# ---- design 1 ----
==> design_1/pdn.png <==
Pins as bars on the die edge. Tap cells in grey.
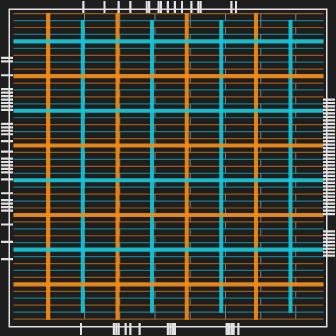

==> src/rtl/zbuf_pkg.sv <==
// Types shared by the z-buffer sequencer and the z_buffer itself.
// Holds the sequencer FSM states, depth-compare functions and counter helpers.
package zbuf_pkg;

    typedef enum logic [2:0] {
        S_IDLE,
        S_TEST,
        S_WAIT,
        S_OUT,
        S_FLUSH,
        S_FLUSH_WAIT
    } seq_state_e;

    // Compare function selected inside z_buffer; the sequencer only forwards fragments.
    typedef enum logic [2:0] {
        DF_NEVER,
        DF_LESS,
        DF_EQUAL,
        DF_LEQUAL,
        DF_GREATER,
        DF_NOTEQUAL,
        DF_GEQUAL,
        DF_ALWAYS
    } depth_func_e;

    localparam int CNT_W = 16;

    // Statistics counters roll over from all-ones back to zero.
    function automatic logic [CNT_W-1:0] cnt_inc(input logic [CNT_W-1:0] value);
        return value + CNT_W'(1);
    endfunction

endpackage

==> src/rtl/zbuf_sequencer_fifo.sv <==
// Fragment queue: synchronous FIFO with a registered read port.
// The read register doubles as the sequencer's hold register for the fragment under test.
module frag_fifo #(
    parameter int WIDTH = 28,
    parameter int DEPTH = 4
) (
    input  logic             clk,
    input  logic             srst,
    input  logic             push,
    input  logic             pop,
    input  logic [WIDTH-1:0] wr_data,
    output logic [WIDTH-1:0] rd_data,
    output logic             full,
    output logic             empty
);

    // DEPTH is a power of two, so the pointers wrap naturally.
    localparam int AW = $clog2(DEPTH);
    localparam logic [AW:0] FULL_CNT = (AW + 1)'(DEPTH);

    logic [WIDTH-1:0] mem [DEPTH];
    logic [AW-1:0]    wr_ptr_reg;
    logic [AW-1:0]    rd_ptr_reg;
    logic [AW:0]      count_reg;
    logic [WIDTH-1:0] rd_data_reg;
    logic             do_push;
    logic             do_pop;

    assign full    = (count_reg == FULL_CNT);
    assign empty   = (count_reg == '0);
    assign do_push = push && !full;
    assign do_pop  = pop && !empty;
    assign rd_data = rd_data_reg;

    always_ff @(posedge clk) begin
        if (do_push) begin
            mem[wr_ptr_reg] <= wr_data;
        end
    end

    always_ff @(posedge clk) begin
        if (srst) begin
            wr_ptr_reg  <= '0;
            rd_ptr_reg  <= '0;
            count_reg   <= '0;
            rd_data_reg <= '0;
        end else begin
            if (do_push) begin
                wr_ptr_reg <= wr_ptr_reg + AW'(1);
            end
            if (do_pop) begin
                rd_ptr_reg  <= rd_ptr_reg + AW'(1);
                rd_data_reg <= mem[rd_ptr_reg];
            end
            case ({do_push, do_pop})
                2'b10:   count_reg <= count_reg + (AW + 1)'(1);
                2'b01:   count_reg <= count_reg - (AW + 1)'(1);
                default: count_reg <= count_reg;
            endcase
        end
    end

endmodule

==> src/rtl/zbuf_sequencer.sv <==
// Sequences queued fragments through an external z_buffer, forwards passing fragments,
// and orders depth-buffer clears behind all fragments queued before the clear request.
module zbuf_sequencer
    import zbuf_pkg::*;
#(
    parameter int Z_SIZE       = 8,
    parameter int X_PIXEL_SIZE = 2,
    parameter int Y_PIXEL_SIZE = 2,
    parameter int COLOR_SIZE   = 16,
    parameter int FIFO_DEPTH   = 4
) (
    input  logic                    clk_i,
    input  logic                    rst_i,
    input  logic                    frag_valid_i,
    output logic                    frag_ready_o,
    input  logic [X_PIXEL_SIZE-1:0] frag_x_i,
    input  logic [Y_PIXEL_SIZE-1:0] frag_y_i,
    input  logic [Z_SIZE-1:0]       frag_z_i,
    input  logic [COLOR_SIZE-1:0]   frag_color_i,
    input  logic                    flush_req_i,
    output logic                    flush_ack_o,
    output logic                    zb_start_o,
    output logic                    zb_flush_o,
    output logic [X_PIXEL_SIZE-1:0] zb_x_o,
    output logic [Y_PIXEL_SIZE-1:0] zb_y_o,
    output logic [Z_SIZE-1:0]       zb_z_o,
    input  logic                    zb_done_i,
    input  logic                    zb_depth_pass_i,
    output logic                    out_valid_o,
    input  logic                    out_ready_i,
    output logic [X_PIXEL_SIZE-1:0] out_x_o,
    output logic [Y_PIXEL_SIZE-1:0] out_y_o,
    output logic [COLOR_SIZE-1:0]   out_color_o,
    output logic [CNT_W-1:0]        pass_cnt_o,
    output logic [CNT_W-1:0]        kill_cnt_o
);

    localparam int ENTRY_W = X_PIXEL_SIZE + Y_PIXEL_SIZE + Z_SIZE + COLOR_SIZE;
    localparam int Z_LSB   = COLOR_SIZE;
    localparam int Y_LSB   = COLOR_SIZE + Z_SIZE;
    localparam int X_LSB   = COLOR_SIZE + Z_SIZE + Y_PIXEL_SIZE;

    seq_state_e       state_reg, state_next;
    logic             flush_pending_reg;
    logic             run_reg;
    logic             zb_start_reg;
    logic             zb_flush_reg;
    logic             flush_ack_reg, flush_ack_next;
    logic [CNT_W-1:0] pass_cnt_reg;
    logic [CNT_W-1:0] kill_cnt_reg;
    logic             pass_inc, kill_inc;

    logic               fifo_push, fifo_pop;
    logic               fifo_full, fifo_empty;
    logic [ENTRY_W-1:0] fifo_wr_data;
    logic [ENTRY_W-1:0] hold;

    logic [X_PIXEL_SIZE-1:0] hold_x;
    logic [Y_PIXEL_SIZE-1:0] hold_y;
    logic [Z_SIZE-1:0]       hold_z;
    logic [COLOR_SIZE-1:0]   hold_color;

    // run_reg keeps the input closed during reset and for the first edge after it.
    assign frag_ready_o = run_reg && !fifo_full && !flush_pending_reg;
    assign fifo_push    = frag_valid_i && frag_ready_o;
    assign fifo_wr_data = {frag_x_i, frag_y_i, frag_z_i, frag_color_i};

    frag_fifo #(
        .WIDTH (ENTRY_W),
        .DEPTH (FIFO_DEPTH)
    ) u_fifo (
        .clk     (clk_i),
        .srst    (rst_i),
        .push    (fifo_push),
        .pop     (fifo_pop),
        .wr_data (fifo_wr_data),
        .rd_data (hold),
        .full    (fifo_full),
        .empty   (fifo_empty)
    );

    assign hold_color = hold[COLOR_SIZE-1:0];
    assign hold_z     = hold[Z_LSB +: Z_SIZE];
    assign hold_y     = hold[Y_LSB +: Y_PIXEL_SIZE];
    assign hold_x     = hold[X_LSB +: X_PIXEL_SIZE];

    always_comb begin
        state_next     = state_reg;
        fifo_pop       = 1'b0;
        flush_ack_next = 1'b0;
        pass_inc       = 1'b0;
        kill_inc       = 1'b0;
        case (state_reg)
            S_IDLE: begin
                // Fragments already queued drain before a pending clear is issued.
                if (flush_pending_reg && fifo_empty) begin
                    state_next = S_FLUSH;
                end else if (!fifo_empty) begin
                    fifo_pop   = 1'b1;
                    state_next = S_TEST;
                end
            end
            S_TEST: begin
                state_next = S_WAIT;
            end
            S_WAIT: begin
                if (zb_done_i) begin
                    if (zb_depth_pass_i) begin
                        pass_inc   = 1'b1;
                        state_next = S_OUT;
                    end else begin
                        kill_inc   = 1'b1;
                        state_next = S_IDLE;
                    end
                end
            end
            S_OUT: begin
                if (out_ready_i) begin
                    state_next = S_IDLE;
                end
            end
            S_FLUSH: begin
                state_next = S_FLUSH_WAIT;
            end
            S_FLUSH_WAIT: begin
                if (zb_done_i) begin
                    flush_ack_next = 1'b1;
                    state_next     = S_IDLE;
                end
            end
            default: begin
                state_next = S_IDLE;
            end
        endcase
    end

    always_ff @(posedge clk_i) begin
        if (rst_i) begin
            state_reg         <= S_IDLE;
            run_reg           <= 1'b0;
            flush_pending_reg <= 1'b0;
            zb_start_reg      <= 1'b0;
            zb_flush_reg      <= 1'b0;
            flush_ack_reg     <= 1'b0;
            pass_cnt_reg      <= '0;
            kill_cnt_reg      <= '0;
        end else begin
            state_reg     <= state_next;
            run_reg       <= 1'b1;
            zb_start_reg  <= (state_next == S_TEST) || (state_next == S_FLUSH);
            zb_flush_reg  <= (state_next == S_FLUSH);
            flush_ack_reg <= flush_ack_next;
            if (flush_ack_next) begin
                flush_pending_reg <= 1'b0;
            end else if (flush_req_i) begin
                flush_pending_reg <= 1'b1;
            end
            if (pass_inc) begin
                pass_cnt_reg <= cnt_inc(pass_cnt_reg);
            end
            if (kill_inc) begin
                kill_cnt_reg <= cnt_inc(kill_cnt_reg);
            end
        end
    end

    assign zb_start_o  = zb_start_reg;
    assign zb_flush_o  = zb_flush_reg;
    assign flush_ack_o = flush_ack_reg;
    assign zb_x_o      = hold_x;
    assign zb_y_o      = hold_y;
    assign zb_z_o      = hold_z;
    assign out_valid_o = (state_reg == S_OUT);
    assign out_x_o     = hold_x;
    assign out_y_o     = hold_y;
    assign out_color_o = hold_color;
    assign pass_cnt_o  = pass_cnt_reg;
    assign kill_cnt_o  = kill_cnt_reg;

endmodule

==> config.mk <==
export PLATFORM = sky130hd
export DESIGN_NAME = zbuf_sequencer
export DESIGN_NICKNAME = d
export VERILOG_FILES = /design/src/rtl/zbuf_pkg.sv /design/src/rtl/zbuf_sequencer_fifo.sv /design/src/rtl/zbuf_sequencer.sv
export SDC_FILE = /design/constraint.sdc
export NUM_CORES = 1
export LEC_CHECK = 0
export CAP_MARGIN = 25
export CORE_UTILIZATION = 49
export CTS_CLUSTER_DIAMETER = 30
export DETAILED_ROUTE_END_ITERATION = 12
export GPL_ROUTABILITY_DRIVEN = 0
export GPL_TIMING_DRIVEN = 1
export PLACE_DENSITY = 0.76
export SYNTH_ARGS = -nofsm -noshare
export SYNTH_HDL_FRONTEND = slang
export SYNTH_SLANG_ARGS = --single-unit
==> constraint.sdc <==
create_clock -name clk_i -period 2.2 [get_ports clk_i]
set_input_delay 0.44 -clock clk_i [delete_from_list [all_inputs] [get_ports clk_i]]
set_output_delay 0.44 -clock clk_i [all_outputs]
set_load 0.01 [all_outputs]
# ---- design 2 ----
===== src/rtl/rv32i_dmem_ctrl_pkg.sv =====
// Shared types for the RV32i data-memory controller.
// FSM encoding and default ACCESS timeout.
package RV32i_pkg;

  typedef enum logic [1:0] {
    IDLE,
    ACCESS,
    RESP
  } dmem_state_t;

  localparam int DMEM_TIMEOUT_DEFAULT = 16;

endpackage


===== src/rtl/rv32i_dmem_ctrl.sv =====
// Data-memory controller: one core load/store at a time on a
// variable-latency word-SRAM bus, with range and timeout faults.
module rv32i_dmem_ctrl
  import RV32i_pkg::*;
#(
  parameter int          ADDR_W  = 12,
  parameter logic [31:0] BASE    = 32'h0001_0000,
  parameter int          TIMEOUT = DMEM_TIMEOUT_DEFAULT
) (
  input  logic              clk_i,
  input  logic              rst_i,
  input  logic [31:0]       dmem_add_i,
  input  logic [31:0]       dmem_di_i,
  input  logic              dmem_we_i,
  input  logic              dmem_re_i,
  input  logic [3:0]        dmem_ble_i,
  output logic [31:0]       dmem_do_o,
  output logic              dmem_valid_o,
  output logic              mem_req_o,
  output logic              mem_we_o,
  output logic [ADDR_W-1:0] mem_add_o,
  output logic [31:0]       mem_wdata_o,
  output logic [3:0]        mem_be_o,
  input  logic [31:0]       mem_rdata_i,
  input  logic              mem_ack_i,
  output logic              err_o,
  output logic [31:0]       err_add_o
);

  localparam int CW = $clog2(TIMEOUT + 1);
  localparam int HI = ADDR_W + 2;

  dmem_state_t   state, state_n;
  logic [CW-1:0] cnt;
  logic [31:0]   cap_add;

  logic          req;
  logic          in_range;
  logic          last;
  logic          go_acc;
  logic          go_resp;
  logic          resp_err;
  logic [31:0]   resp_data;

  assign req      = dmem_we_i | dmem_re_i;
  assign in_range = dmem_add_i[31:HI] == BASE[31:HI];
  assign last     = cnt == CW'(TIMEOUT - 1);

  always_ff @(posedge clk_i or posedge rst_i) begin
    if (rst_i) state <= IDLE;
    else       state <= state_n;
  end

  always_comb begin
    state_n   = state;
    go_acc    = 1'b0;
    go_resp   = 1'b0;
    resp_err  = 1'b0;
    resp_data = '0;
    unique case (state)
      IDLE: begin
        if (req) begin
          if (!in_range) begin
            state_n  = RESP;
            go_resp  = 1'b1;
            resp_err = 1'b1;
          end else if (dmem_we_i && dmem_ble_i == 4'b0000) begin
            state_n = RESP;
            go_resp = 1'b1;
          end else begin
            state_n = ACCESS;
            go_acc  = 1'b1;
          end
        end
      end
      ACCESS: begin
        // An ack on the final counted cycle still wins over timeout.
        if (mem_ack_i) begin
          state_n   = RESP;
          go_resp   = 1'b1;
          resp_data = mem_we_o ? 32'h0 : mem_rdata_i;
        end else if (last) begin
          state_n  = RESP;
          go_resp  = 1'b1;
          resp_err = 1'b1;
        end
      end
      RESP: state_n = IDLE;
      default: state_n = IDLE;
    endcase
  end

  always_ff @(posedge clk_i or posedge rst_i) begin
    if (rst_i) begin
      dmem_do_o    <= '0;
      dmem_valid_o <= 1'b0;
      mem_req_o    <= 1'b0;
      mem_we_o     <= 1'b0;
      mem_add_o    <= '0;
      mem_wdata_o  <= '0;
      mem_be_o     <= '0;
      err_o        <= 1'b0;
      err_add_o    <= '0;
      cap_add      <= '0;
      cnt          <= '0;
    end else begin
      dmem_valid_o <= go_resp;
      err_o        <= go_resp & resp_err;
      mem_req_o    <= state_n == ACCESS;
      if (state == IDLE && req) begin
        mem_we_o    <= dmem_we_i;
        mem_add_o   <= dmem_add_i[HI-1:2];
        mem_wdata_o <= dmem_di_i;
        mem_be_o    <= dmem_ble_i;
        cap_add     <= dmem_add_i;
      end
      if (go_resp) begin
        dmem_do_o <= resp_data;
        // Range faults are decided in IDLE, before the capture lands.
        if (resp_err)
          err_add_o <= (state == IDLE) ? dmem_add_i : cap_add;
      end
      if (go_acc)
        cnt <= '0;
      else if (state == ACCESS)
        cnt <= cnt + CW'(1);
    end
  end

endmodule


===== config.mk =====
export PLATFORM = sky130hd
export DESIGN_NAME = rv32i_dmem_ctrl
export DESIGN_NICKNAME = d
export VERILOG_FILES = /design/src/rtl/rv32i_dmem_ctrl_pkg.sv /design/src/rtl/rv32i_dmem_ctrl.sv
export SDC_FILE = /design/constraint.sdc
export NUM_CORES = 1
export LEC_CHECK = 0
export CORE_UTILIZATION = 50
export CTS_CLUSTER_DIAMETER = 150
export CTS_CLUSTER_SIZE = 25
export DETAILED_ROUTE_END_ITERATION = 10
export PLACE_DENSITY = 0.93
export SLEW_MARGIN = 20
export SYNTH_ARGS = -nofsm -noshare
export SYNTH_HDL_FRONTEND = slang
export SYNTH_SLANG_ARGS = --single-unit

===== constraint.sdc =====
create_clock -name clk_i -period 9.6 [get_ports clk_i]
set_input_delay 1.92 -clock clk_i [delete_from_list [all_inputs] [get_ports clk_i]]
set_output_delay 1.92 -clock clk_i [all_outputs]
set_load 0.01 [all_outputs]

# ---- design 3 ----
### src/rtl/crossbar_pkg.sv
// Shared types and constants for the crossbar arbiters.
package crossbar_pkg;

  localparam int unsigned N_DEFAULT = 32;
  localparam logic [31:0] ERR_RDATA = 32'hDEAD_BEEF;

  typedef enum logic {
    IDLE = 1'b0,
    BUSY = 1'b1
  } arb_state_t;

endpackage

### src/rtl/crossbar_slave_arbiter_rr_picker.sv
// Round-robin picker: first set request at or above rr_ptr, searching upward with wrap.
module rr_picker #(
  parameter int unsigned MASTERS = 4,
  parameter int unsigned ID_W    = $clog2(MASTERS)
) (
  input  logic [MASTERS-1:0] req,
  input  logic [ID_W-1:0]    rr_ptr,
  output logic               found,
  output logic [ID_W-1:0]    idx
);

  localparam int unsigned CW = ID_W + 1;

  logic [CW-1:0] cand;

  // Walk from the farthest offset down so the nearest hit is the one that sticks.
  always_comb begin
    found = 1'b0;
    idx   = '0;
    cand  = '0;
    for (int i = int'(MASTERS) - 1; i >= 0; i--) begin
      cand = CW'(rr_ptr) + CW'(i);
      if (cand >= CW'(MASTERS)) begin
        cand = cand - CW'(MASTERS);
      end
      if (req[cand[ID_W-1:0]]) begin
        found = 1'b1;
        idx   = cand[ID_W-1:0];
      end
    end
  end

endmodule

### src/rtl/crossbar_slave_arbiter.sv
// Round-robin arbiter sharing one crossbar slave among several masters, with a
// watchdog that terminates transactions the slave never acknowledges.
module crossbar_slave_arbiter
  import crossbar_pkg::*;
#(
  parameter int unsigned N       = N_DEFAULT,
  parameter int unsigned MASTERS = 4,
  parameter int unsigned ID_W    = $clog2(MASTERS),
  parameter int unsigned TIMEOUT = 255
) (
  input  logic                 clk,
  input  logic                 rst,
  input  logic [MASTERS-1:0]   master_req,
  input  logic [MASTERS*N-1:0] master_addr,
  input  logic [MASTERS-1:0]   master_cmd,
  input  logic [MASTERS*N-1:0] master_wdata,
  output logic [MASTERS-1:0]   master_ack,
  output logic [MASTERS*N-1:0] master_rdata,
  output logic                 slave_req,
  output logic [N-1:0]         slave_addr,
  output logic                 slave_cmd,
  output logic [N-1:0]         slave_wdata,
  input  logic                 slave_ack,
  input  logic [N-1:0]         slave_rdata,
  output logic                 busy,
  output logic [ID_W-1:0]      grant_id,
  output logic                 timeout_err,
  input  logic                 err_clr
);

  localparam int unsigned     CNT_W   = (TIMEOUT > 2) ? $clog2(TIMEOUT) : 1;
  localparam logic [CNT_W-1:0] WD_LAST = CNT_W'(TIMEOUT - 1);

  arb_state_t       state_q, state_d;
  logic [ID_W-1:0]  grant_d;
  logic [ID_W-1:0]  rr_q, rr_d;
  logic [CNT_W-1:0] cnt_q, cnt_d;
  logic             err_d;
  logic             timeout_hit;
  logic             found;
  logic [ID_W-1:0]  pick_idx;

  rr_picker #(
    .MASTERS (MASTERS),
    .ID_W    (ID_W)
  ) u_picker (
    .req    (master_req),
    .rr_ptr (rr_q),
    .found  (found),
    .idx    (pick_idx)
  );

  assign busy = (state_q == BUSY);

  // Next state plus combinational routing between the granted master and the slave.
  always_comb begin
    state_d      = state_q;
    grant_d      = grant_id;
    rr_d         = rr_q;
    cnt_d        = cnt_q;
    err_d        = timeout_err;
    timeout_hit  = 1'b0;
    slave_req    = 1'b0;
    slave_addr   = '0;
    slave_cmd    = 1'b0;
    slave_wdata  = '0;
    master_ack   = '0;
    master_rdata = '0;

    if (err_clr) begin
      err_d = 1'b0;
    end

    case (state_q)
      IDLE: begin
        if (found) begin
          state_d = BUSY;
          grant_d = pick_idx;
          cnt_d   = '0;
        end
      end
      BUSY: begin
        timeout_hit = (TIMEOUT != 0) && (cnt_q == WD_LAST) && !slave_ack;
        slave_req   = master_req[grant_id] && !timeout_hit;
        slave_addr  = master_addr[int'(grant_id)*N +: N];
        slave_cmd   = master_cmd[grant_id];
        slave_wdata = master_wdata[int'(grant_id)*N +: N];
        master_ack[grant_id] = slave_ack || timeout_hit;
        master_rdata[int'(grant_id)*N +: N] = timeout_hit ? N'(ERR_RDATA) : slave_rdata;
        if (slave_ack || timeout_hit) begin
          state_d = IDLE;
          rr_d    = (grant_id == ID_W'(MASTERS - 1)) ? '0 : grant_id + ID_W'(1);
        end else begin
          cnt_d = cnt_q + CNT_W'(1);
        end
        // A watchdog expiry outranks a simultaneous clear.
        if (timeout_hit) begin
          err_d = 1'b1;
        end
      end
      default: state_d = IDLE;
    endcase
  end

  always_ff @(posedge clk or negedge rst) begin
    if (!rst) begin
      state_q     <= IDLE;
      grant_id    <= '0;
      rr_q        <= '0;
      cnt_q       <= '0;
      timeout_err <= 1'b0;
    end else begin
      state_q     <= state_d;
      grant_id    <= grant_d;
      rr_q        <= rr_d;
      cnt_q       <= cnt_d;
      timeout_err <= err_d;
    end
  end

endmodule

### config.mk
export PLATFORM = sky130hd
export DESIGN_NAME = crossbar_slave_arbiter
export DESIGN_NICKNAME = d
export VERILOG_FILES = /design/src/rtl/crossbar_pkg.sv /design/src/rtl/crossbar_slave_arbiter_rr_picker.sv /design/src/rtl/crossbar_slave_arbiter.sv
export SDC_FILE = /design/constraint.sdc
export NUM_CORES = 1
export LEC_CHECK = 0
export CELL_PAD_IN_SITES_DETAIL_PLACEMENT = 0
export CELL_PAD_IN_SITES_GLOBAL_PLACEMENT = 1
export CORE_AREA = 10 10 189 191
export CTS_CLUSTER_SIZE = 20
export DETAILED_ROUTE_END_ITERATION = 7
export DIE_AREA = 0 0 199 201
export PLACE_DENSITY = 0.62
export SYNTH_ARGS = -nofsm -noshare
export SYNTH_HDL_FRONTEND = slang
export SYNTH_SLANG_ARGS = --single-unit
### constraint.sdc
create_clock -name clk -period 3.65 [get_ports clk]
set_input_delay 1.095 -clock clk [delete_from_list [all_inputs] [get_ports clk]]
set_output_delay 1.095 -clock clk [all_outputs]
set_load 0.05 [all_outputs]

==> layout pictures side by side <==
Placed cells, one colour a class.
image #1
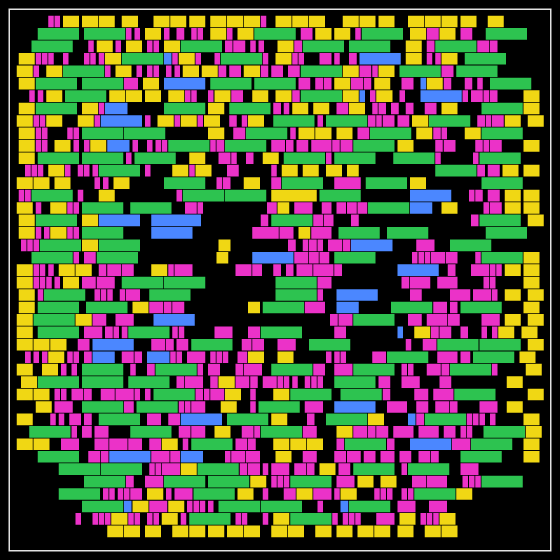
image #2
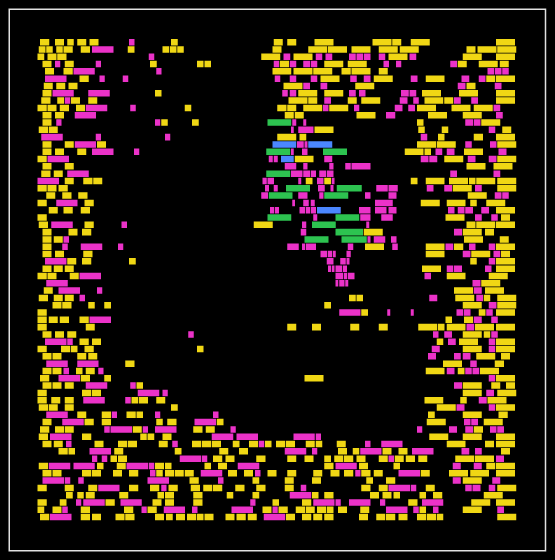
image #3
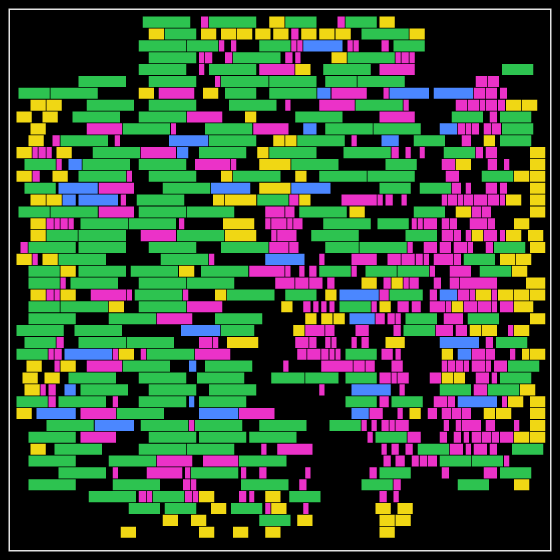
Design 1 is image #3.
Design 2 is image #1.
Design 3 is image #2.

Key to image #2:
- magenta: all other logic (cells 345)
- green: flip-flops (cells 14)
- blue: clock drivers and dummy loads (cells 4)
- yellow: other buffers and delay cells (cells 530)

==> design_3/metal_stack.png <==
The bar under the picture is 50 um long.
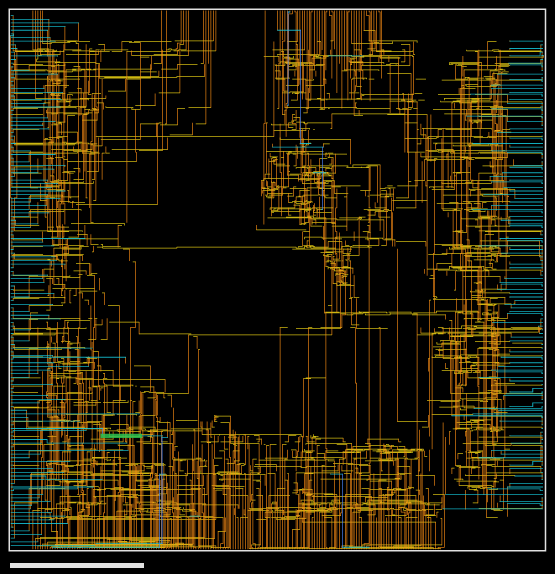
- orange: met2 (wire length 15700 um)
- blue: met4 (wire length 197 um)
- yellow: met1 (wire length 10500 um)
- green: met5 (wire length 13.8 um)
- cyan: met3 (wire length 3310 um)
routed wire length: 29700 um
GRT Resource Usage Total: 14.1%
vias after detailed routing: 5437
average wire per cell in the routed design: 22.8 um

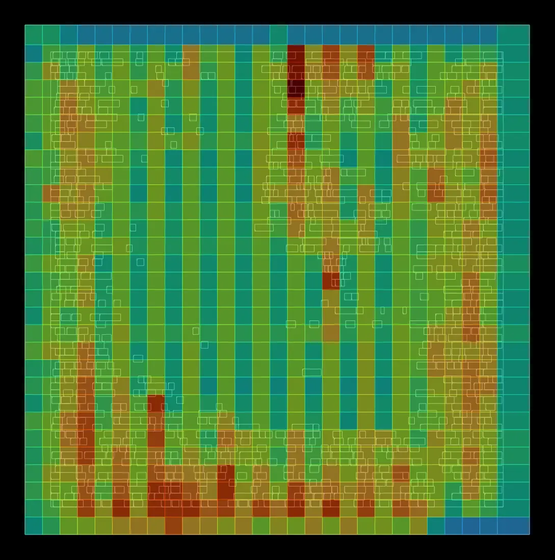
(design_3/final_congestion.png)
met3 Resource Use GR: 5.85%
global-route layer with the greatest usage: met2

==> impl_metrics.ini, design 3 <==
; synthesis and place-and-route metrics
[clock_network]
cts_hold_buf = 0
largest_buffer_count_on_any_clock_path = 2

[worst_setup_path]
critPathArrivalTime_ns = 2.50
startpoint = slave_ack
cp_cell_sequence = clkdlybuf4s50_1 > nor3_4 > buf_12 > buf_4 > o21a_1 > buf_12
rrSetupSlack_ns = 1.80
cp-end-kind = output pin

[synth]
ys.warnings.count = 0
synth_seq_share_pct = 8.79

[die]
pin_count = 502

[finish]
seqAreaFraction_pct = 3.26
final-seq-area_um2 = 357
layout.clock_buffers = 4
num-multi-input-gates = 339
combGateArea_um2 = 3480
final_layout_size_suffix_gt1_share_pct = 42.2
final_util_pct = 34.1

[status]
result_of_the_run = completed

[pwr]
irDropWorstVdd_mv = 0.731
power_sequential_w = 0.000259
finalPower_w = 0.00589
power.largest_group = combinational logic

[final_timing]
setup-tns-final_ns = 0
layout_setup_ws_ns = 0.0572
timing.final.setup_violations = 0
fin_crit_sh_pct = 98.4
slew_headroom_pct = 57.5

[grt]
groute.layer.met1.usage_pct = 14.4
==> design 3: flip-flops by register name, indices dropped and copies added (netlist names) <==
signal,count
grant_id,2
cnt_q,8
timeout_err,1
rr_q,2
busy,1
==> design 3: worst register-to-register path, cell delays in order (launching register included) <==
cell                      delay (ns)
sky130_fd_sc_hd__dfrtp_2        0.44
sky130_fd_sc_hd__buf_4          0.25
sky130_fd_sc_hd__nor2b_1        0.19
sky130_fd_sc_hd__o21ai_0        0.11
sky130_fd_sc_hd__buf_4          0.18
sky130_fd_sc_hd__or4_1          0.46
sky130_fd_sc_hd__a21oi_1        0.14
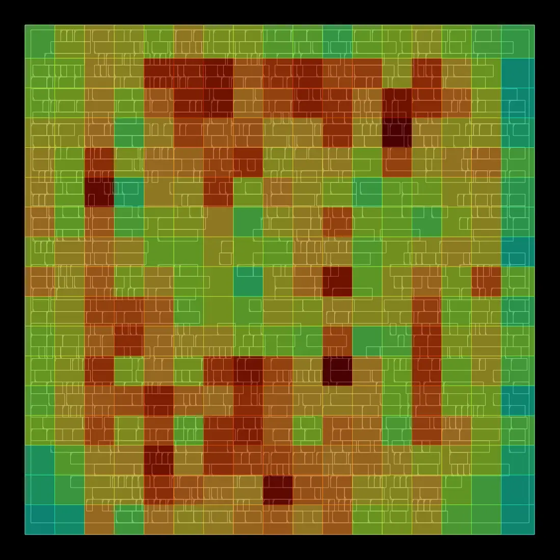
(design_2/final_congestion.png)
global-route met1 utilization: 35.2%
met3 Resource Use GR: 5.28%

==> impl_metrics.ini, design 2 <==
; synthesis and place-and-route metrics
[die]
core_area_um2 = 13200

[worst_setup_path]
critical_path.max_fanout = 34
setup.worst_path.class = in2reg

[final_timing]
timing.final.setup_violations = 0

[grt]
grt_start_max_net_pins = 90
grt.overflow.total = 0

[pwr]
finalPower_w = 0.00182
swShare_pct = 27.4
power.largest_group = registers
clock_power_w = 0.000646

[synth]
synthSimpleGateAreaFrac_pct = 22.5
synth-compound-area-share_pct = 13.1
synthMostInstantiatedCell = sky130_fd_sc_hd__nand2_1
synthFlopType = sky130_fd_sc_hd__dfrtp_1
xors_xnors_by_area_pct = 0.390

[clock_network]
postCtsResizedCells = 0
htree_num_levels = 4
largest_buffer_count_on_any_clock_path = 2

[detailed_routing]
route.detailed.wl_per_inst_um = 17.3

[finish]
fill_cells = 939
buffers_excl_clock = 227
n_all_inverters = 2
final_layout_size_suffix_gt1_share_pct = 10.4

[status]
result_of_the_run = completed

[place]
dp.final_hpwl_um = 11700
## design 2: metal layers
metal  share of wire [%]  global-route usage [%]  vias up
met5                   0                       0        -
met2                  50                    44.9      235
li1                    -                       -     2798
met1                  41                    35.2     2969
met4                 3.2                    13.9        0
met3                 5.2                    5.28       44
## design 2: cells by family after synthesis
| group | after synthesis |
|---|---|
| XOR/XNOR | 3 |
| AND/OR/NAND/NOR | 329 |
| multiplexers | 33 |
| adder cells (fa/ha/maj) | 2 |
| AND-OR/OR-AND | 125 |
| flip-flops | 143 |
| buffers and inverters | 69 |
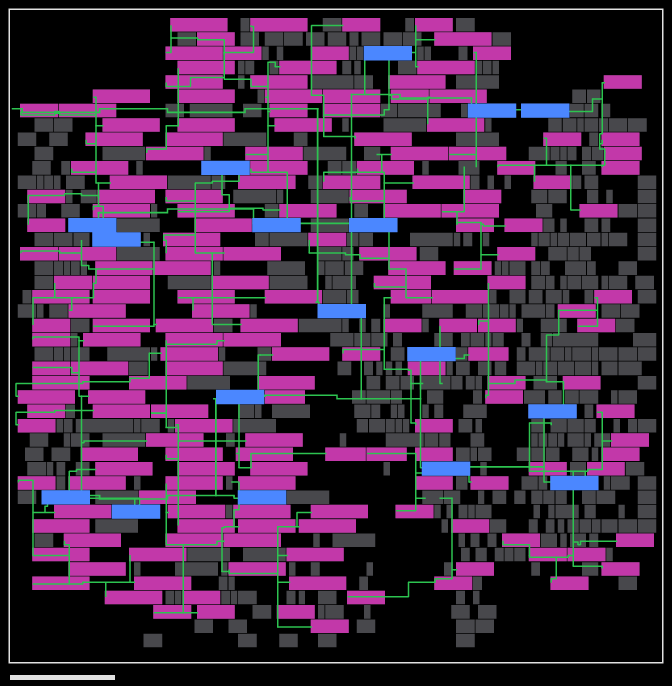
(design_1/clock_map.png)
The bar under the picture is 20 um long.
- blue: cells driving clock nets (count 17)
- magenta: flip-flops (count 187)
- green: clock wires (length 1930 um)
- flops lie: spread over the die
- routed clock nets: 18

Notes on design_1/pdn.png above:
- cyan: VDD
- orange: VSS
- tap cells: 184
- rows: 44
- met5 straps: 8
- met1 rails: 45

==> impl_metrics.ini, design 1 <==
; synthesis and place-and-route metrics
[finish]
fin_cells = 854
final_layout_size_suffix_gt1_share_pct = 15.5

[clock_network]
cts_hold_buf = 0
tritoncts = yes

[die]
die_area_um2 = 15300

[status]
result_of_the_run = completed

[grt]
met2_usage_pct = 34.8
groute.layer.met1.usage_pct = 25.7
grt_pass1_vias = 4705
globalRouteTotalUtil_pct = 20.7

[final_timing]
max_freq_mhz = 484
hold_viol_final = 0
tightestPinTransition_ns = 0.547
slew_headroom_pct = 63.6

[synth]
post_synth_inst_count = 534
mappedNetlistNets = 577
synthFlopType = sky130_fd_sc_hd__edfxtp_1
synthMostInstantiatedCell = sky130_fd_sc_hd__edfxtp_1

[detailed_routing]
route.detailed.wl_per_inst_um = 17.5
routed_via_density = 5.48

[pwr]
power.largest_group = registers

[worst_setup_path]
setup.worst_path.class = reg2reg
worst_setup_path_start_kind = flip-flop
## design 1: worst paths after layout
| path | startpoint | endpoint | slack [ns] | cells after the start |
|---|---|---|---|---|
| setup reg to reg | state_reg[2] | u_fifo.count_reg[2] | 0.13 | 9 |
| setup / recovery | state_reg[2] | u_fifo.count_reg[2] | 0.13 | 9 |
| hold / removal | u_fifo.rd_data[15] | u_fifo.rd_data[15] | 0.46 | 2 |
| hold reg to reg | u_fifo.rd_data[15] | u_fifo.rd_data[15] | 0.46 | 2 |

# ---- design 4 ----
===== src/rtl/fmeas_pkg.sv =====
// Shared types and helpers for the multi-channel frequency/period meter.
//   state_t : one-hot FSM encoding (IDLE, ARM, MEASURE, DONE)
//   mode_t  : measurement mode latched with start (frequency gate / period)
//   max_int : larger of two integers, used to size the shared gate/timeout counter
package fmeas_pkg;

  typedef enum logic [3:0] {
    IDLE    = 4'b0001,
    ARM     = 4'b0010,
    MEASURE = 4'b0100,
    DONE    = 4'b1000
  } state_t;

  typedef enum logic {
    MODE_FREQ   = 1'b0,
    MODE_PERIOD = 1'b1
  } mode_t;

  function automatic int max_int(input int a, input int b);
    return (a > b) ? a : b;
  endfunction

endpackage


===== src/rtl/fmeas_channel.sv =====
// One measurement lane: synchroniser, rising-edge detector, saturating result
// counter and period-complete tracking.
// Ports:
//   clk, rst_n : measurement clock, asynchronous active-low reset
//   wave       : asynchronous wave input for this lane
//   clear      : high while the FSM is in ARM; clears counter/ovf/complete state
//   measure    : high while the FSM is in MEASURE; enables counting
//   mode       : latched measurement mode
//   count      : current (saturating) result count
//   ovf        : count has reached its maximum value
//   complete   : period mode only, NUM_PERIODS periods have been timed
module fmeas_channel
  import fmeas_pkg::*;
#(
  parameter int CNT_W       = 32,
  parameter int NUM_PERIODS = 1,
  parameter int SYNC_STAGES = 2
) (
  input  logic             clk,
  input  logic             rst_n,
  input  logic             wave,
  input  logic             clear,
  input  logic             measure,
  input  mode_t            mode,
  output logic [CNT_W-1:0] count,
  output logic             ovf,
  output logic             complete
);

  localparam int              PER_W    = (NUM_PERIODS > 1) ? $clog2(NUM_PERIODS) : 1;
  localparam logic [PER_W-1:0] PER_LAST = PER_W'(NUM_PERIODS - 1);
  localparam logic [CNT_W-1:0] CNT_MAX  = {CNT_W{1'b1}};

  logic [SYNC_STAGES-1:0] sync_q, sync_d;
  logic                   prev_q, prev_d;
  logic [CNT_W-1:0]       count_q, count_d;
  logic                   ovf_q, ovf_d;
  logic                   armed_q, armed_d;
  logic                   complete_q, complete_d;
  logic [PER_W-1:0]       per_cnt_q, per_cnt_d;

  logic synced;
  logic rise;
  logic inc;

  assign synced = sync_q[SYNC_STAGES-1];
  assign rise   = synced & ~prev_q;

  always_comb begin
    sync_d     = {sync_q[SYNC_STAGES-2:0], wave};
    // prev follows the synced wave every cycle, so on leaving ARM it already
    // holds the current level and no spurious first edge is seen.
    prev_d     = synced;
    count_d    = count_q;
    ovf_d      = ovf_q;
    armed_d    = armed_q;
    complete_d = complete_q;
    per_cnt_d  = per_cnt_q;
    inc        = 1'b0;

    if (clear) begin
      count_d    = '0;
      ovf_d      = 1'b0;
      armed_d    = 1'b0;
      complete_d = 1'b0;
      per_cnt_d  = '0;
    end else if (measure) begin
      if (mode == MODE_FREQ) begin
        inc = rise;
      end else if (!complete_q) begin
        if (armed_q) begin
          // Count every clk from the cycle after the arming edge up to and
          // including the cycle of the completing edge.
          inc = 1'b1;
          if (rise) begin
            if (per_cnt_q == PER_LAST) begin
              complete_d = 1'b1;
            end else begin
              per_cnt_d = per_cnt_q + PER_W'(1);
            end
          end
        end else if (rise) begin
          armed_d = 1'b1;
        end
      end

      if (inc) begin
        if (count_q != CNT_MAX) begin
          count_d = count_q + CNT_W'(1);
        end
        if (count_d == CNT_MAX) begin
          ovf_d = 1'b1;
        end
      end
    end
  end

  always_ff @(posedge clk or negedge rst_n) begin
    if (!rst_n) begin
      sync_q     <= '0;
      prev_q     <= 1'b0;
      count_q    <= '0;
      ovf_q      <= 1'b0;
      armed_q    <= 1'b0;
      complete_q <= 1'b0;
      per_cnt_q  <= '0;
    end else begin
      sync_q     <= sync_d;
      prev_q     <= prev_d;
      count_q    <= count_d;
      ovf_q      <= ovf_d;
      armed_q    <= armed_d;
      complete_q <= complete_d;
      per_cnt_q  <= per_cnt_d;
    end
  end

  assign count    = count_q;
  assign ovf      = ovf_q;
  assign complete = complete_q;

endmodule


===== src/rtl/multi_channel_freq_meter.sv =====
// Multi-channel frequency / period meter, single clock domain.
// Frequency mode counts synced rising edges over GATE_CYCLES clocks; period
// mode counts clk cycles across NUM_PERIODS wave periods per channel.
// Optional feature macro: FMEAS_TIMEOUT_EN -- when defined, period mode gives
// up after TIMEOUT_CYCLES and flags incomplete channels on `timeout`;
// when undefined, `timeout` is tied to 0 (TIMEOUT_CYCLES then only sizes the
// shared cycle counter).
// Ports:
//   clk, rst_n : measurement clock, asynchronous active-low reset
//   wave       : N_CH asynchronous wave inputs
//   start      : start request, honoured only in IDLE
//   mode       : 0 frequency, 1 period; latched with start
//   abort      : cancel measurement in ARM/MEASURE
//   busy       : state != IDLE
//   done       : one-cycle pulse, results valid from this cycle
//   val        : per-channel result, channel i at [i*CNT_W +: CNT_W]
//   ovf        : per-channel saturation flag
//   timeout    : per-channel incomplete-at-timeout flag
module multi_channel_freq_meter
  import fmeas_pkg::*;
#(
  parameter int N_CH           = 4,
  parameter int CNT_W          = 32,
  parameter int GATE_CYCLES    = 1000,
  parameter int NUM_PERIODS    = 1,
  parameter int SYNC_STAGES    = 2,
  parameter int TIMEOUT_CYCLES = 1 << 20
) (
  input  logic                  clk,
  input  logic                  rst_n,
  input  logic [N_CH-1:0]       wave,
  input  logic                  start,
  input  logic                  mode,
  input  logic                  abort,
  output logic                  busy,
  output logic                  done,
  output logic [N_CH*CNT_W-1:0] val,
  output logic [N_CH-1:0]       ovf,
  output logic [N_CH-1:0]       timeout
);

  localparam int TMR_MAX = max_int(GATE_CYCLES, TIMEOUT_CYCLES);
  localparam int TMR_W   = $clog2(TMR_MAX + 1);

  state_t           state_q, state_d;
  mode_t            mode_q, mode_d;
  logic [TMR_W-1:0] tmr_q, tmr_d;
  logic             load_results;

  logic [N_CH*CNT_W-1:0] val_q, val_d;
  logic [N_CH-1:0]       ovf_q, ovf_d;

  logic [N_CH*CNT_W-1:0] count_w;
  logic [N_CH-1:0]       ovf_w;
  logic [N_CH-1:0]       complete_w;
  logic                  all_complete;

  logic ch_clear;
  logic ch_measure;

  assign ch_clear     = (state_q == ARM);
  assign ch_measure   = (state_q == MEASURE);
  assign all_complete = &complete_w;

  genvar gi;
  generate
    for (gi = 0; gi < N_CH; gi++) begin : g_ch
      fmeas_channel #(
        .CNT_W       (CNT_W),
        .NUM_PERIODS (NUM_PERIODS),
        .SYNC_STAGES (SYNC_STAGES)
      ) u_ch (
        .clk      (clk),
        .rst_n    (rst_n),
        .wave     (wave[gi]),
        .clear    (ch_clear),
        .measure  (ch_measure),
        .mode     (mode_q),
        .count    (count_w[gi*CNT_W +: CNT_W]),
        .ovf      (ovf_w[gi]),
        .complete (complete_w[gi])
      );
    end
  endgenerate

  // FSM next state, shared gate/timeout counter and result-load strobe.
  always_comb begin
    state_d      = state_q;
    mode_d       = mode_q;
    tmr_d        = tmr_q;
    load_results = 1'b0;

    case (state_q)
      IDLE: begin
        if (start) begin
          mode_d  = mode_t'(mode);
          state_d = ARM;
        end
      end
      ARM: begin
        tmr_d   = '0;
        state_d = abort ? IDLE : MEASURE;
      end
      MEASURE: begin
        if (tmr_q != {TMR_W{1'b1}}) begin
          tmr_d = tmr_q + TMR_W'(1);
        end
        if (abort) begin
          state_d = IDLE;
        end else if (mode_q == MODE_FREQ) begin
          if (tmr_q == TMR_W'(GATE_CYCLES - 1)) begin
            state_d      = DONE;
            load_results = 1'b1;
          end
        end else begin
          if (all_complete) begin
            state_d      = DONE;
            load_results = 1'b1;
          end
`ifdef FMEAS_TIMEOUT_EN
          else if (tmr_q == TMR_W'(TIMEOUT_CYCLES - 1)) begin
            state_d      = DONE;
            load_results = 1'b1;
          end
`endif
        end
      end
      DONE: begin
        state_d = IDLE;
      end
      default: begin
        state_d = IDLE;
      end
    endcase
  end

`ifdef FMEAS_TIMEOUT_EN
  logic [N_CH-1:0] timeout_q, timeout_d;

  always_comb begin
    val_d     = val_q;
    ovf_d     = ovf_q;
    timeout_d = timeout_q;
    if (load_results) begin
      for (int i = 0; i < N_CH; i++) begin
        // Only a period run can end with channels still incomplete.
        if ((mode_q == MODE_PERIOD) && !complete_w[i]) begin
          val_d[i*CNT_W +: CNT_W] = '0;
          ovf_d[i]                = 1'b0;
          timeout_d[i]            = 1'b1;
        end else begin
          val_d[i*CNT_W +: CNT_W] = count_w[i*CNT_W +: CNT_W];
          ovf_d[i]                = ovf_w[i];
          timeout_d[i]            = 1'b0;
        end
      end
    end
  end

  always_ff @(posedge clk or negedge rst_n) begin
    if (!rst_n) begin
      timeout_q <= '0;
    end else begin
      timeout_q <= timeout_d;
    end
  end

  assign timeout = timeout_q;
`else
  always_comb begin
    val_d = val_q;
    ovf_d = ovf_q;
    if (load_results) begin
      val_d = count_w;
      ovf_d = ovf_w;
    end
  end

  assign timeout = '0;
`endif

  always_ff @(posedge clk or negedge rst_n) begin
    if (!rst_n) begin
      state_q <= IDLE;
      mode_q  <= MODE_FREQ;
      tmr_q   <= '0;
      val_q   <= '0;
      ovf_q   <= '0;
    end else begin
      state_q <= state_d;
      mode_q  <= mode_d;
      tmr_q   <= tmr_d;
      val_q   <= val_d;
      ovf_q   <= ovf_d;
    end
  end

  assign busy = (state_q != IDLE);
  assign done = (state_q == DONE);
  assign val  = val_q;
  assign ovf  = ovf_q;

endmodule


===== config.mk =====
export PLATFORM = sky130hd
export DESIGN_NAME = multi_channel_freq_meter
export DESIGN_NICKNAME = d
export VERILOG_FILES = /design/src/rtl/fmeas_pkg.sv /design/src/rtl/fmeas_channel.sv /design/src/rtl/multi_channel_freq_meter.sv
export SDC_FILE = /design/constraint.sdc
export NUM_CORES = 1
export LEC_CHECK = 0
export CORE_MARGIN = 10
export CORE_UTILIZATION = 63
export CTS_CLUSTER_SIZE = 16
export DETAILED_ROUTE_END_ITERATION = 10
export GPL_TIMING_DRIVEN = 0
export PLACE_DENSITY = 0.86
export REMOVE_ABC_BUFFERS = 1
export SLEW_MARGIN = 20
export SYNTH_ARGS = -nofsm -noshare
export SYNTH_HDL_FRONTEND = slang
export SYNTH_SLANG_ARGS = --single-unit

===== constraint.sdc =====
create_clock -name clk -period 4.2 [get_ports clk]
set_input_delay 0.84 -clock clk [delete_from_list [all_inputs] [get_ports clk]]
set_output_delay 0.84 -clock clk [all_outputs]
set_load 0.005 [all_outputs]

# ---- design 5 ----
===== src/rtl/demux1x2x16_stream.sv =====
// ---------------------------------------------------------------------------
// demux1x2x16_stream
//
// Purpose:
//   Stream demultiplexer. Takes words from one valid/ready producer and
//   steers each word into one of two buffered output channels, each backed
//   by its own small circular FIFO. With PACKET_MODE=1 the route is locked
//   from the first word of an in_last-framed burst until its last word, so
//   a whole packet lands on one channel. With PACKET_MODE=0 every word is
//   routed by its own in_sel and in_last is only carried along.
//
// Ports:
//   clk          rising-edge clock
//   rst_n        synchronous reset, active low
//   in_data      input word (WIDTH bits)
//   in_sel       target channel, used only while the route is unlocked
//   in_last      last word of a packet, forwarded with the word
//   in_valid     input word present
//   in_ready     block can accept a word this cycle
//   outN_data    channel N head word (0 when channel empty)
//   outN_last    channel N head last flag (0 when channel empty)
//   outN_valid   channel N head valid
//   outN_ready   channel N consumer accepts head
//   outN_level   channel N FIFO occupancy, 0..DEPTH
// ---------------------------------------------------------------------------
module demux1x2x16_stream #(
  parameter int WIDTH       = 16,
  parameter int DEPTH       = 4,
  parameter int PACKET_MODE = 1
) (
  input  logic                     clk,
  input  logic                     rst_n,
  input  logic [WIDTH-1:0]         in_data,
  input  logic                     in_sel,
  input  logic                     in_last,
  input  logic                     in_valid,
  output logic                     in_ready,
  output logic [WIDTH-1:0]         out0_data,
  output logic                     out0_last,
  output logic                     out0_valid,
  input  logic                     out0_ready,
  output logic [WIDTH-1:0]         out1_data,
  output logic                     out1_last,
  output logic                     out1_valid,
  input  logic                     out1_ready,
  output logic [$clog2(DEPTH):0]   out0_level,
  output logic [$clog2(DEPTH):0]   out1_level
);

  localparam int AW = $clog2(DEPTH);
  localparam int LW = AW + 1;

  localparam logic [1:0] ST_IDLE  = 2'd0;
  localparam logic [1:0] ST_LOCK0 = 2'd1;
  localparam logic [1:0] ST_LOCK1 = 2'd2;

  logic [1:0]    r_state;
  // Each entry stores {last, data}.
  logic [WIDTH:0] r_mem   [2][DEPTH];
  logic [AW-1:0]  r_wptr  [2];
  logic [AW-1:0]  r_rptr  [2];
  logic [LW-1:0]  r_level [2];

  logic       w_route;
  logic       w_accept;
  logic [1:0] w_full;
  logic [1:0] w_valid;
  logic [1:0] w_push;
  logic [1:0] w_pop;
  logic [1:0] w_outReady;

  assign w_outReady = {out1_ready, out0_ready};

  // Route selection and handshakes. in_ready looks only at the state,
  // in_sel and the fill levels, never at in_valid, and a full FIFO refuses
  // a word even if its consumer drains that same cycle.
  always_comb begin
    w_route   = (r_state == ST_IDLE) ? in_sel : (r_state == ST_LOCK1);
    w_full[0] = (r_level[0] == LW'(DEPTH));
    w_full[1] = (r_level[1] == LW'(DEPTH));
    w_valid[0] = (r_level[0] != '0);
    w_valid[1] = (r_level[1] != '0);
    in_ready  = !w_full[w_route] && rst_n;
    w_accept  = in_valid && in_ready;
    w_push[0] = w_accept && !w_route;
    w_push[1] = w_accept && w_route;
    w_pop     = w_valid & w_outReady;
  end

  // Pointer and level bookkeeping. Pointers are AW bits wide, so with a
  // power-of-two DEPTH they wrap on their own.
  always_ff @(posedge clk) begin
    if (!rst_n) begin
      for (int c = 0; c < 2; c++) begin
        r_wptr[c]  <= '0;
        r_rptr[c]  <= '0;
        r_level[c] <= '0;
      end
    end else begin
      for (int c = 0; c < 2; c++) begin
        if (w_push[c]) r_wptr[c] <= r_wptr[c] + 1'b1;
        if (w_pop[c])  r_rptr[c] <= r_rptr[c] + 1'b1;
        case ({w_push[c], w_pop[c]})
          2'b10:   r_level[c] <= r_level[c] + 1'b1;
          2'b01:   r_level[c] <= r_level[c] - 1'b1;
          default: r_level[c] <= r_level[c];
        endcase
      end
    end
  end

  // Storage array carries no reset; stale contents are unreachable because
  // the read side is masked whenever a channel is empty.
  always_ff @(posedge clk) begin
    for (int c = 0; c < 2; c++) begin
      if (w_push[c]) r_mem[c][r_wptr[c]] <= {in_last, in_data};
    end
  end

  // Packet lock: the first non-last word of a burst pins the route until
  // the word carrying in_last has been accepted.
  always_ff @(posedge clk) begin
    if (!rst_n) begin
      r_state <= ST_IDLE;
    end else if (PACKET_MODE != 0 && w_accept) begin
      case (r_state)
        ST_IDLE:  r_state <= in_last ? ST_IDLE : (w_route ? ST_LOCK1 : ST_LOCK0);
        ST_LOCK0: r_state <= in_last ? ST_IDLE : ST_LOCK0;
        ST_LOCK1: r_state <= in_last ? ST_IDLE : ST_LOCK1;
        default:  r_state <= ST_IDLE;
      endcase
    end
  end

  assign out0_valid = w_valid[0];
  assign out1_valid = w_valid[1];
  assign out0_data  = w_valid[0] ? r_mem[0][r_rptr[0]][WIDTH-1:0] : '0;
  assign out1_data  = w_valid[1] ? r_mem[1][r_rptr[1]][WIDTH-1:0] : '0;
  assign out0_last  = w_valid[0] && r_mem[0][r_rptr[0]][WIDTH];
  assign out1_last  = w_valid[1] && r_mem[1][r_rptr[1]][WIDTH];
  assign out0_level = r_level[0];
  assign out1_level = r_level[1];

endmodule


===== config.mk =====
export PLATFORM = sky130hd
export DESIGN_NAME = demux1x2x16_stream
export DESIGN_NICKNAME = d
export VERILOG_FILES = /design/src/rtl/demux1x2x16_stream.sv
export SDC_FILE = /design/constraint.sdc
export NUM_CORES = 1
export LEC_CHECK = 0
export CAP_MARGIN = 20
export CELL_PAD_IN_SITES_DETAIL_PLACEMENT = 1
export CELL_PAD_IN_SITES_GLOBAL_PLACEMENT = 1
export CORE_UTILIZATION = 25
export DETAILED_ROUTE_END_ITERATION = 8
export GPL_TIMING_DRIVEN = 0
export PLACE_DENSITY_LB_ADDON = 0.1
export REMOVE_ABC_BUFFERS = 1
export SLEW_MARGIN = 20
export SYNTH_ARGS = -nofsm -noshare
export SYNTH_HDL_FRONTEND = slang
export SYNTH_SLANG_ARGS = --single-unit

===== constraint.sdc =====
create_clock -name clk -period 6.16 [get_ports clk]
set_input_delay 1.54 -clock clk [delete_from_list [all_inputs] [get_ports clk]]
set_output_delay 1.54 -clock clk [all_outputs]
set_load 0.05 [all_outputs]

# ---- design 6 ----
## config.mk

```make
export PLATFORM = sky130hd
export DESIGN_NAME = stream_ctrl_arbiter_flat
export DESIGN_NICKNAME = d
export VERILOG_FILES = /design/src/rtl/stream_ctrl_arbiter_if.sv /design/src/rtl/stream_ctrl_arbiter.sv /design/src/flat_wrapper.sv
export SDC_FILE = /design/constraint.sdc
export NUM_CORES = 1
export LEC_CHECK = 0
export ABC_AREA = 1
export CAP_MARGIN = 20
export CORE_AREA = 2 2 151 153
export CTS_CLUSTER_DIAMETER = 120
export DETAILED_ROUTE_END_ITERATION = 12
export DIE_AREA = 0 0 153 155
export HOLD_SLACK_MARGIN = 0.06
export PLACE_DENSITY_LB_ADDON = 0.3
export SYNTH_ARGS = -nofsm -noshare
export SYNTH_HDL_FRONTEND = slang
export SYNTH_SLANG_ARGS = --single-unit
```

## constraint.sdc

```tcl
create_clock -name clk_i -period 2.1 [get_ports clk_i]
set_clock_uncertainty 0.1 [all_clocks]
set_input_delay 0.21 -clock clk_i [delete_from_list [all_inputs] [get_ports clk_i]]
set_output_delay 0.21 -clock clk_i [all_outputs]
set_load 0.05 [all_outputs]
```

## src/rtl/stream_ctrl_arbiter_if.sv

```systemverilog
// Handshake bundle between the requesters, the arbiter and the HCI source streamer.
// slave is the arbiter's view; master is the requester/streamer side.
interface stream_ctrl_arbiter_if #(
  parameter int unsigned N_REQ = 3,
  parameter int unsigned CFG_W = 81
);
  logic [N_REQ-1:0]            req_valid_i;
  logic [N_REQ-1:0][CFG_W-1:0] req_cfg_i;
  logic [N_REQ-1:0]            req_grant_o;
  logic [N_REQ-1:0]            req_done_o;
  logic [CFG_W-1:0]            stream_ctrl_o;
  logic                        stream_ready_i;
  logic                        stream_done_i;

  modport slave (
    input  req_valid_i, req_cfg_i, stream_ready_i, stream_done_i,
    output req_grant_o, req_done_o, stream_ctrl_o
  );

  modport master (
    output req_valid_i, req_cfg_i, stream_ready_i, stream_done_i,
    input  req_grant_o, req_done_o, stream_ctrl_o
  );
endinterface

```

## src/rtl/stream_ctrl_arbiter.sv

```systemverilog
// Round-robin arbiter sharing one HCI source streamer between N_REQ requesters,
// keeping exactly one transfer in flight and returning per-requester done pulses.
module stream_ctrl_arbiter #(
  parameter int unsigned N_REQ     = 3,
  parameter int unsigned CNT_WIDTH = 16,
  localparam int unsigned OW       = (N_REQ > 1) ? $clog2(N_REQ) : 1
) (
  input  logic                             clk_i,
  input  logic                             rst_ni,
  input  logic                             clear_i,
  stream_ctrl_arbiter_if.slave             arb_if,
  output logic                             busy_o,
  output logic [OW-1:0]                    owner_o,
  output logic [N_REQ-1:0][CNT_WIDTH-1:0]  done_cnt_o
);

  // req_start sits in the LSB so the requesters' flat descriptor maps onto this layout.
  typedef struct packed {
    logic [31:0] base_addr;
    logic [15:0] tot_len;
    logic [15:0] d0_len;
    logic [15:0] d0_stride;
    logic        req_start;
  } hci_streamer_ctrl_t;

  typedef enum logic [1:0] {
    ST_IDLE  = 2'd0,
    ST_ISSUE = 2'd1,
    ST_WAIT  = 2'd2
  } state_e;

  state_e                          state_q, state_d;
  hci_streamer_ctrl_t              cfg_q, cfg_d;
  logic [OW-1:0]                   owner_q, owner_d;
  logic [OW-1:0]                   prio_q, prio_d;
  logic [N_REQ-1:0]                done_q, done_d;
  logic [N_REQ-1:0][CNT_WIDTH-1:0] cnt_q, cnt_d;
  logic                            busy_q, busy_d;

  logic                            sel_found_s;
  logic [OW-1:0]                   sel_idx_s;
  logic [OW-1:0]                   nxt_prio_s;
  logic [N_REQ-1:0]                grant_s;

  function automatic logic [OW-1:0] wrap_idx(input logic [OW-1:0] base, input int unsigned off);
    int unsigned sum;
    sum = int'(base) + off;
    if (sum >= N_REQ) begin
      sum = sum - N_REQ;
    end else begin
      sum = sum;
    end
    return OW'(sum);
  endfunction

  // First pending request at or after prio_q, wrapping at N_REQ.
  always_comb begin
    sel_found_s = 1'b0;
    sel_idx_s   = '0;
    for (int unsigned k = 0; k < N_REQ; k++) begin
      sel_idx_s   = (!sel_found_s && arb_if.req_valid_i[wrap_idx(prio_q, k)])
                    ? wrap_idx(prio_q, k) : sel_idx_s;
      sel_found_s = sel_found_s | arb_if.req_valid_i[wrap_idx(prio_q, k)];
    end
  end

  assign nxt_prio_s = (sel_idx_s == OW'(N_REQ - 1)) ? '0 : sel_idx_s + OW'(1);

  // Zero-latency grant; masked while reset or clear is asserted.
  always_comb begin
    grant_s = '0;
    if ((state_q == ST_IDLE) && sel_found_s && rst_ni && !clear_i) begin
      grant_s[sel_idx_s] = 1'b1;
    end else begin
      grant_s = '0;
    end
  end

  // Next-state and datapath updates for the IDLE/ISSUE/WAIT sequence.
  always_comb begin
    state_d = state_q;
    cfg_d   = cfg_q;
    owner_d = owner_q;
    prio_d  = prio_q;
    done_d  = '0;
    cnt_d   = cnt_q;
    case (state_q)
      ST_IDLE: begin
        if (sel_found_s) begin
          cfg_d           = hci_streamer_ctrl_t'(arb_if.req_cfg_i[sel_idx_s]);
          cfg_d.req_start = 1'b1;
          owner_d         = sel_idx_s;
          prio_d          = nxt_prio_s;
          state_d         = ST_ISSUE;
        end else begin
          state_d = ST_IDLE;
        end
      end
      ST_ISSUE: begin
        if (arb_if.stream_ready_i) begin
          cfg_d.req_start = 1'b0;
          state_d         = ST_WAIT;
        end else begin
          state_d = ST_ISSUE;
        end
      end
      ST_WAIT: begin
        if (arb_if.stream_done_i) begin
          done_d[owner_q] = 1'b1;
          cnt_d[owner_q]  = cnt_q[owner_q] + CNT_WIDTH'(1);
          state_d         = ST_IDLE;
        end else begin
          state_d = ST_WAIT;
        end
      end
      default: begin
        state_d = ST_IDLE;
      end
    endcase
    busy_d = (state_d != ST_IDLE);
  end

  // State and output registers; clear_i behaves exactly like reset.
  always_ff @(posedge clk_i) begin
    if (!rst_ni || clear_i) begin
      state_q <= ST_IDLE;
      cfg_q   <= '0;
      owner_q <= '0;
      prio_q  <= '0;
      done_q  <= '0;
      cnt_q   <= '0;
      busy_q  <= 1'b0;
    end else begin
      state_q <= state_d;
      cfg_q   <= cfg_d;
      owner_q <= owner_d;
      prio_q  <= prio_d;
      done_q  <= done_d;
      cnt_q   <= cnt_d;
      busy_q  <= busy_d;
    end
  end

  assign arb_if.req_grant_o   = grant_s;
  assign arb_if.req_done_o    = done_q;
  assign arb_if.stream_ctrl_o = cfg_q;
  assign busy_o               = busy_q;
  assign owner_o              = owner_q;
  assign done_cnt_o           = cnt_q;

endmodule

```

## src/flat_wrapper.sv

```systemverilog
// flat-port wrapper written by rule: the top's interface ports become plain ports
module stream_ctrl_arbiter_flat 
#(
  parameter int unsigned N_REQ     = 3,
  parameter int unsigned CNT_WIDTH = 16,
  localparam int unsigned OW       = (N_REQ > 1) ? $clog2(N_REQ) : 1
)
  (clk_i, rst_ni, clear_i, busy_o, owner_o, done_cnt_o, arb_if_req_valid_i, arb_if_req_cfg_i, arb_if_stream_ready_i, arb_if_stream_done_i, arb_if_req_grant_o, arb_if_req_done_o, arb_if_stream_ctrl_o);
  stream_ctrl_arbiter_if #(.N_REQ(N_REQ), .CFG_W((81))) arb_if_i ();
  input  logic clk_i;
  input  logic rst_ni;
  input  logic clear_i;
  output logic busy_o;
  output logic [OW-1:0] owner_o;
  output logic [N_REQ-1:0][CNT_WIDTH-1:0] done_cnt_o;
  input wire logic [$bits(arb_if_i.req_valid_i)-1:0] arb_if_req_valid_i;
  input wire logic [$bits(arb_if_i.req_cfg_i)-1:0] arb_if_req_cfg_i;
  input wire logic [$bits(arb_if_i.stream_ready_i)-1:0] arb_if_stream_ready_i;
  input wire logic [$bits(arb_if_i.stream_done_i)-1:0] arb_if_stream_done_i;
  output wire logic [$bits(arb_if_i.req_grant_o)-1:0] arb_if_req_grant_o;
  output wire logic [$bits(arb_if_i.req_done_o)-1:0] arb_if_req_done_o;
  output wire logic [$bits(arb_if_i.stream_ctrl_o)-1:0] arb_if_stream_ctrl_o;
  assign arb_if_i.req_valid_i = arb_if_req_valid_i;
  assign arb_if_i.req_cfg_i = arb_if_req_cfg_i;
  assign arb_if_i.stream_ready_i = arb_if_stream_ready_i;
  assign arb_if_i.stream_done_i = arb_if_stream_done_i;
  assign arb_if_req_grant_o = arb_if_i.req_grant_o;
  assign arb_if_req_done_o = arb_if_i.req_done_o;
  assign arb_if_stream_ctrl_o = arb_if_i.stream_ctrl_o;
  stream_ctrl_arbiter #(.N_REQ(N_REQ), .CNT_WIDTH(CNT_WIDTH)) u_core (.clk_i(clk_i), .rst_ni(rst_ni), .clear_i(clear_i), .arb_if(arb_if_i), .busy_o(busy_o), .owner_o(owner_o), .done_cnt_o(done_cnt_o));
endmodule
```

# ---- design 7 ----
===== src/rtl/adder_seq.sv =====
// Multi-cycle adder/subtractor: processes one CHUNK-bit slice per cycle with a
// registered inter-slice carry, and produces OF/SF/ZF/CF/cout when the last slice completes.
module adder_seq #(
    parameter int unsigned WIDTH = 32,
    parameter int unsigned CHUNK = 8
) (
    input  logic             clk,
    input  logic             rst_n,
    input  logic             in_valid,
    output logic             in_ready,
    input  logic [WIDTH-1:0] x,
    input  logic [WIDTH-1:0] y,
    input  logic [1:0]       op,
    input  logic             cin,
    output logic             out_valid,
    input  logic             out_ready,
    output logic [WIDTH-1:0] f,
    output logic             OF,
    output logic             SF,
    output logic             ZF,
    output logic             CF,
    output logic             cout
);

    localparam int unsigned NCHUNK = WIDTH / CHUNK;
    localparam int unsigned KW     = (NCHUNK > 1) ? $clog2(NCHUNK) : 1;
    localparam logic [KW-1:0] KLAST = KW'(NCHUNK - 1);

    typedef enum logic [1:0] {
        IDLE = 2'd0,
        RUN  = 2'd1,
        DONE = 2'd2
    } state_t;

    state_t state, state_n;

    logic [KW-1:0]    k;
    logic [WIDTH-1:0] xr;
    logic [WIDTH-1:0] br;
    logic             sub_r;
    logic             carry;

    logic             c0;
    logic [WIDTH-1:0] b_in;
    int unsigned      lo;
    logic [CHUNK-1:0] xs;
    logic [CHUNK-1:0] bs;
    logic [CHUNK:0]   sum;
    logic [WIDTH-1:0] f_n;
    logic             c_msb;
    logic             last;

    // Initial carry and conditioned second operand for the accept edge.
    always_comb begin
        c0   = op[1] ? (cin ^ op[0]) : op[0];
        b_in = op[0] ? ~y : y;
    end

    // Slice adder; c_msb recovers the carry into the top bit of the slice.
    always_comb begin
        lo    = 32'(k) * CHUNK;
        xs    = CHUNK'(xr >> lo);
        bs    = CHUNK'(br >> lo);
        sum   = {1'b0, xs} + {1'b0, bs} + (CHUNK + 1)'(carry);
        c_msb = xs[CHUNK-1] ^ bs[CHUNK-1] ^ sum[CHUNK-1];
        f_n   = (f & ~(WIDTH'({CHUNK{1'b1}}) << lo)) | (WIDTH'(sum[CHUNK-1:0]) << lo);
        last  = (k == KLAST);
    end

    always_ff @(posedge clk) begin
        if (!rst_n) begin
            state <= IDLE;
        end else begin
            state <= state_n;
        end
    end

    always_comb begin
        state_n = state;
        case (state)
            IDLE:    if (in_valid) state_n = RUN;
            RUN:     if (last) state_n = DONE;
            DONE:    if (out_ready) state_n = IDLE;
            default: state_n = IDLE;
        endcase
    end

    // Datapath, flags and registered handshake outputs.
    always_ff @(posedge clk) begin
        if (!rst_n) begin
            k         <= '0;
            xr        <= '0;
            br        <= '0;
            sub_r     <= 1'b0;
            carry     <= 1'b0;
            f         <= '0;
            OF        <= 1'b0;
            SF        <= 1'b0;
            ZF        <= 1'b0;
            CF        <= 1'b0;
            cout      <= 1'b0;
            in_ready  <= 1'b1;
            out_valid <= 1'b0;
        end else begin
            in_ready  <= (state_n == IDLE);
            out_valid <= (state_n == DONE);
            case (state)
                IDLE: begin
                    if (in_valid) begin
                        xr    <= x;
                        br    <= b_in;
                        sub_r <= op[0];
                        carry <= c0;
                        k     <= '0;
                    end
                end
                RUN: begin
                    f     <= f_n;
                    carry <= sum[CHUNK];
                    if (last) begin
                        cout <= sum[CHUNK];
                        CF   <= sum[CHUNK] ^ sub_r;
                        OF   <= c_msb ^ sum[CHUNK];
                        SF   <= f_n[WIDTH-1];
                        ZF   <= (f_n == '0);
                    end else begin
                        k <= k + 1'b1;
                    end
                end
                default: ;
            endcase
        end
    end

endmodule


===== config.mk =====
export PLATFORM = sky130hd
export DESIGN_NAME = adder_seq
export DESIGN_NICKNAME = d
export VERILOG_FILES = /design/src/rtl/adder_seq.sv
export SDC_FILE = /design/constraint.sdc
export NUM_CORES = 1
export LEC_CHECK = 0
export CELL_PAD_IN_SITES_DETAIL_PLACEMENT = 2
export CELL_PAD_IN_SITES_GLOBAL_PLACEMENT = 2
export CORE_MARGIN = 2
export CORE_UTILIZATION = 29
export CTS_CLUSTER_DIAMETER = 50
export DETAILED_ROUTE_END_ITERATION = 7
export GPL_TIMING_DRIVEN = 0
export PLACE_DENSITY_LB_ADDON = 0.3
export RECOVER_POWER = 50
export SETUP_SLACK_MARGIN = 0.5
export SLEW_MARGIN = 20
export SYNTH_ARGS = -nofsm -noshare
export SYNTH_HDL_FRONTEND = slang
export SYNTH_SLANG_ARGS = --single-unit

===== constraint.sdc =====
create_clock -name clk -period 3 [get_ports clk]
set_clock_uncertainty 0.15 [all_clocks]
set_input_delay 0.6 -clock clk [delete_from_list [all_inputs] [get_ports clk]]
set_output_delay 0.6 -clock clk [all_outputs]
set_load 0.02 [all_outputs]

==> design_4/cell_classes.png <==
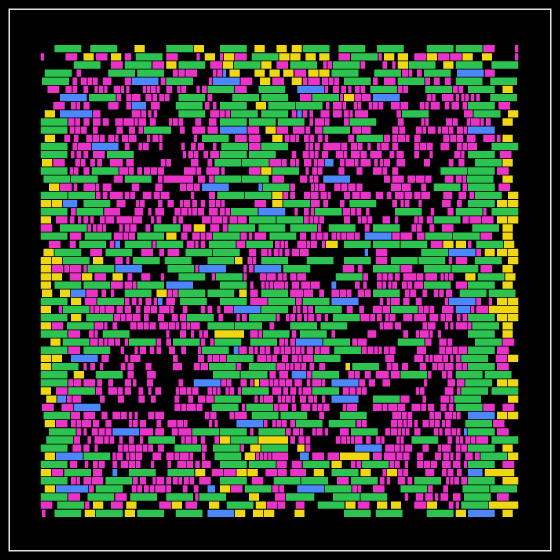
- blue: clock drivers and dummy loads (cells 57)
- yellow: other buffers and delay cells (cells 155)
- green: flip-flops (cells 310)
- magenta: all other logic (cells 1274)
Placement Rows: 58
core footprint: 25200 um^2
core occupancy in the finished layout: 75.0%
cell area after layout: 18900 um^2
sequential fraction of total cell area: 41.1%

==> impl_metrics.ini, design 4 <==
; synthesis and place-and-route metrics
[status]
result_of_the_run = completed

[place]
dpl-instance-area_um2 = 17800
port-buffer-count = 142

[clock_network]
tritoncts = yes
clkSinkCount = 310
cts-buffers-inserted = 34

[final_timing]
tightestPinTransition_ns = 1.09
slew_headroom_pct = 27.1

[pwr]
power.net_switching_w = 0.00144
power.combinational.total_w = 0.000268
irDropWorstVdd_mv = 0.338

[finish]
fin_cells = 2126
antenna_cells = 0
lay_top_count = sky130_fd_sc_hd__dfrtp_1

[synth]
prevailing_logic_family_in_the_synthesized_netlist = simple AND/OR/NAND/NOR gates
synth_seq_share_pct = 48.0

[worst_setup_path]
worst_reg_to_reg_cells = 8
rr_startpoint = g_ch[2].u_ch.count[0]

[detailed_routing]
antenna_left = 0
route.detailed.wl_per_inst_um = 21.0
[design 4: final cells by class]
| cell class | count | share of cell area, % |
|---|---|---|
| Clock inverter | 12 | 0.656 |
| Tap cell | 330 | 2.19 |
| Sequential cell | 310 | 41.1 |
| Clock buffer | 45 | 5.16 |
| Multi-Input combinational cell | 1251 | 41.7 |
| Timing Repair Buffer | 155 | 8.72 |
| Inverter | 23 | 0.457 |
[design 4: routing by layer]
metal	wire (um)	part of all wire [%]
met3	3320	7.4
met4	1110	2.5
met2	21700	48
met5	0	0
met1	18600	42
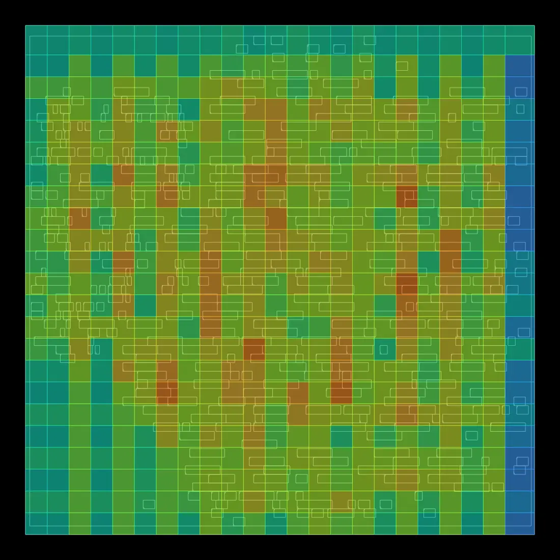
(design_5/final_congestion.png)
global-route layer with the greatest usage: met2
core occupancy in the finished layout: 32.5%
average wire per cell in the routed design: 19.4 um

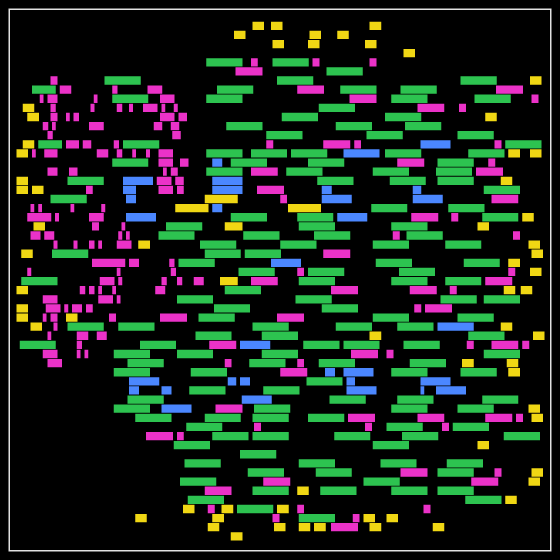
(design_5/cell_classes.png)
- yellow: other buffers and delay cells (cells 70)
- magenta: all other logic (cells 168)
- green: flip-flops (cells 152)
- blue: clock drivers and dummy loads (cells 32)

==> impl_metrics.ini, design 5 <==
; synthesis and place-and-route metrics
[status]
result_of_the_run = completed

[pwr]
swShare_pct = 32.1
combPwrFrac_pct = 26.1
clock_power_share_pct = 34.0

[grt]
grt_first_pass_wirelength_um = 22200
groute.layer.met1.usage_pct = 15.5

[die]
num_tap_cells = 324

[clock_network]
tritoncts = yes
clkSinkCount = 152
postCtsResizedCells = 0

[synth]
synthFlopType = sky130_fd_sc_hd__edfxtp_1
syn-cell-area_um2 = 6330
synthMostInstantiatedCell = sky130_fd_sc_hd__edfxtp_1
ys.warnings.count = 0
synth.area.top_cells = sky130_fd_sc_hd__edfxtp_1, sky130_fd_sc_hd__mux4_2, sky130_fd_sc_hd__and2_1

[final_timing]
hold_viol_final = 0
finalClockSkew_ns = 0.00758
final_slew_violations = 0

[finish]
final_layout_size_suffix_gt1_share_pct = 20.6
buffers_excl_clock = 70
fin_cells = 746
layout.cells.most_common_list = sky130_fd_sc_hd__edfxtp_1, sky130_fd_sc_hd__clkdlybuf4s50_1, sky130_fd_sc_hd__and2_1

[detailed_routing]
top_layer_used = met4

[worst_setup_path]
worst_reg_to_reg_cells = 7
rr_startpoint = r_level[0][0]
rrSetupSlack_ns = 3.02
worstPathBufferInverterCount = 2

[min_path]
worstHoldPathType = reg2reg
-- design 5: cells by family (layout without fill, tap and decap cells) --
group / after synthesis / after routing / share of synthesized area (%)
XOR/XNOR: 4 / 4 / 0.554
multiplexers: 36 / 36 / 12.4
buffers and inverters: 30 / 119 / 2.65
adder cells (fa/ha/maj): 16 / 16 / 3.28
AND/OR/NAND/NOR: 81 / 81 / 7.47
flip-flops: 152 / 152 / 71.8
AND-OR/OR-AND: 14 / 14 / 1.82
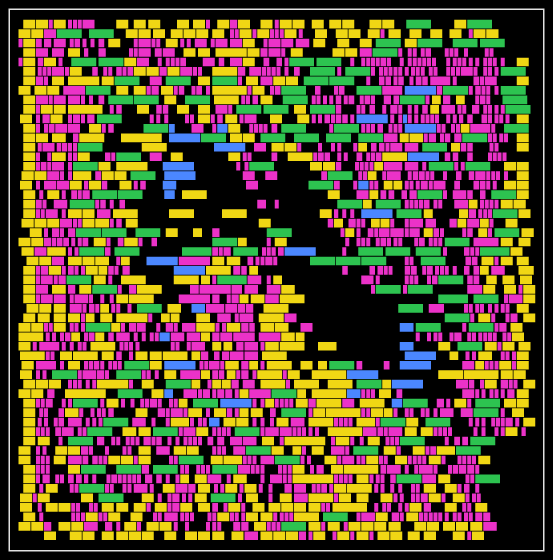
(design_6/cell_classes.png)
- magenta: all other logic (cells 1221)
- blue: clock drivers and dummy loads (cells 32)
- green: flip-flops (cells 139)
- yellow: other buffers and delay cells (cells 534)
sequential fraction of total cell area: 17.6%
Placement Rows: 55

==> impl_metrics.ini, design 6 <==
; synthesis and place-and-route metrics
[worst_setup_path]
worst_setup_path_start_kind = flip-flop
setup.worst_path.class = reg2out
worstPathBufferInverterCount = 5

[place]
port-buffer-count = 385

[finish]
finish.net_count = 2169
combGateArea_um2 = 5720
fin_cells = 2212
antenna_cells = 1

[clock_network]
cts-buffers-inserted = 17

[final_timing]
timing.final.setup_violations = 87
layout_setup_ws_ns = -0.524

[synth]
xors_xnors_by_area_pct = 0.737
ys_sh_adder_pct = 0.752
yosys-mux-area-fraction_pct = 0

[pwr]
clock_power_share_pct = 17.8

[status]
violated_checks = setup timing
result_of_the_run = finished with violations

[detailed_routing]
drcViolationCount = 0
[design 6: layer usage]
metal,part of all wire [%],global-route usage (%),vias to the layer above
met5,0,0,-
met4,3.5,10.4,0
met3,6.0,5.24,94
met2,52,50.7,446
met1,38,31.7,5016
li1,-,-,5397
[design 6: flip-flops by register name, summed over array words and instances, names as in the netlist]
name	count
u_core.busy_o	1
u_core.owner_o	2
u_core.prio_q	2
u_core.state_q	2
u_core.done_cnt_o	48
u_core.arb_if.req_done_o	3
u_core.arb_if.stream_ctrl_o	81
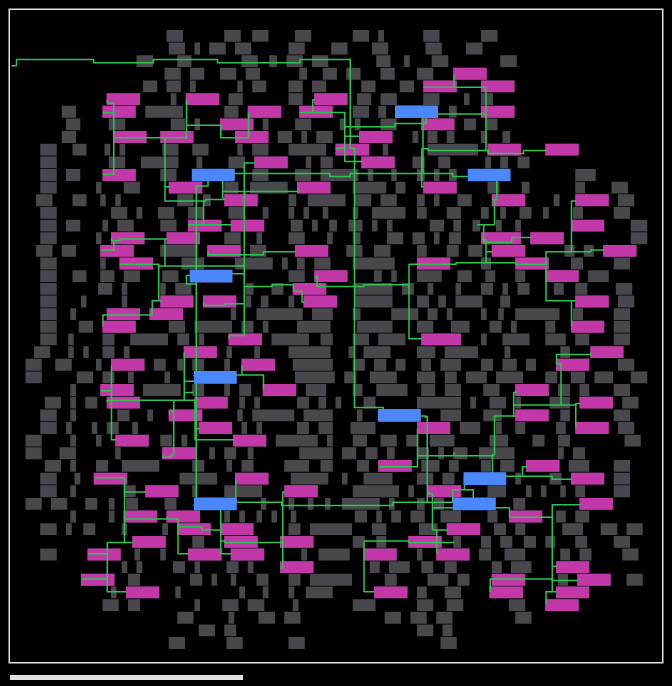
(design_7/clock_map.png)
The bar under the picture is 50 um long.
- green: clock wires (length 1490 um)
- blue: cells driving clock nets (count 9)
- magenta: flip-flops (count 109)
- flops lie: spread over the die
clock latency on the worst-skew pair: 0.36 ns
P_clk: 0.00123 W

==> impl_metrics.ini, design 7 <==
; synthesis and place-and-route metrics
[pwr]
finalPower_w = 0.00383
internal_power_w = 0.00268
power.largest_group = registers
sequentialPowerShare_pct = 41.4

[grt]
globalRouteTotalUtil_pct = 20.5
antenna_found_initial = 0

[finish]
num-multi-input-gates = 403
layout.cells.most_common_list = sky130_fd_sc_hd__nand2_1, sky130_fd_sc_hd__clkdlybuf4s50_1, sky130_fd_sc_hd__dfxtp_1

[final_timing]
period_minus_slack_ns = 2.98
layout_setup_ws_ns = 0.0235

[clock_network]
clkSinkCount = 109
largest_buffer_count_on_any_clock_path = 2
cts_setup_buffers = 18

[synth]
mappedNetlistNets = 645
syn_area_per_cell_um2 = 9.59
yosys_area_um2 = 5380
synthFlopType = sky130_fd_sc_hd__dfxtp_1

[status]
result_of_the_run = completed

[place]
place.detailed.instances = 898
dpl-instance-area_um2 = 6830
dp.final_hpwl_um = 14100

[die]
die.size.x_um = 140
num_tap_cells = 229
die_area_um2 = 19700

[worst_setup_path]
worst_reg_to_reg_cells = 8
design 7: sequential cells by signal, summed over array words and instances, names as in the netlist, 2 cells and up:
signal,count
state,2
br,32
f,32
k,2
xr,32
design 7: metal layers:
layer	track usage, %	share of wire [%]
met1	22.4	40
met2	38.2	54
met3	4.41	3.7
met4	8.61	2.9
met5	0	0
design 7: worst max-delay path: cells and delay by family (launching register included):
| kind | cells | cell delay [ns] |
|---|---|---|
| compound gates | 3 | 0.98 |
| fa+ha+maj | 1 | 0.31 |
| buf+inv | 3 | 0.53 |
| flops | 1 | 0.36 |
| mux | 1 | 0.53 |

# ---- design 8 ----
$ cat src/rtl/ps2_lcd_pkg.sv
// Shared types and constants for the PS/2 keyboard to HD44780 text path.
// Latency: n/a (declarations only).
// Backpressure: n/a.
package ps2_lcd_pkg;

    typedef enum logic [1:0] {
        OP_CHAR,
        OP_NEWLINE,
        OP_BKSP,
        OP_CLEAR
    } op_t;

    typedef enum logic [2:0] {
        ST_OFF,
        ST_INIT,
        ST_READY,
        ST_SETUP,
        ST_PULSE,
        ST_HOLD
    } lcd_state_t;

    // One queued keyboard operation
    typedef struct packed {
        op_t        op;
        logic [7:0] dat;
    } fifo_ent_t;

    // One LCD bus write: register select plus byte
    typedef struct packed {
        logic       rs;
        logic [7:0] dat;
    } lcd_wr_t;

    // Scan-code set 2 prefixes and special keys
    localparam logic [7:0] SC_BREAK  = 8'hF0;
    localparam logic [7:0] SC_EXT    = 8'hE0;
    localparam logic [7:0] SC_LSHIFT = 8'h12;
    localparam logic [7:0] SC_RSHIFT = 8'h59;
    localparam logic [7:0] SC_ENTER  = 8'h5A;
    localparam logic [7:0] SC_BKSP   = 8'h66;
    localparam logic [7:0] SC_ESC    = 8'h76;
    localparam logic [7:0] SC_SPACE  = 8'h29;

    // HD44780 commands
    localparam logic [7:0] LCD_FUNC_SET = 8'h38;
    localparam logic [7:0] LCD_DISP_ON  = 8'h0C;
    localparam logic [7:0] LCD_CLEAR    = 8'h01;
    localparam logic [7:0] LCD_ENTRY    = 8'h06;
    localparam logic [7:0] LCD_SET_ADDR = 8'h80;

endpackage

$ cat src/rtl/ps2_scan_decoder.sv
// Tracks break/extended prefixes and shift state, turns make codes into ops.
// Latency: 1 cycle from ps2_code_new to push.
// Backpressure: none; consumer must accept or drop every push.
module ps2_scan_decoder
    import ps2_lcd_pkg::*;
(
    input  logic       clk,
    input  logic       rst,
    input  logic [7:0] ps2_code,
    input  logic       ps2_code_new,
    output logic       push,
    output op_t        op,
    output logic [7:0] data
);

    logic       brk_pend;
    logic       ext_pend;
    logic       shift;
    logic       is_shift;
    logic       map_vld;
    logic       is_let;
    logic [7:0] lc;
    logic [7:0] map_asc;

    assign is_shift = (ps2_code == SC_LSHIFT) || (ps2_code == SC_RSHIFT);

    // Scan code to ASCII; letters share one entry and are upper-cased by shift
    always_comb begin
        map_vld = 1'b1;
        is_let  = 1'b1;
        lc      = 8'h00;
        map_asc = 8'h00;
        case (ps2_code)
            8'h1C: lc = 8'h61; 8'h32: lc = 8'h62; 8'h21: lc = 8'h63; 8'h23: lc = 8'h64;
            8'h24: lc = 8'h65; 8'h2B: lc = 8'h66; 8'h34: lc = 8'h67; 8'h33: lc = 8'h68;
            8'h43: lc = 8'h69; 8'h3B: lc = 8'h6A; 8'h42: lc = 8'h6B; 8'h4B: lc = 8'h6C;
            8'h3A: lc = 8'h6D; 8'h31: lc = 8'h6E; 8'h44: lc = 8'h6F; 8'h4D: lc = 8'h70;
            8'h15: lc = 8'h71; 8'h2D: lc = 8'h72; 8'h1B: lc = 8'h73; 8'h2C: lc = 8'h74;
            8'h3C: lc = 8'h75; 8'h2A: lc = 8'h76; 8'h1D: lc = 8'h77; 8'h22: lc = 8'h78;
            8'h35: lc = 8'h79; 8'h1A: lc = 8'h7A;
            8'h16: begin is_let = 1'b0; map_asc = shift ? 8'h21 : 8'h31; end
            8'h1E: begin is_let = 1'b0; map_asc = shift ? 8'h40 : 8'h32; end
            8'h26: begin is_let = 1'b0; map_asc = shift ? 8'h23 : 8'h33; end
            8'h25: begin is_let = 1'b0; map_asc = shift ? 8'h24 : 8'h34; end
            8'h2E: begin is_let = 1'b0; map_asc = shift ? 8'h25 : 8'h35; end
            8'h36: begin is_let = 1'b0; map_asc = shift ? 8'h5E : 8'h36; end
            8'h3D: begin is_let = 1'b0; map_asc = shift ? 8'h26 : 8'h37; end
            8'h3E: begin is_let = 1'b0; map_asc = shift ? 8'h2A : 8'h38; end
            8'h46: begin is_let = 1'b0; map_asc = shift ? 8'h28 : 8'h39; end
            8'h45: begin is_let = 1'b0; map_asc = shift ? 8'h29 : 8'h30; end
            SC_SPACE: begin is_let = 1'b0; map_asc = 8'h20; end
            default: begin is_let = 1'b0; map_vld = 1'b0; end
        endcase
        if (is_let) begin
            map_asc = shift ? (lc - 8'h20) : lc;
        end
    end

    // Prefix/shift tracking and registered op output
    always_ff @(posedge clk) begin
        if (rst) begin
            brk_pend <= 1'b0;
            ext_pend <= 1'b0;
            shift    <= 1'b0;
            push     <= 1'b0;
            op       <= OP_CHAR;
            data     <= 8'h00;
        end else begin
            push <= 1'b0;
            if (ps2_code_new) begin
                if (ps2_code == SC_BREAK) begin
                    brk_pend <= 1'b1;
                end else if (ps2_code == SC_EXT) begin
                    ext_pend <= 1'b1;
                end else begin
                    brk_pend <= 1'b0;
                    ext_pend <= 1'b0;
                    if (brk_pend) begin
                        if (is_shift) shift <= 1'b0;
                    end else if (!ext_pend) begin
                        if (is_shift) begin
                            shift <= 1'b1;
                        end else if (ps2_code == SC_ENTER) begin
                            push <= 1'b1; op <= OP_NEWLINE; data <= 8'h00;
                        end else if (ps2_code == SC_BKSP) begin
                            push <= 1'b1; op <= OP_BKSP; data <= 8'h00;
                        end else if (ps2_code == SC_ESC) begin
                            push <= 1'b1; op <= OP_CLEAR; data <= 8'h00;
                        end else if (map_vld) begin
                            push <= 1'b1; op <= OP_CHAR; data <= map_asc;
                        end
                    end
                end
            end
        end
    end

endmodule

$ cat src/rtl/ps2_lcd_text_ctrl.sv
// PS/2 keystrokes to multi-row HD44780 text: decode, op FIFO, LCD bus sequencer.
// Latency: decode 1 cycle, FIFO 1 cycle, then SETUP + EN_CYC + hold per bus write.
// Backpressure: none upstream; ops pushed into a full FIFO are dropped and flagged sticky.
module ps2_lcd_text_ctrl
    import ps2_lcd_pkg::*;
#(
    parameter int COLS         = 16,
    parameter int ROWS         = 2,
    parameter int FIFO_DEPTH   = 8,
    parameter int EN_CYC       = 12,
    parameter int CMD_WAIT_CYC = 2000,
    parameter int CLR_WAIT_CYC = 82000
)(
    input  logic                          clk,
    input  logic                          rst,
    input  logic                          go,
    input  logic [7:0]                    ps2_code,
    input  logic                          ps2_code_new,
    output logic [7:0]                    lcd_data,
    output logic                          lcd_en,
    output logic                          lcd_rs,
    output logic                          lcd_rw,
    output logic                          lcd_on,
    output logic [$clog2(COLS*ROWS)-1:0]  pointer,
    output logic                          fifo_full,
    output logic                          overflow,
    output logic                          busy
);

    localparam int TOTAL = COLS * ROWS;
    localparam int PW    = $clog2(TOTAL);
    localparam int AW    = $clog2(FIFO_DEPTH);
    localparam int TW    = $clog2(((CLR_WAIT_CYC > CMD_WAIT_CYC) ? CLR_WAIT_CYC : CMD_WAIT_CYC) + EN_CYC + 1);

    // Set-DDRAM-address command for a linear cursor index
    function automatic logic [7:0] set_addr(input logic [PW-1:0] p);
        int         r;
        int         c;
        logic [7:0] base;
        r = int'(p) / COLS;
        c = int'(p) % COLS;
        case (r)
            1:       base = 8'h40;
            2:       base = 8'(COLS);
            3:       base = 8'(64 + COLS);
            default: base = 8'h00;
        endcase
        return LCD_SET_ADDR | (base + 8'(c));
    endfunction

    logic       dec_push;
    op_t        dec_op;
    logic [7:0] dec_dat;

    ps2_scan_decoder u_dec (
        .clk          (clk),
        .rst          (rst),
        .ps2_code     (ps2_code),
        .ps2_code_new (ps2_code_new),
        .push         (dec_push),
        .op           (dec_op),
        .data         (dec_dat)
    );

    // ---------------- op FIFO ----------------
    fifo_ent_t fifo_mem [FIFO_DEPTH];
    logic [AW:0] wr_ptr, rd_ptr, fifo_cnt;
    logic        fifo_empty, wr_en, pop;
    fifo_ent_t   head;

    assign fifo_cnt   = wr_ptr - rd_ptr;
    assign fifo_empty = (fifo_cnt == '0);
    assign fifo_full  = (fifo_cnt == (AW+1)'(FIFO_DEPTH));
    assign wr_en      = dec_push && (!fifo_full || pop);
    assign head       = fifo_mem[rd_ptr[AW-1:0]];

    // FIFO storage; contents are don't-care while empty
    always_ff @(posedge clk) begin
        if (wr_en) fifo_mem[wr_ptr[AW-1:0]] <= '{op: dec_op, dat: dec_dat};
    end

    // FIFO pointers and sticky drop flag
    always_ff @(posedge clk) begin
        if (rst) begin
            wr_ptr   <= '0;
            rd_ptr   <= '0;
            overflow <= 1'b0;
        end else begin
            if (wr_en) wr_ptr <= wr_ptr + 1'b1;
            if (pop)   rd_ptr <= rd_ptr + 1'b1;
            if (dec_push && fifo_full && !pop) overflow <= 1'b1;
        end
    end

    // ---------------- op sequencer ----------------
    lcd_state_t    state, state_nxt;
    lcd_wr_t       plan [4];
    lcd_wr_t       seq  [4];
    logic [2:0]    plan_cnt, seq_cnt;
    logic [1:0]    seq_idx;
    logic [PW-1:0] plan_ptr, seq_ptr, ptr_inc, ptr_dec, ptr_nl;
    logic [TW-1:0] tmr, hold_last;
    lcd_wr_t       cur_wr;
    logic          last_wr, load_op, load_init, tmr_clr, idx_inc, ptr_upd, in_wr;

    assign ptr_inc   = (pointer == PW'(TOTAL - 1)) ? '0 : pointer + 1'b1;
    assign ptr_dec   = pointer - 1'b1;
    assign ptr_nl    = ((int'(pointer) / COLS) == ROWS - 1) ? '0 : PW'(((int'(pointer) / COLS) + 1) * COLS);
    assign cur_wr    = seq[seq_idx];
    assign hold_last = (!cur_wr.rs && cur_wr.dat == LCD_CLEAR) ? TW'(CLR_WAIT_CYC - 1) : TW'(CMD_WAIT_CYC - 1);
    assign last_wr   = ({1'b0, seq_idx} == (seq_cnt - 3'd1));

    // Expand the FIFO head op into its list of bus writes and resulting cursor
    always_comb begin
        for (int i = 0; i < 4; i++) plan[i] = '0;
        plan_cnt = 3'd0;
        plan_ptr = pointer;
        case (head.op)
            OP_CHAR: begin
                if ((int'(pointer) % COLS) == 0) begin
                    plan[0]  = '{rs: 1'b0, dat: set_addr(pointer)};
                    plan[1]  = '{rs: 1'b1, dat: head.dat};
                    plan_cnt = 3'd2;
                end else begin
                    plan[0]  = '{rs: 1'b1, dat: head.dat};
                    plan_cnt = 3'd1;
                end
                plan_ptr = ptr_inc;
            end
            OP_NEWLINE: begin
                plan[0]  = '{rs: 1'b0, dat: set_addr(ptr_nl)};
                plan_cnt = 3'd1;
                plan_ptr = ptr_nl;
            end
            OP_BKSP: begin
                if (pointer != '0) begin
                    plan[0]  = '{rs: 1'b0, dat: set_addr(ptr_dec)};
                    plan[1]  = '{rs: 1'b1, dat: 8'h20};
                    plan[2]  = '{rs: 1'b0, dat: set_addr(ptr_dec)};
                    plan_cnt = 3'd3;
                    plan_ptr = ptr_dec;
                end
            end
            default: begin
                plan[0]  = '{rs: 1'b0, dat: LCD_CLEAR};
                plan_cnt = 3'd1;
                plan_ptr = '0;
            end
        endcase
    end

    // FSM state register
    always_ff @(posedge clk) begin
        if (rst) state <= ST_OFF;
        else     state <= state_nxt;
    end

    // FSM next state, sequencer controls and LCD pin outputs
    always_comb begin
        state_nxt = state;
        pop       = 1'b0;
        load_op   = 1'b0;
        load_init = 1'b0;
        tmr_clr   = 1'b0;
        idx_inc   = 1'b0;
        ptr_upd   = 1'b0;
        case (state)
            ST_OFF:   if (go) state_nxt = ST_INIT;
            ST_INIT: begin
                load_init = 1'b1;
                state_nxt = ST_SETUP;
            end
            ST_READY: begin
                if (!fifo_empty) begin
                    pop     = 1'b1;
                    load_op = 1'b1;
                    if (plan_cnt != 3'd0) state_nxt = ST_SETUP;
                end
            end
            ST_SETUP: begin
                tmr_clr   = 1'b1;
                state_nxt = ST_PULSE;
            end
            ST_PULSE: begin
                if (tmr == TW'(EN_CYC - 1)) begin
                    tmr_clr   = 1'b1;
                    state_nxt = ST_HOLD;
                end
            end
            ST_HOLD: begin
                if (tmr == hold_last) begin
                    if (last_wr) begin
                        ptr_upd   = 1'b1;
                        state_nxt = ST_READY;
                    end else begin
                        idx_inc   = 1'b1;
                        state_nxt = ST_SETUP;
                    end
                end
            end
            default: state_nxt = ST_OFF;
        endcase
        in_wr    = (state == ST_SETUP) || (state == ST_PULSE) || (state == ST_HOLD);
        lcd_data = in_wr ? cur_wr.dat : 8'h00;
        lcd_rs   = in_wr ? cur_wr.rs  : 1'b0;
        lcd_en   = (state == ST_PULSE);
        lcd_rw   = 1'b0;
        lcd_on   = (state != ST_OFF);
        busy     = (state != ST_READY) || !fifo_empty;
    end

    // Sequencer datapath: write list, index, timer and cursor
    always_ff @(posedge clk) begin
        if (rst) begin
            for (int i = 0; i < 4; i++) seq[i] <= '0;
            seq_cnt <= 3'd0;
            seq_idx <= 2'd0;
            seq_ptr <= '0;
            tmr     <= '0;
            pointer <= '0;
        end else begin
            tmr <= tmr_clr ? '0 : tmr + 1'b1;
            if (load_init) begin
                seq[0]  <= '{rs: 1'b0, dat: LCD_FUNC_SET};
                seq[1]  <= '{rs: 1'b0, dat: LCD_DISP_ON};
                seq[2]  <= '{rs: 1'b0, dat: LCD_CLEAR};
                seq[3]  <= '{rs: 1'b0, dat: LCD_ENTRY};
                seq_cnt <= 3'd4;
                seq_idx <= 2'd0;
                seq_ptr <= '0;
            end else if (load_op) begin
                seq     <= plan;
                seq_cnt <= plan_cnt;
                seq_idx <= 2'd0;
                seq_ptr <= plan_ptr;
            end else if (idx_inc) begin
                seq_idx <= seq_idx + 2'd1;
            end
            if (ptr_upd) pointer <= seq_ptr;
        end
    end

endmodule

$ cat config.mk
export PLATFORM = sky130hd
export DESIGN_NAME = ps2_lcd_text_ctrl
export DESIGN_NICKNAME = d
export VERILOG_FILES = /design/src/rtl/ps2_lcd_pkg.sv /design/src/rtl/ps2_scan_decoder.sv /design/src/rtl/ps2_lcd_text_ctrl.sv
export SDC_FILE = /design/constraint.sdc
export NUM_CORES = 1
export LEC_CHECK = 0
export CAP_MARGIN = 0
export CORE_UTILIZATION = 30
export DETAILED_ROUTE_END_ITERATION = 6
export GPL_TIMING_DRIVEN = 0
export SYNTH_ARGS = -nofsm -noshare
export SYNTH_HDL_FRONTEND = slang
export SYNTH_SLANG_ARGS = --single-unit
$ cat constraint.sdc
create_clock -name clk -period 3.9 [get_ports clk]
set_clock_uncertainty 0.1 [all_clocks]
set_input_delay 0.39 -clock clk [delete_from_list [all_inputs] [get_ports clk]]
set_output_delay 0.39 -clock clk [all_outputs]
set_load 0.005 [all_outputs]
# ---- design 9 ----
File: config.mk
export PLATFORM = sky130hd
export DESIGN_NAME = key_debounce
export DESIGN_NICKNAME = d
export VERILOG_FILES = /design/src/rtl/key_pkg.sv /design/src/rtl/key_sync.sv /design/src/rtl/key_debounce.sv
export SDC_FILE = /design/constraint.sdc
export NUM_CORES = 1
export LEC_CHECK = 0
export CELL_PAD_IN_SITES_DETAIL_PLACEMENT = 1
export CELL_PAD_IN_SITES_GLOBAL_PLACEMENT = 1
export CORE_ASPECT_RATIO = 1.2
export CORE_MARGIN = 1.5
export CORE_UTILIZATION = 36
export CTS_CLUSTER_SIZE = 30
export DETAILED_ROUTE_END_ITERATION = 10
export HOLD_SLACK_MARGIN = 0.05
export PLACE_DENSITY_LB_ADDON = 0.15
export REMOVE_ABC_BUFFERS = 1
export SLEW_MARGIN = 5
export SYNTH_ARGS = -nofsm -noshare
export SYNTH_HDL_FRONTEND = slang
export SYNTH_SLANG_ARGS = --single-unit
export TNS_END_PERCENT = 50
File: constraint.sdc
create_clock -name clk -period 4.3 [get_ports clk]
set_input_delay 0.86 -clock clk [delete_from_list [all_inputs] [get_ports clk]]
set_output_delay 0.86 -clock clk [all_outputs]
set_load 0.005 [all_outputs]
File: src/rtl/key_pkg.sv
// -----------------------------------------------------------------------------
// key_pkg
// Shared types and constants for the push-button conditioning blocks.
//   hold_state_t : states of the press/hold tracker in key_debounce
//   KEY_PRESSED  : raw/debounced key level while the button is held (active-low)
//   KEY_RELEASED : raw/debounced key level while the button is idle
//   max_u()      : constant helper used to size the shared hold counter
// -----------------------------------------------------------------------------
package key_pkg;

  typedef enum logic [1:0] {
    HOLD_IDLE   = 2'd0,
    HOLD_WAIT   = 2'd1,
    HOLD_REPEAT = 2'd2
  } hold_state_t;

  localparam logic KEY_PRESSED  = 1'b0;
  localparam logic KEY_RELEASED = 1'b1;

  // Larger of two non-negative values; used at elaboration time only.
  function automatic int max_u(input int a, input int b);
    return (a > b) ? a : b;
  endfunction

endpackage

File: src/rtl/key_sync.sv
// -----------------------------------------------------------------------------
// key_sync
// Multi-flop synchroniser for one asynchronous key line. Every stage resets
// to the released level so a reset never looks like a press.
//   Parameters: STAGES - number of flops in the chain (>= 2)
//   clk  in  system clock
//   rstn in  asynchronous active-low reset
//   d    in  raw asynchronous input
//   q    out synchronised output (last stage)
// -----------------------------------------------------------------------------
module key_sync
  import key_pkg::*;
#(
  parameter int STAGES = 2
) (
  input  logic clk,
  input  logic rstn,
  input  logic d,
  output logic q
);

  logic [STAGES-1:0] chain_r;

  // Shift the raw input through the synchroniser chain.
  always_ff @(posedge clk or negedge rstn) begin
    if (!rstn) begin
      chain_r <= {STAGES{KEY_RELEASED}};
    end else begin
      chain_r <= {chain_r[STAGES-2:0], d};
    end
  end

  assign q = chain_r[STAGES-1];

endmodule

File: src/rtl/key_debounce.sv
// -----------------------------------------------------------------------------
// key_debounce
// Synchronises and debounces one raw active-low push-button and derives
// single-cycle event pulses from the clean level.
//   Parameters:
//     SYNC_STAGES - synchroniser depth (>= 2)
//     DEBOUNCE    - stable cycles needed before level follows the key (>= 1)
//     LONG        - cycles from press pulse to long_press pulse (>= 1)
//     REPEAT      - cycles between repeat pulses after long_press (0 = off)
//   Ports:
//     clk         in  system clock
//     rstn        in  asynchronous active-low reset
//     key         in  raw button, 0 = pressed, asynchronous
//     level       out debounced key, same polarity as key, registered
//     press       out one-cycle pulse when level falls
//     release_evt out one-cycle pulse when level rises
//     long_press  out one-cycle pulse once per hold, LONG cycles after press
//     repeat_evt  out periodic one-cycle pulse while held after long_press
//   The release/repeat events carry an _evt suffix because the bare words are
//   SystemVerilog keywords.
// -----------------------------------------------------------------------------
module key_debounce
  import key_pkg::*;
#(
  parameter int SYNC_STAGES = 2,
  parameter int DEBOUNCE    = 1_000_000,
  parameter int LONG        = 50_000_000,
  parameter int REPEAT      = 10_000_000
) (
  input  logic clk,
  input  logic rstn,
  input  logic key,
  output logic level,
  output logic press,
  output logic release_evt,
  output logic long_press,
  output logic repeat_evt
);

  localparam int DB_W   = $clog2(DEBOUNCE + 32'sd1);
  localparam int HOLD_W = $clog2(max_u(LONG, REPEAT) + 32'sd1);

  localparam logic [DB_W-1:0]   DB_ZERO   = {DB_W{1'b0}};
  localparam logic [DB_W-1:0]   DB_ONE    = DB_W'(32'sd1);
  localparam logic [DB_W-1:0]   DB_LAST   = DB_W'(DEBOUNCE - 32'sd1);
  localparam logic [HOLD_W-1:0] HOLD_ZERO = {HOLD_W{1'b0}};
  localparam logic [HOLD_W-1:0] HOLD_ONE  = HOLD_W'(32'sd1);
  localparam logic [HOLD_W-1:0] LONG_CNT  = HOLD_W'(LONG);
  localparam logic [HOLD_W-1:0] REP_CNT   = HOLD_W'(REPEAT);
  localparam bit                REPEAT_ON = (REPEAT > 32'sd0);

  logic              sync_s;
  logic              sync_diff_s;
  logic              db_hit_s;
  logic              press_evt_s;
  logic              release_evt_s;

  logic [DB_W-1:0]   db_cnt_r;
  logic              level_r;
  logic              press_r;
  logic              release_r;

  hold_state_t       hold_state_r;
  logic [HOLD_W-1:0] hold_cnt_r;
  logic              parked_r;
  logic              long_r;
  logic              repeat_r;

  key_sync #(
    .STAGES (SYNC_STAGES)
  ) u_sync (
    .clk  (clk),
    .rstn (rstn),
    .d    (key),
    .q    (sync_s)
  );

  // Decode the debounce threshold and classify the resulting level change.
  // The hold tracker uses the same decode so it moves on the very edge that
  // registers press/release, keeping long_press exactly LONG cycles later.
  always_comb begin
    sync_diff_s   = (sync_s != level_r);
    db_hit_s      = sync_diff_s && (db_cnt_r == DB_LAST);
    press_evt_s   = db_hit_s && (sync_s == KEY_PRESSED);
    release_evt_s = db_hit_s && (sync_s == KEY_RELEASED);
  end

  // Debounce counter, clean level and press/release edge registers.
  always_ff @(posedge clk or negedge rstn) begin
    if (!rstn) begin
      db_cnt_r  <= DB_ZERO;
      level_r   <= KEY_RELEASED;
      press_r   <= 1'b0;
      release_r <= 1'b0;
    end else begin
      press_r   <= press_evt_s;
      release_r <= release_evt_s;
      if (!sync_diff_s) begin
        // Any cycle that agrees with the current level restarts the count.
        db_cnt_r <= DB_ZERO;
      end else if (db_hit_s) begin
        level_r  <= sync_s;
        db_cnt_r <= DB_ZERO;
      end else begin
        db_cnt_r <= db_cnt_r + DB_ONE;
      end
    end
  end

  // Hold tracker: times long_press from the press edge, then repeat pulses.
  // A release edge always wins over a threshold hit on the same edge.
  always_ff @(posedge clk or negedge rstn) begin
    if (!rstn) begin
      hold_state_r <= HOLD_IDLE;
      hold_cnt_r   <= HOLD_ZERO;
      parked_r     <= 1'b0;
      long_r       <= 1'b0;
      repeat_r     <= 1'b0;
    end else begin
      long_r   <= 1'b0;
      repeat_r <= 1'b0;
      if (release_evt_s) begin
        hold_state_r <= HOLD_IDLE;
        hold_cnt_r   <= HOLD_ZERO;
        parked_r     <= 1'b0;
      end else begin
        case (hold_state_r)
          HOLD_IDLE: begin
            if (press_evt_s) begin
              hold_state_r <= HOLD_WAIT;
              hold_cnt_r   <= HOLD_ONE;
              parked_r     <= 1'b0;
            end else begin
              hold_cnt_r   <= HOLD_ZERO;
            end
          end
          HOLD_WAIT: begin
            if (parked_r) begin
              // long_press already fired and repeat is disabled: stay silent
              // until the key is released.
              hold_cnt_r <= hold_cnt_r;
            end else if (hold_cnt_r == LONG_CNT) begin
              long_r <= 1'b1;
              if (REPEAT_ON) begin
                hold_state_r <= HOLD_REPEAT;
                hold_cnt_r   <= HOLD_ONE;
              end else begin
                parked_r     <= 1'b1;
              end
            end else begin
              hold_cnt_r <= hold_cnt_r + HOLD_ONE;
            end
          end
          HOLD_REPEAT: begin
            if (hold_cnt_r == REP_CNT) begin
              repeat_r   <= 1'b1;
              hold_cnt_r <= HOLD_ONE;
            end else begin
              hold_cnt_r <= hold_cnt_r + HOLD_ONE;
            end
          end
          default: begin
            hold_state_r <= HOLD_IDLE;
            hold_cnt_r   <= HOLD_ZERO;
            parked_r     <= 1'b0;
          end
        endcase
      end
    end
  end

  assign level       = level_r;
  assign press       = press_r;
  assign release_evt = release_r;
  assign long_press  = long_r;
  assign repeat_evt  = repeat_r;

endmodule
# ---- design 10 ----
### config.mk
export PLATFORM = sky130hd
export DESIGN_NAME = comparator_seq
export DESIGN_NICKNAME = d
export VERILOG_FILES = /design/src/rtl/comparator_seq.sv
export SDC_FILE = /design/constraint.sdc
export NUM_CORES = 1
export LEC_CHECK = 0
export ABC_AREA = 1
export CORE_ASPECT_RATIO = 0.6
export CORE_MARGIN = 10
export CORE_UTILIZATION = 49
export CTS_CLUSTER_DIAMETER = 80
export DETAILED_ROUTE_END_ITERATION = 16
export GPL_ROUTABILITY_DRIVEN = 0
export PLACE_DENSITY = 0.77
export SYNTH_ARGS = -nofsm -noshare
export SYNTH_HDL_FRONTEND = slang
export SYNTH_SLANG_ARGS = --single-unit
export TNS_END_PERCENT = 5
### constraint.sdc
create_clock -name clk -period 2.4 [get_ports clk]
set_clock_uncertainty 0.2 [all_clocks]
set_input_delay 0.24 -clock clk [delete_from_list [all_inputs] [get_ports clk]]
set_output_delay 0.24 -clock clk [all_outputs]
set_load 0.01 [all_outputs]
### src/rtl/comparator_seq.sv
// Multi-cycle WIDTH-bit magnitude comparator: walks CHUNK-bit slices MSB-first and
// stops at the first slice that differs. Signed compares are handled by biasing the sign bit.
module comparator_seq #(
    parameter int WIDTH = 8,
    parameter int CHUNK = 2
) (
    input  logic             clk,
    input  logic             rst_n,
    input  logic             start,
    input  logic             signed_mode,
    input  logic [WIDTH-1:0] a,
    input  logic [WIDTH-1:0] b,
    output logic             busy,
    output logic             done,
    output logic             g,
    output logic             l,
    output logic             e
);

    localparam int NCH   = WIDTH / CHUNK;
    localparam int CW    = (NCH > 1) ? $clog2(NCH) : 1;
    localparam int NSLOT = 1 << CW;

    localparam logic [CW-1:0]    CNT_LAST  = CW'(NCH - 1);
    localparam logic [WIDTH-1:0] ONE_W     = WIDTH'(1);
    localparam logic [WIDTH-1:0] SIGN_BIAS = ONE_W << (WIDTH - 1);

    typedef enum logic [1:0] {
        S_IDLE = 2'd0,
        S_RUN  = 2'd1,
        S_DONE = 2'd2
    } state_t;

    state_t           state_q, state_d;
    logic [CW-1:0]    cnt_q, cnt_d;
    logic [WIDTH-1:0] a_q, a_d;
    logic [WIDTH-1:0] b_q, b_d;
    logic             g_q, g_d;
    logic             l_q, l_d;
    logic             e_q, e_d;

    // Slice table padded to a power of two so the counter can index it directly.
    logic [CHUNK-1:0] a_ch [NSLOT];
    logic [CHUNK-1:0] b_ch [NSLOT];
    logic [CHUNK-1:0] a_cur;
    logic [CHUNK-1:0] b_cur;

    for (genvar gi = 0; gi < NSLOT; gi++) begin : g_slice
        if (gi < NCH) begin : g_real
            assign a_ch[gi] = a_q[gi*CHUNK +: CHUNK];
            assign b_ch[gi] = b_q[gi*CHUNK +: CHUNK];
        end else begin : g_pad
            assign a_ch[gi] = '0;
            assign b_ch[gi] = '0;
        end
    end

    assign a_cur = a_ch[cnt_q];
    assign b_cur = b_ch[cnt_q];

    always_comb begin
        state_d = state_q;
        cnt_d   = cnt_q;
        a_d     = a_q;
        b_d     = b_q;
        g_d     = g_q;
        l_d     = l_q;
        e_d     = e_q;
        case (state_q)
            S_IDLE, S_DONE: begin
                // DONE accepts a new start just like IDLE, so operations can run back-to-back.
                state_d = S_IDLE;
                if (start) begin
                    a_d     = a ^ (signed_mode ? SIGN_BIAS : '0);
                    b_d     = b ^ (signed_mode ? SIGN_BIAS : '0);
                    cnt_d   = CNT_LAST;
                    state_d = S_RUN;
                end
            end
            S_RUN: begin
                if (a_cur != b_cur) begin
                    g_d     = (a_cur > b_cur);
                    l_d     = (a_cur < b_cur);
                    e_d     = 1'b0;
                    state_d = S_DONE;
                end else if (cnt_q == '0) begin
                    g_d     = 1'b0;
                    l_d     = 1'b0;
                    e_d     = 1'b1;
                    state_d = S_DONE;
                end else begin
                    cnt_d = cnt_q - 1'b1;
                end
            end
            default: state_d = S_IDLE;
        endcase
    end

    always_ff @(posedge clk or negedge rst_n) begin
        if (!rst_n) begin
            state_q <= S_IDLE;
            cnt_q   <= '0;
            a_q     <= '0;
            b_q     <= '0;
            g_q     <= 1'b0;
            l_q     <= 1'b0;
            e_q     <= 1'b0;
        end else begin
            state_q <= state_d;
            cnt_q   <= cnt_d;
            a_q     <= a_d;
            b_q     <= b_d;
            g_q     <= g_d;
            l_q     <= l_d;
            e_q     <= e_d;
        end
    end

    assign busy = (state_q == S_RUN);
    assign done = (state_q == S_DONE);
    assign g    = g_q;
    assign l    = l_q;
    assign e    = e_q;

endmodule
==> design_8/pdn.png <==
Pins as bars on the die edge. Tap cells in grey.
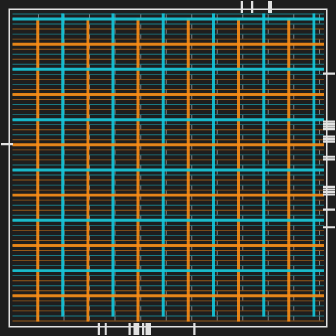
- cyan: VDD
- orange: VSS
- met1 rails: 62
- rows: 61
- signal pins: 32
- met5 straps: 12
- met4 straps: 12
height of the die: 171 um
worst-case vdd ir drop: 0.238 mV
core footprint: 27900 um^2

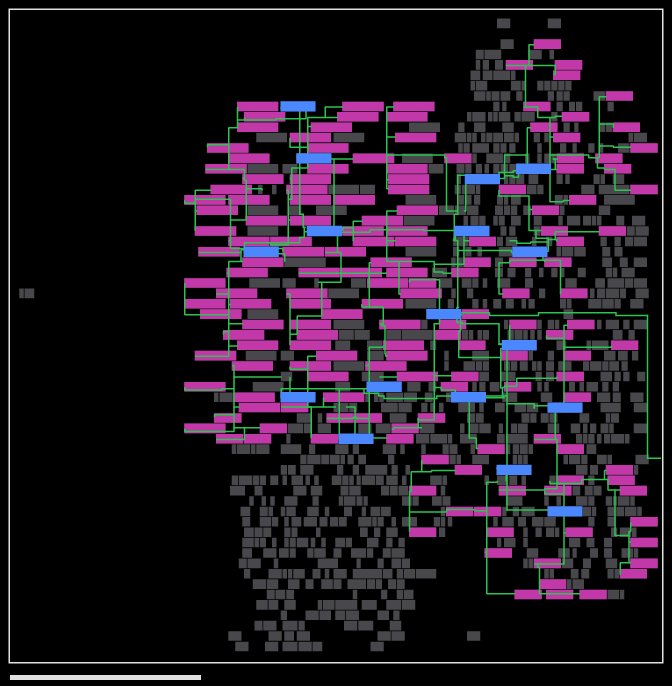
(design_8/clock_map.png)
The bar under the picture is 50 um long.
- green: clock wires (length 2020 um)
- blue: cells driving clock nets (count 17)
- magenta: flip-flops (count 164)
- routed clock nets: 18
clock latency on the worst-skew pair: 0.43 ns
P_clk: 0.00166 W
clock share of power: 41.3%

==> impl_metrics.ini, design 8 <==
; synthesis and place-and-route metrics
[detailed_routing]
drt-total-wl_um = 22000

[min_path]
timing.hold.worst_path_depth = 1
hold_end = tmr[0]

[finish]
final-seq-area_um2 = 4080
layout.sequential_cells = 164
comb_share_pct = 41.6
final_layout_size_suffix_gt1_share_pct = 14.5
lay_top_count = sky130_fd_sc_hd__dfxtp_1

[status]
result_of_the_run = completed

[synth]
async_reset_ff_share_pct = 0
ys_sh_adder_pct = 1.61

[die]
die.size.x_um = 171

[place]
port-buffer-count = 28
place_worst_setup_slack_ns = 0.436

[worst_setup_path]
startpoint = wr_ptr[1]
critical_path.max_fanout = 10
setup.worst_path.class = reg2reg

[pwr]
p_leak_nw = 3.26
internal_power_w = 0.00293

[grt]
grt_first_pass_wirelength_um = 35300
met2_usage_pct = 27.2
grt_use_met3_pct = 2.96

[final_timing]
rsz0062_at_grt = no
==> design 8: power by group through the flow <==
stage	Sequential [W]	Combinational (W)	Clock [W]
6_report	0.00188	0.000476	0.00166
5_1_grt	0.00189	0.000516	0.00176
4_1_cts	0.00188	0.000467	0.00168
3_5_place_dp	0.00192	0.000465	0
3_3_place_gp	0.00192	0.000463	0
2_1_floorplan	0.00191	0.000316	0
==> design 8: state kept, by name, summed over array words and instances (netlist names), 2 cells and up, named ones only <==
register	cells
fifo_mem	80
seq	25
tmr	17
u_dec.data	8
pointer	5
seq_ptr	5
rd_ptr	4
wr_ptr	4
state	3
seq_idx	2
u_dec.op	2
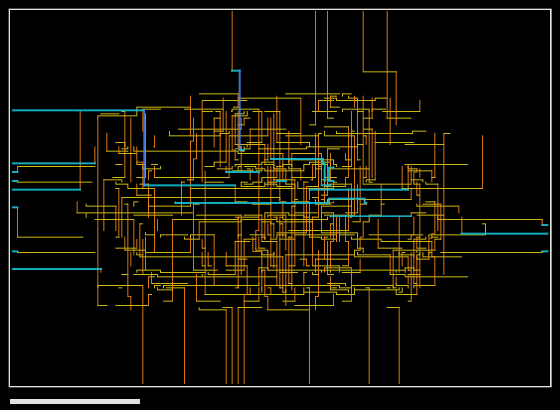
(design_10/metal_stack.png)
The bar under the picture is 20 um long.
- orange: met2 (wire length 1290 um)
- yellow: met1 (wire length 1250 um)
- cyan: met3 (wire length 172 um)
- blue: met4 (wire length 23.8 um)
routed wire length: 2740 um
vias after detailed routing: 1005

==> impl_metrics.ini, design 10 <==
; synthesis and place-and-route metrics
[detailed_routing]
detail_route.first_pass.iterations = 4

[worst_setup_path]
cp_cell_sequence = inv_2 > a21oi_1 > o21ai_1 > nand2_1 > ha_1 > nand2_1 > nor2_1 > nand2_1 > nand3_1 > nand2_1
rrSetupSlack_ns = 0.34
crit_path_top_delay_cell = sky130_fd_sc_hd__dfrtp_1
rr_startpoint = cnt_q[0]
worstPathBufferInverterCount = 1

[final_timing]
final_slew_violations = 0
period_minus_slack_ns = 2.06

[synth]
yosys_cells = 142
syn_area_per_cell_um2 = 8.30
syn-cell-area_um2 = 1180
synthMostInstantiatedCell = sky130_fd_sc_hd__nand2_1

[place]
dp.final_hpwl_um = 2070
port-buffer-count = 24

[finish]
seqAreaFraction_pct = 39.4
final_util_pct = 65.6
antenna_cells = 0
lay_top_count = sky130_fd_sc_hd__nand2_1
fin_cells = 196
combGateArea_um2 = 504
num-multi-input-gates = 102
final_layout_size_suffix_gt1_share_pct = 7.83

[clock_network]
tritoncts = yes
clkSinkCount = 23

[die]
num_tap_cells = 30

[pwr]
p_per_area_nw_per_um2 = 1330
swShare_pct = 44.0

[status]
result_of_the_run = completed

[grt]
globalRouteTotalUtil_pct = 11.5
design 10: registers in the layout, summed over array words and instances, names as in the netlist:
name	cells
a_q	8
b_q	8
cnt_q	2
state_q	2
e	1
g	1
l	1
design 10: metal layers:
layer	global-route usage [%]	vias to the layer above	wire length, um
met1	13.7	472	1250
met5	0	-	0
met2	19.1	32	1290
met4	2.17	0	23
met3	4.88	4	171
li1	-	497	-
design 10: kinds of logic after synthesis:
| group | share of synthesized area, % |
|---|---|
| compound gates | 6.05 |
| fa+ha+maj | 3.19 |
| flops | 48.8 |
| xor+xnor | 1.49 |
| buf+inv | 8.39 |
| simple gates | 32.1 |
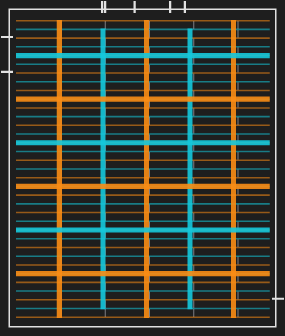
(design_9/pdn.png)
Pins as bars on the die edge. Tap cells in grey.
- orange: VSS
- cyan: VDD
- met4 straps: 5
- tap cells: 90
- signal pins: 8
- met5 straps: 6
die width: 82.6 um
height of the die: 98.5 um
core footprint: 7320 um^2
worst-case vdd ir drop: 0.135 mV

==> impl_metrics.ini, design 9 <==
; synthesis and place-and-route metrics
[place]
place.detailed.instances = 369
dpl-instance-area_um2 = 2890

[worst_setup_path]
critPathArrivalTime_ns = 2.66
startpoint = hold_cnt_r[0]
cp_cell_sequence = inv_1 > ha_1 > or4bb_1 > nor4_4 > a31oi_1 > o21bai_4 > nor2_1
crit_path_top_delay_cell = sky130_fd_sc_hd__o21bai_4

[synth]
synth_top_cell_by_area = sky130_fd_sc_hd__dfrtp_1
yosys_cells = 275

[final_timing]
final_slew_violations = 0
finalClockSkew_ns = 0.00654
worst_hold_slack_ns = 0.365

[finish]
n_all_inverters = 8
layout.sequential_cells = 55
layout.cells.most_common_list = sky130_fd_sc_hd__nor2_1, sky130_fd_sc_hd__dfrtp_1, sky130_fd_sc_hd__xnor2_1
fin_cells = 377

[die]
die_area_um2 = 8140

[status]
result_of_the_run = completed

[detailed_routing]
drt_iter0_markers = 42

[grt]
top_usage_layer = met2

[clock_network]
postCtsResizedCells = 0

[pwr]
p_leak_nw = 1.16
design 9: where the power goes:
group / switching [W] / internal [W]
clock: 0.000166 / 0.000175
sequential: 0.00000313 / 0.000521
combinational: 0.0000152 / 0.00000455
total: 0.000184 / 0.000700
design 9: sequential cells by signal (all words and copies together) (netlist names), 2 cells and up:
name / cells
db_cnt_r: 20
u_sync.chain_r: 2
hold_state_r: 2
hold_cnt_r: 26
design 9: cell families after synthesis:
family,synth area share [%]
XOR/XNOR,13.8
AND-OR/OR-AND,2.24
buffers and inverters,2.28
flip-flops,50.4
AND/OR/NAND/NOR,29.5
adder cells (fa/ha/maj),1.37
multiplexers,0.411

==> layout pictures side by side <==
Congestion heat map.
shot_01.png
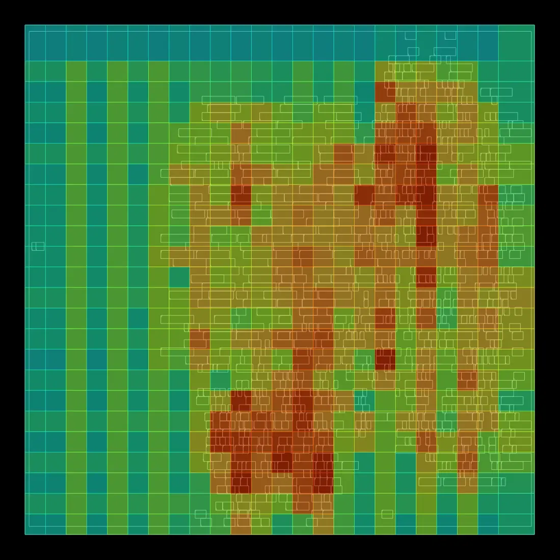
shot_02.png
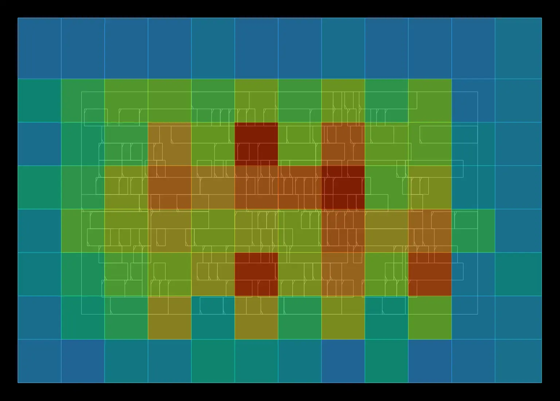
shot_03.png
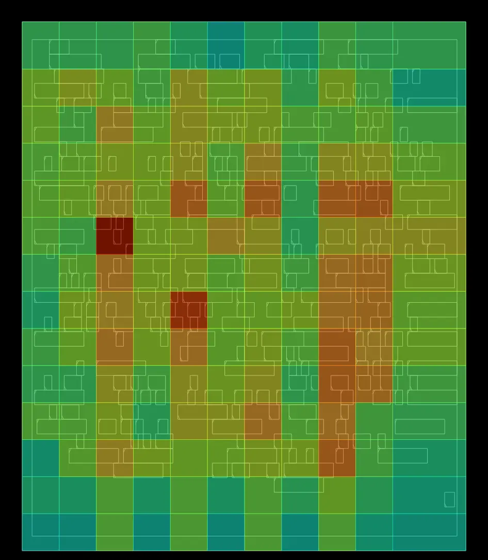
| picture | from |
|---|---|
| shot_01.png | design 8 |
| shot_02.png | design 10 |
| shot_03.png | design 9 |



## Gallery

Congestion heat map.
(a)
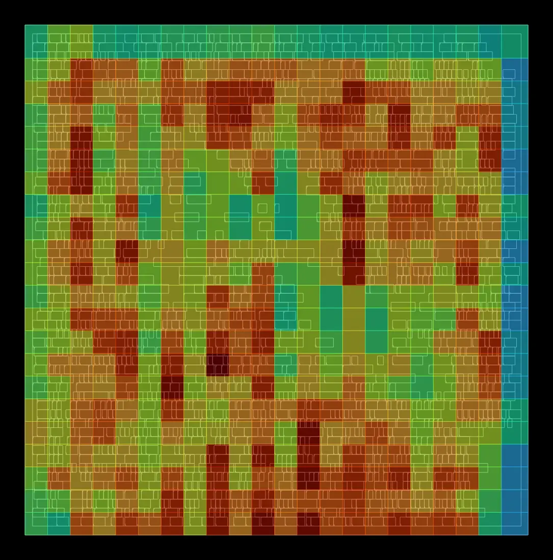
(b)
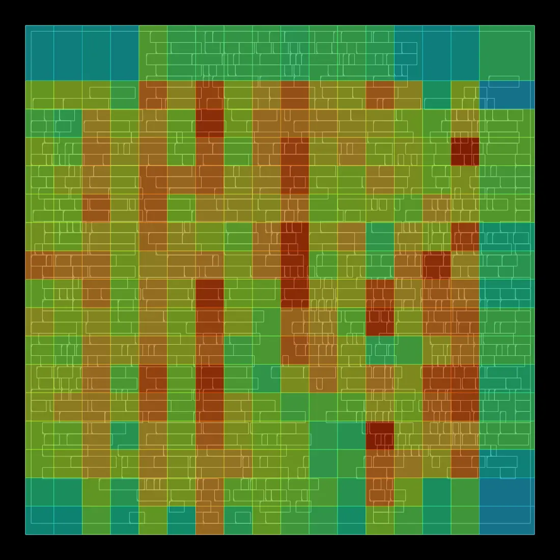
(c)
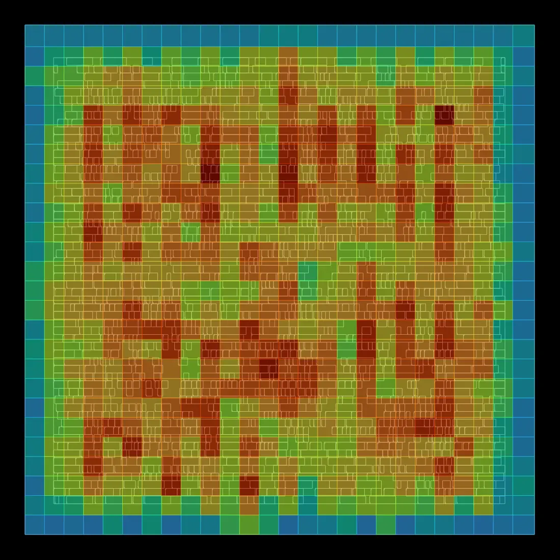
(d)
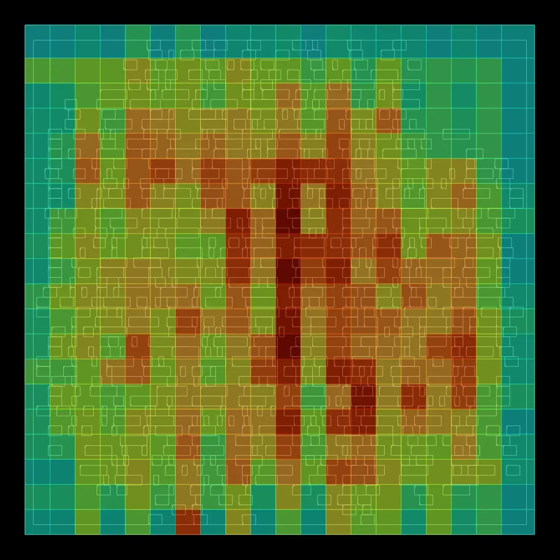
- design 6 = (a)
- design 1 = (b)
- design 7 = (d)
- design 4 = (c)
- lowest utilization: (d)


==> screenshots <==
Floorplan with the power grid.
Pins as bars on the die edge. Tap cells in grey.
panel A
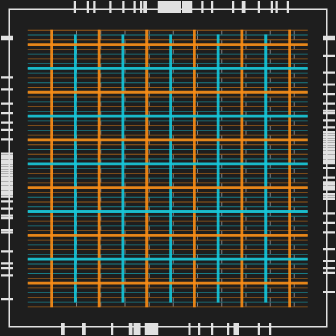
panel B
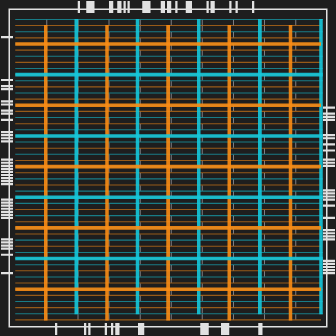
panel C
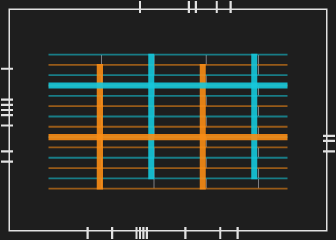
panel D
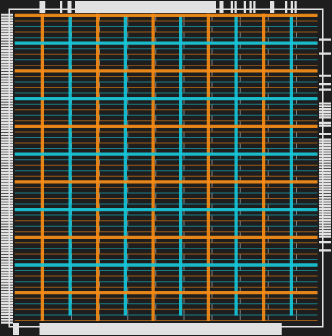
panel E
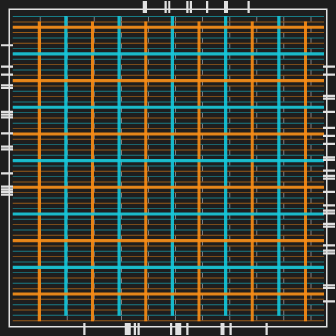
panel F
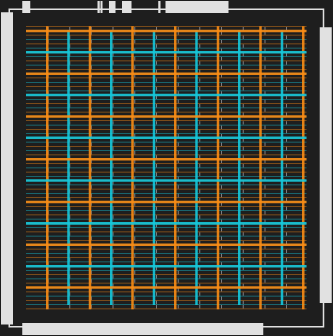
design 3: panel F
design 7: panel B
design 6: panel D
design 10: panel C
design 5: panel E
design 4: panel A
- fewest pins: panel C
- smallest die: panel C

Power is estimated from default activity; no workload was simulated.
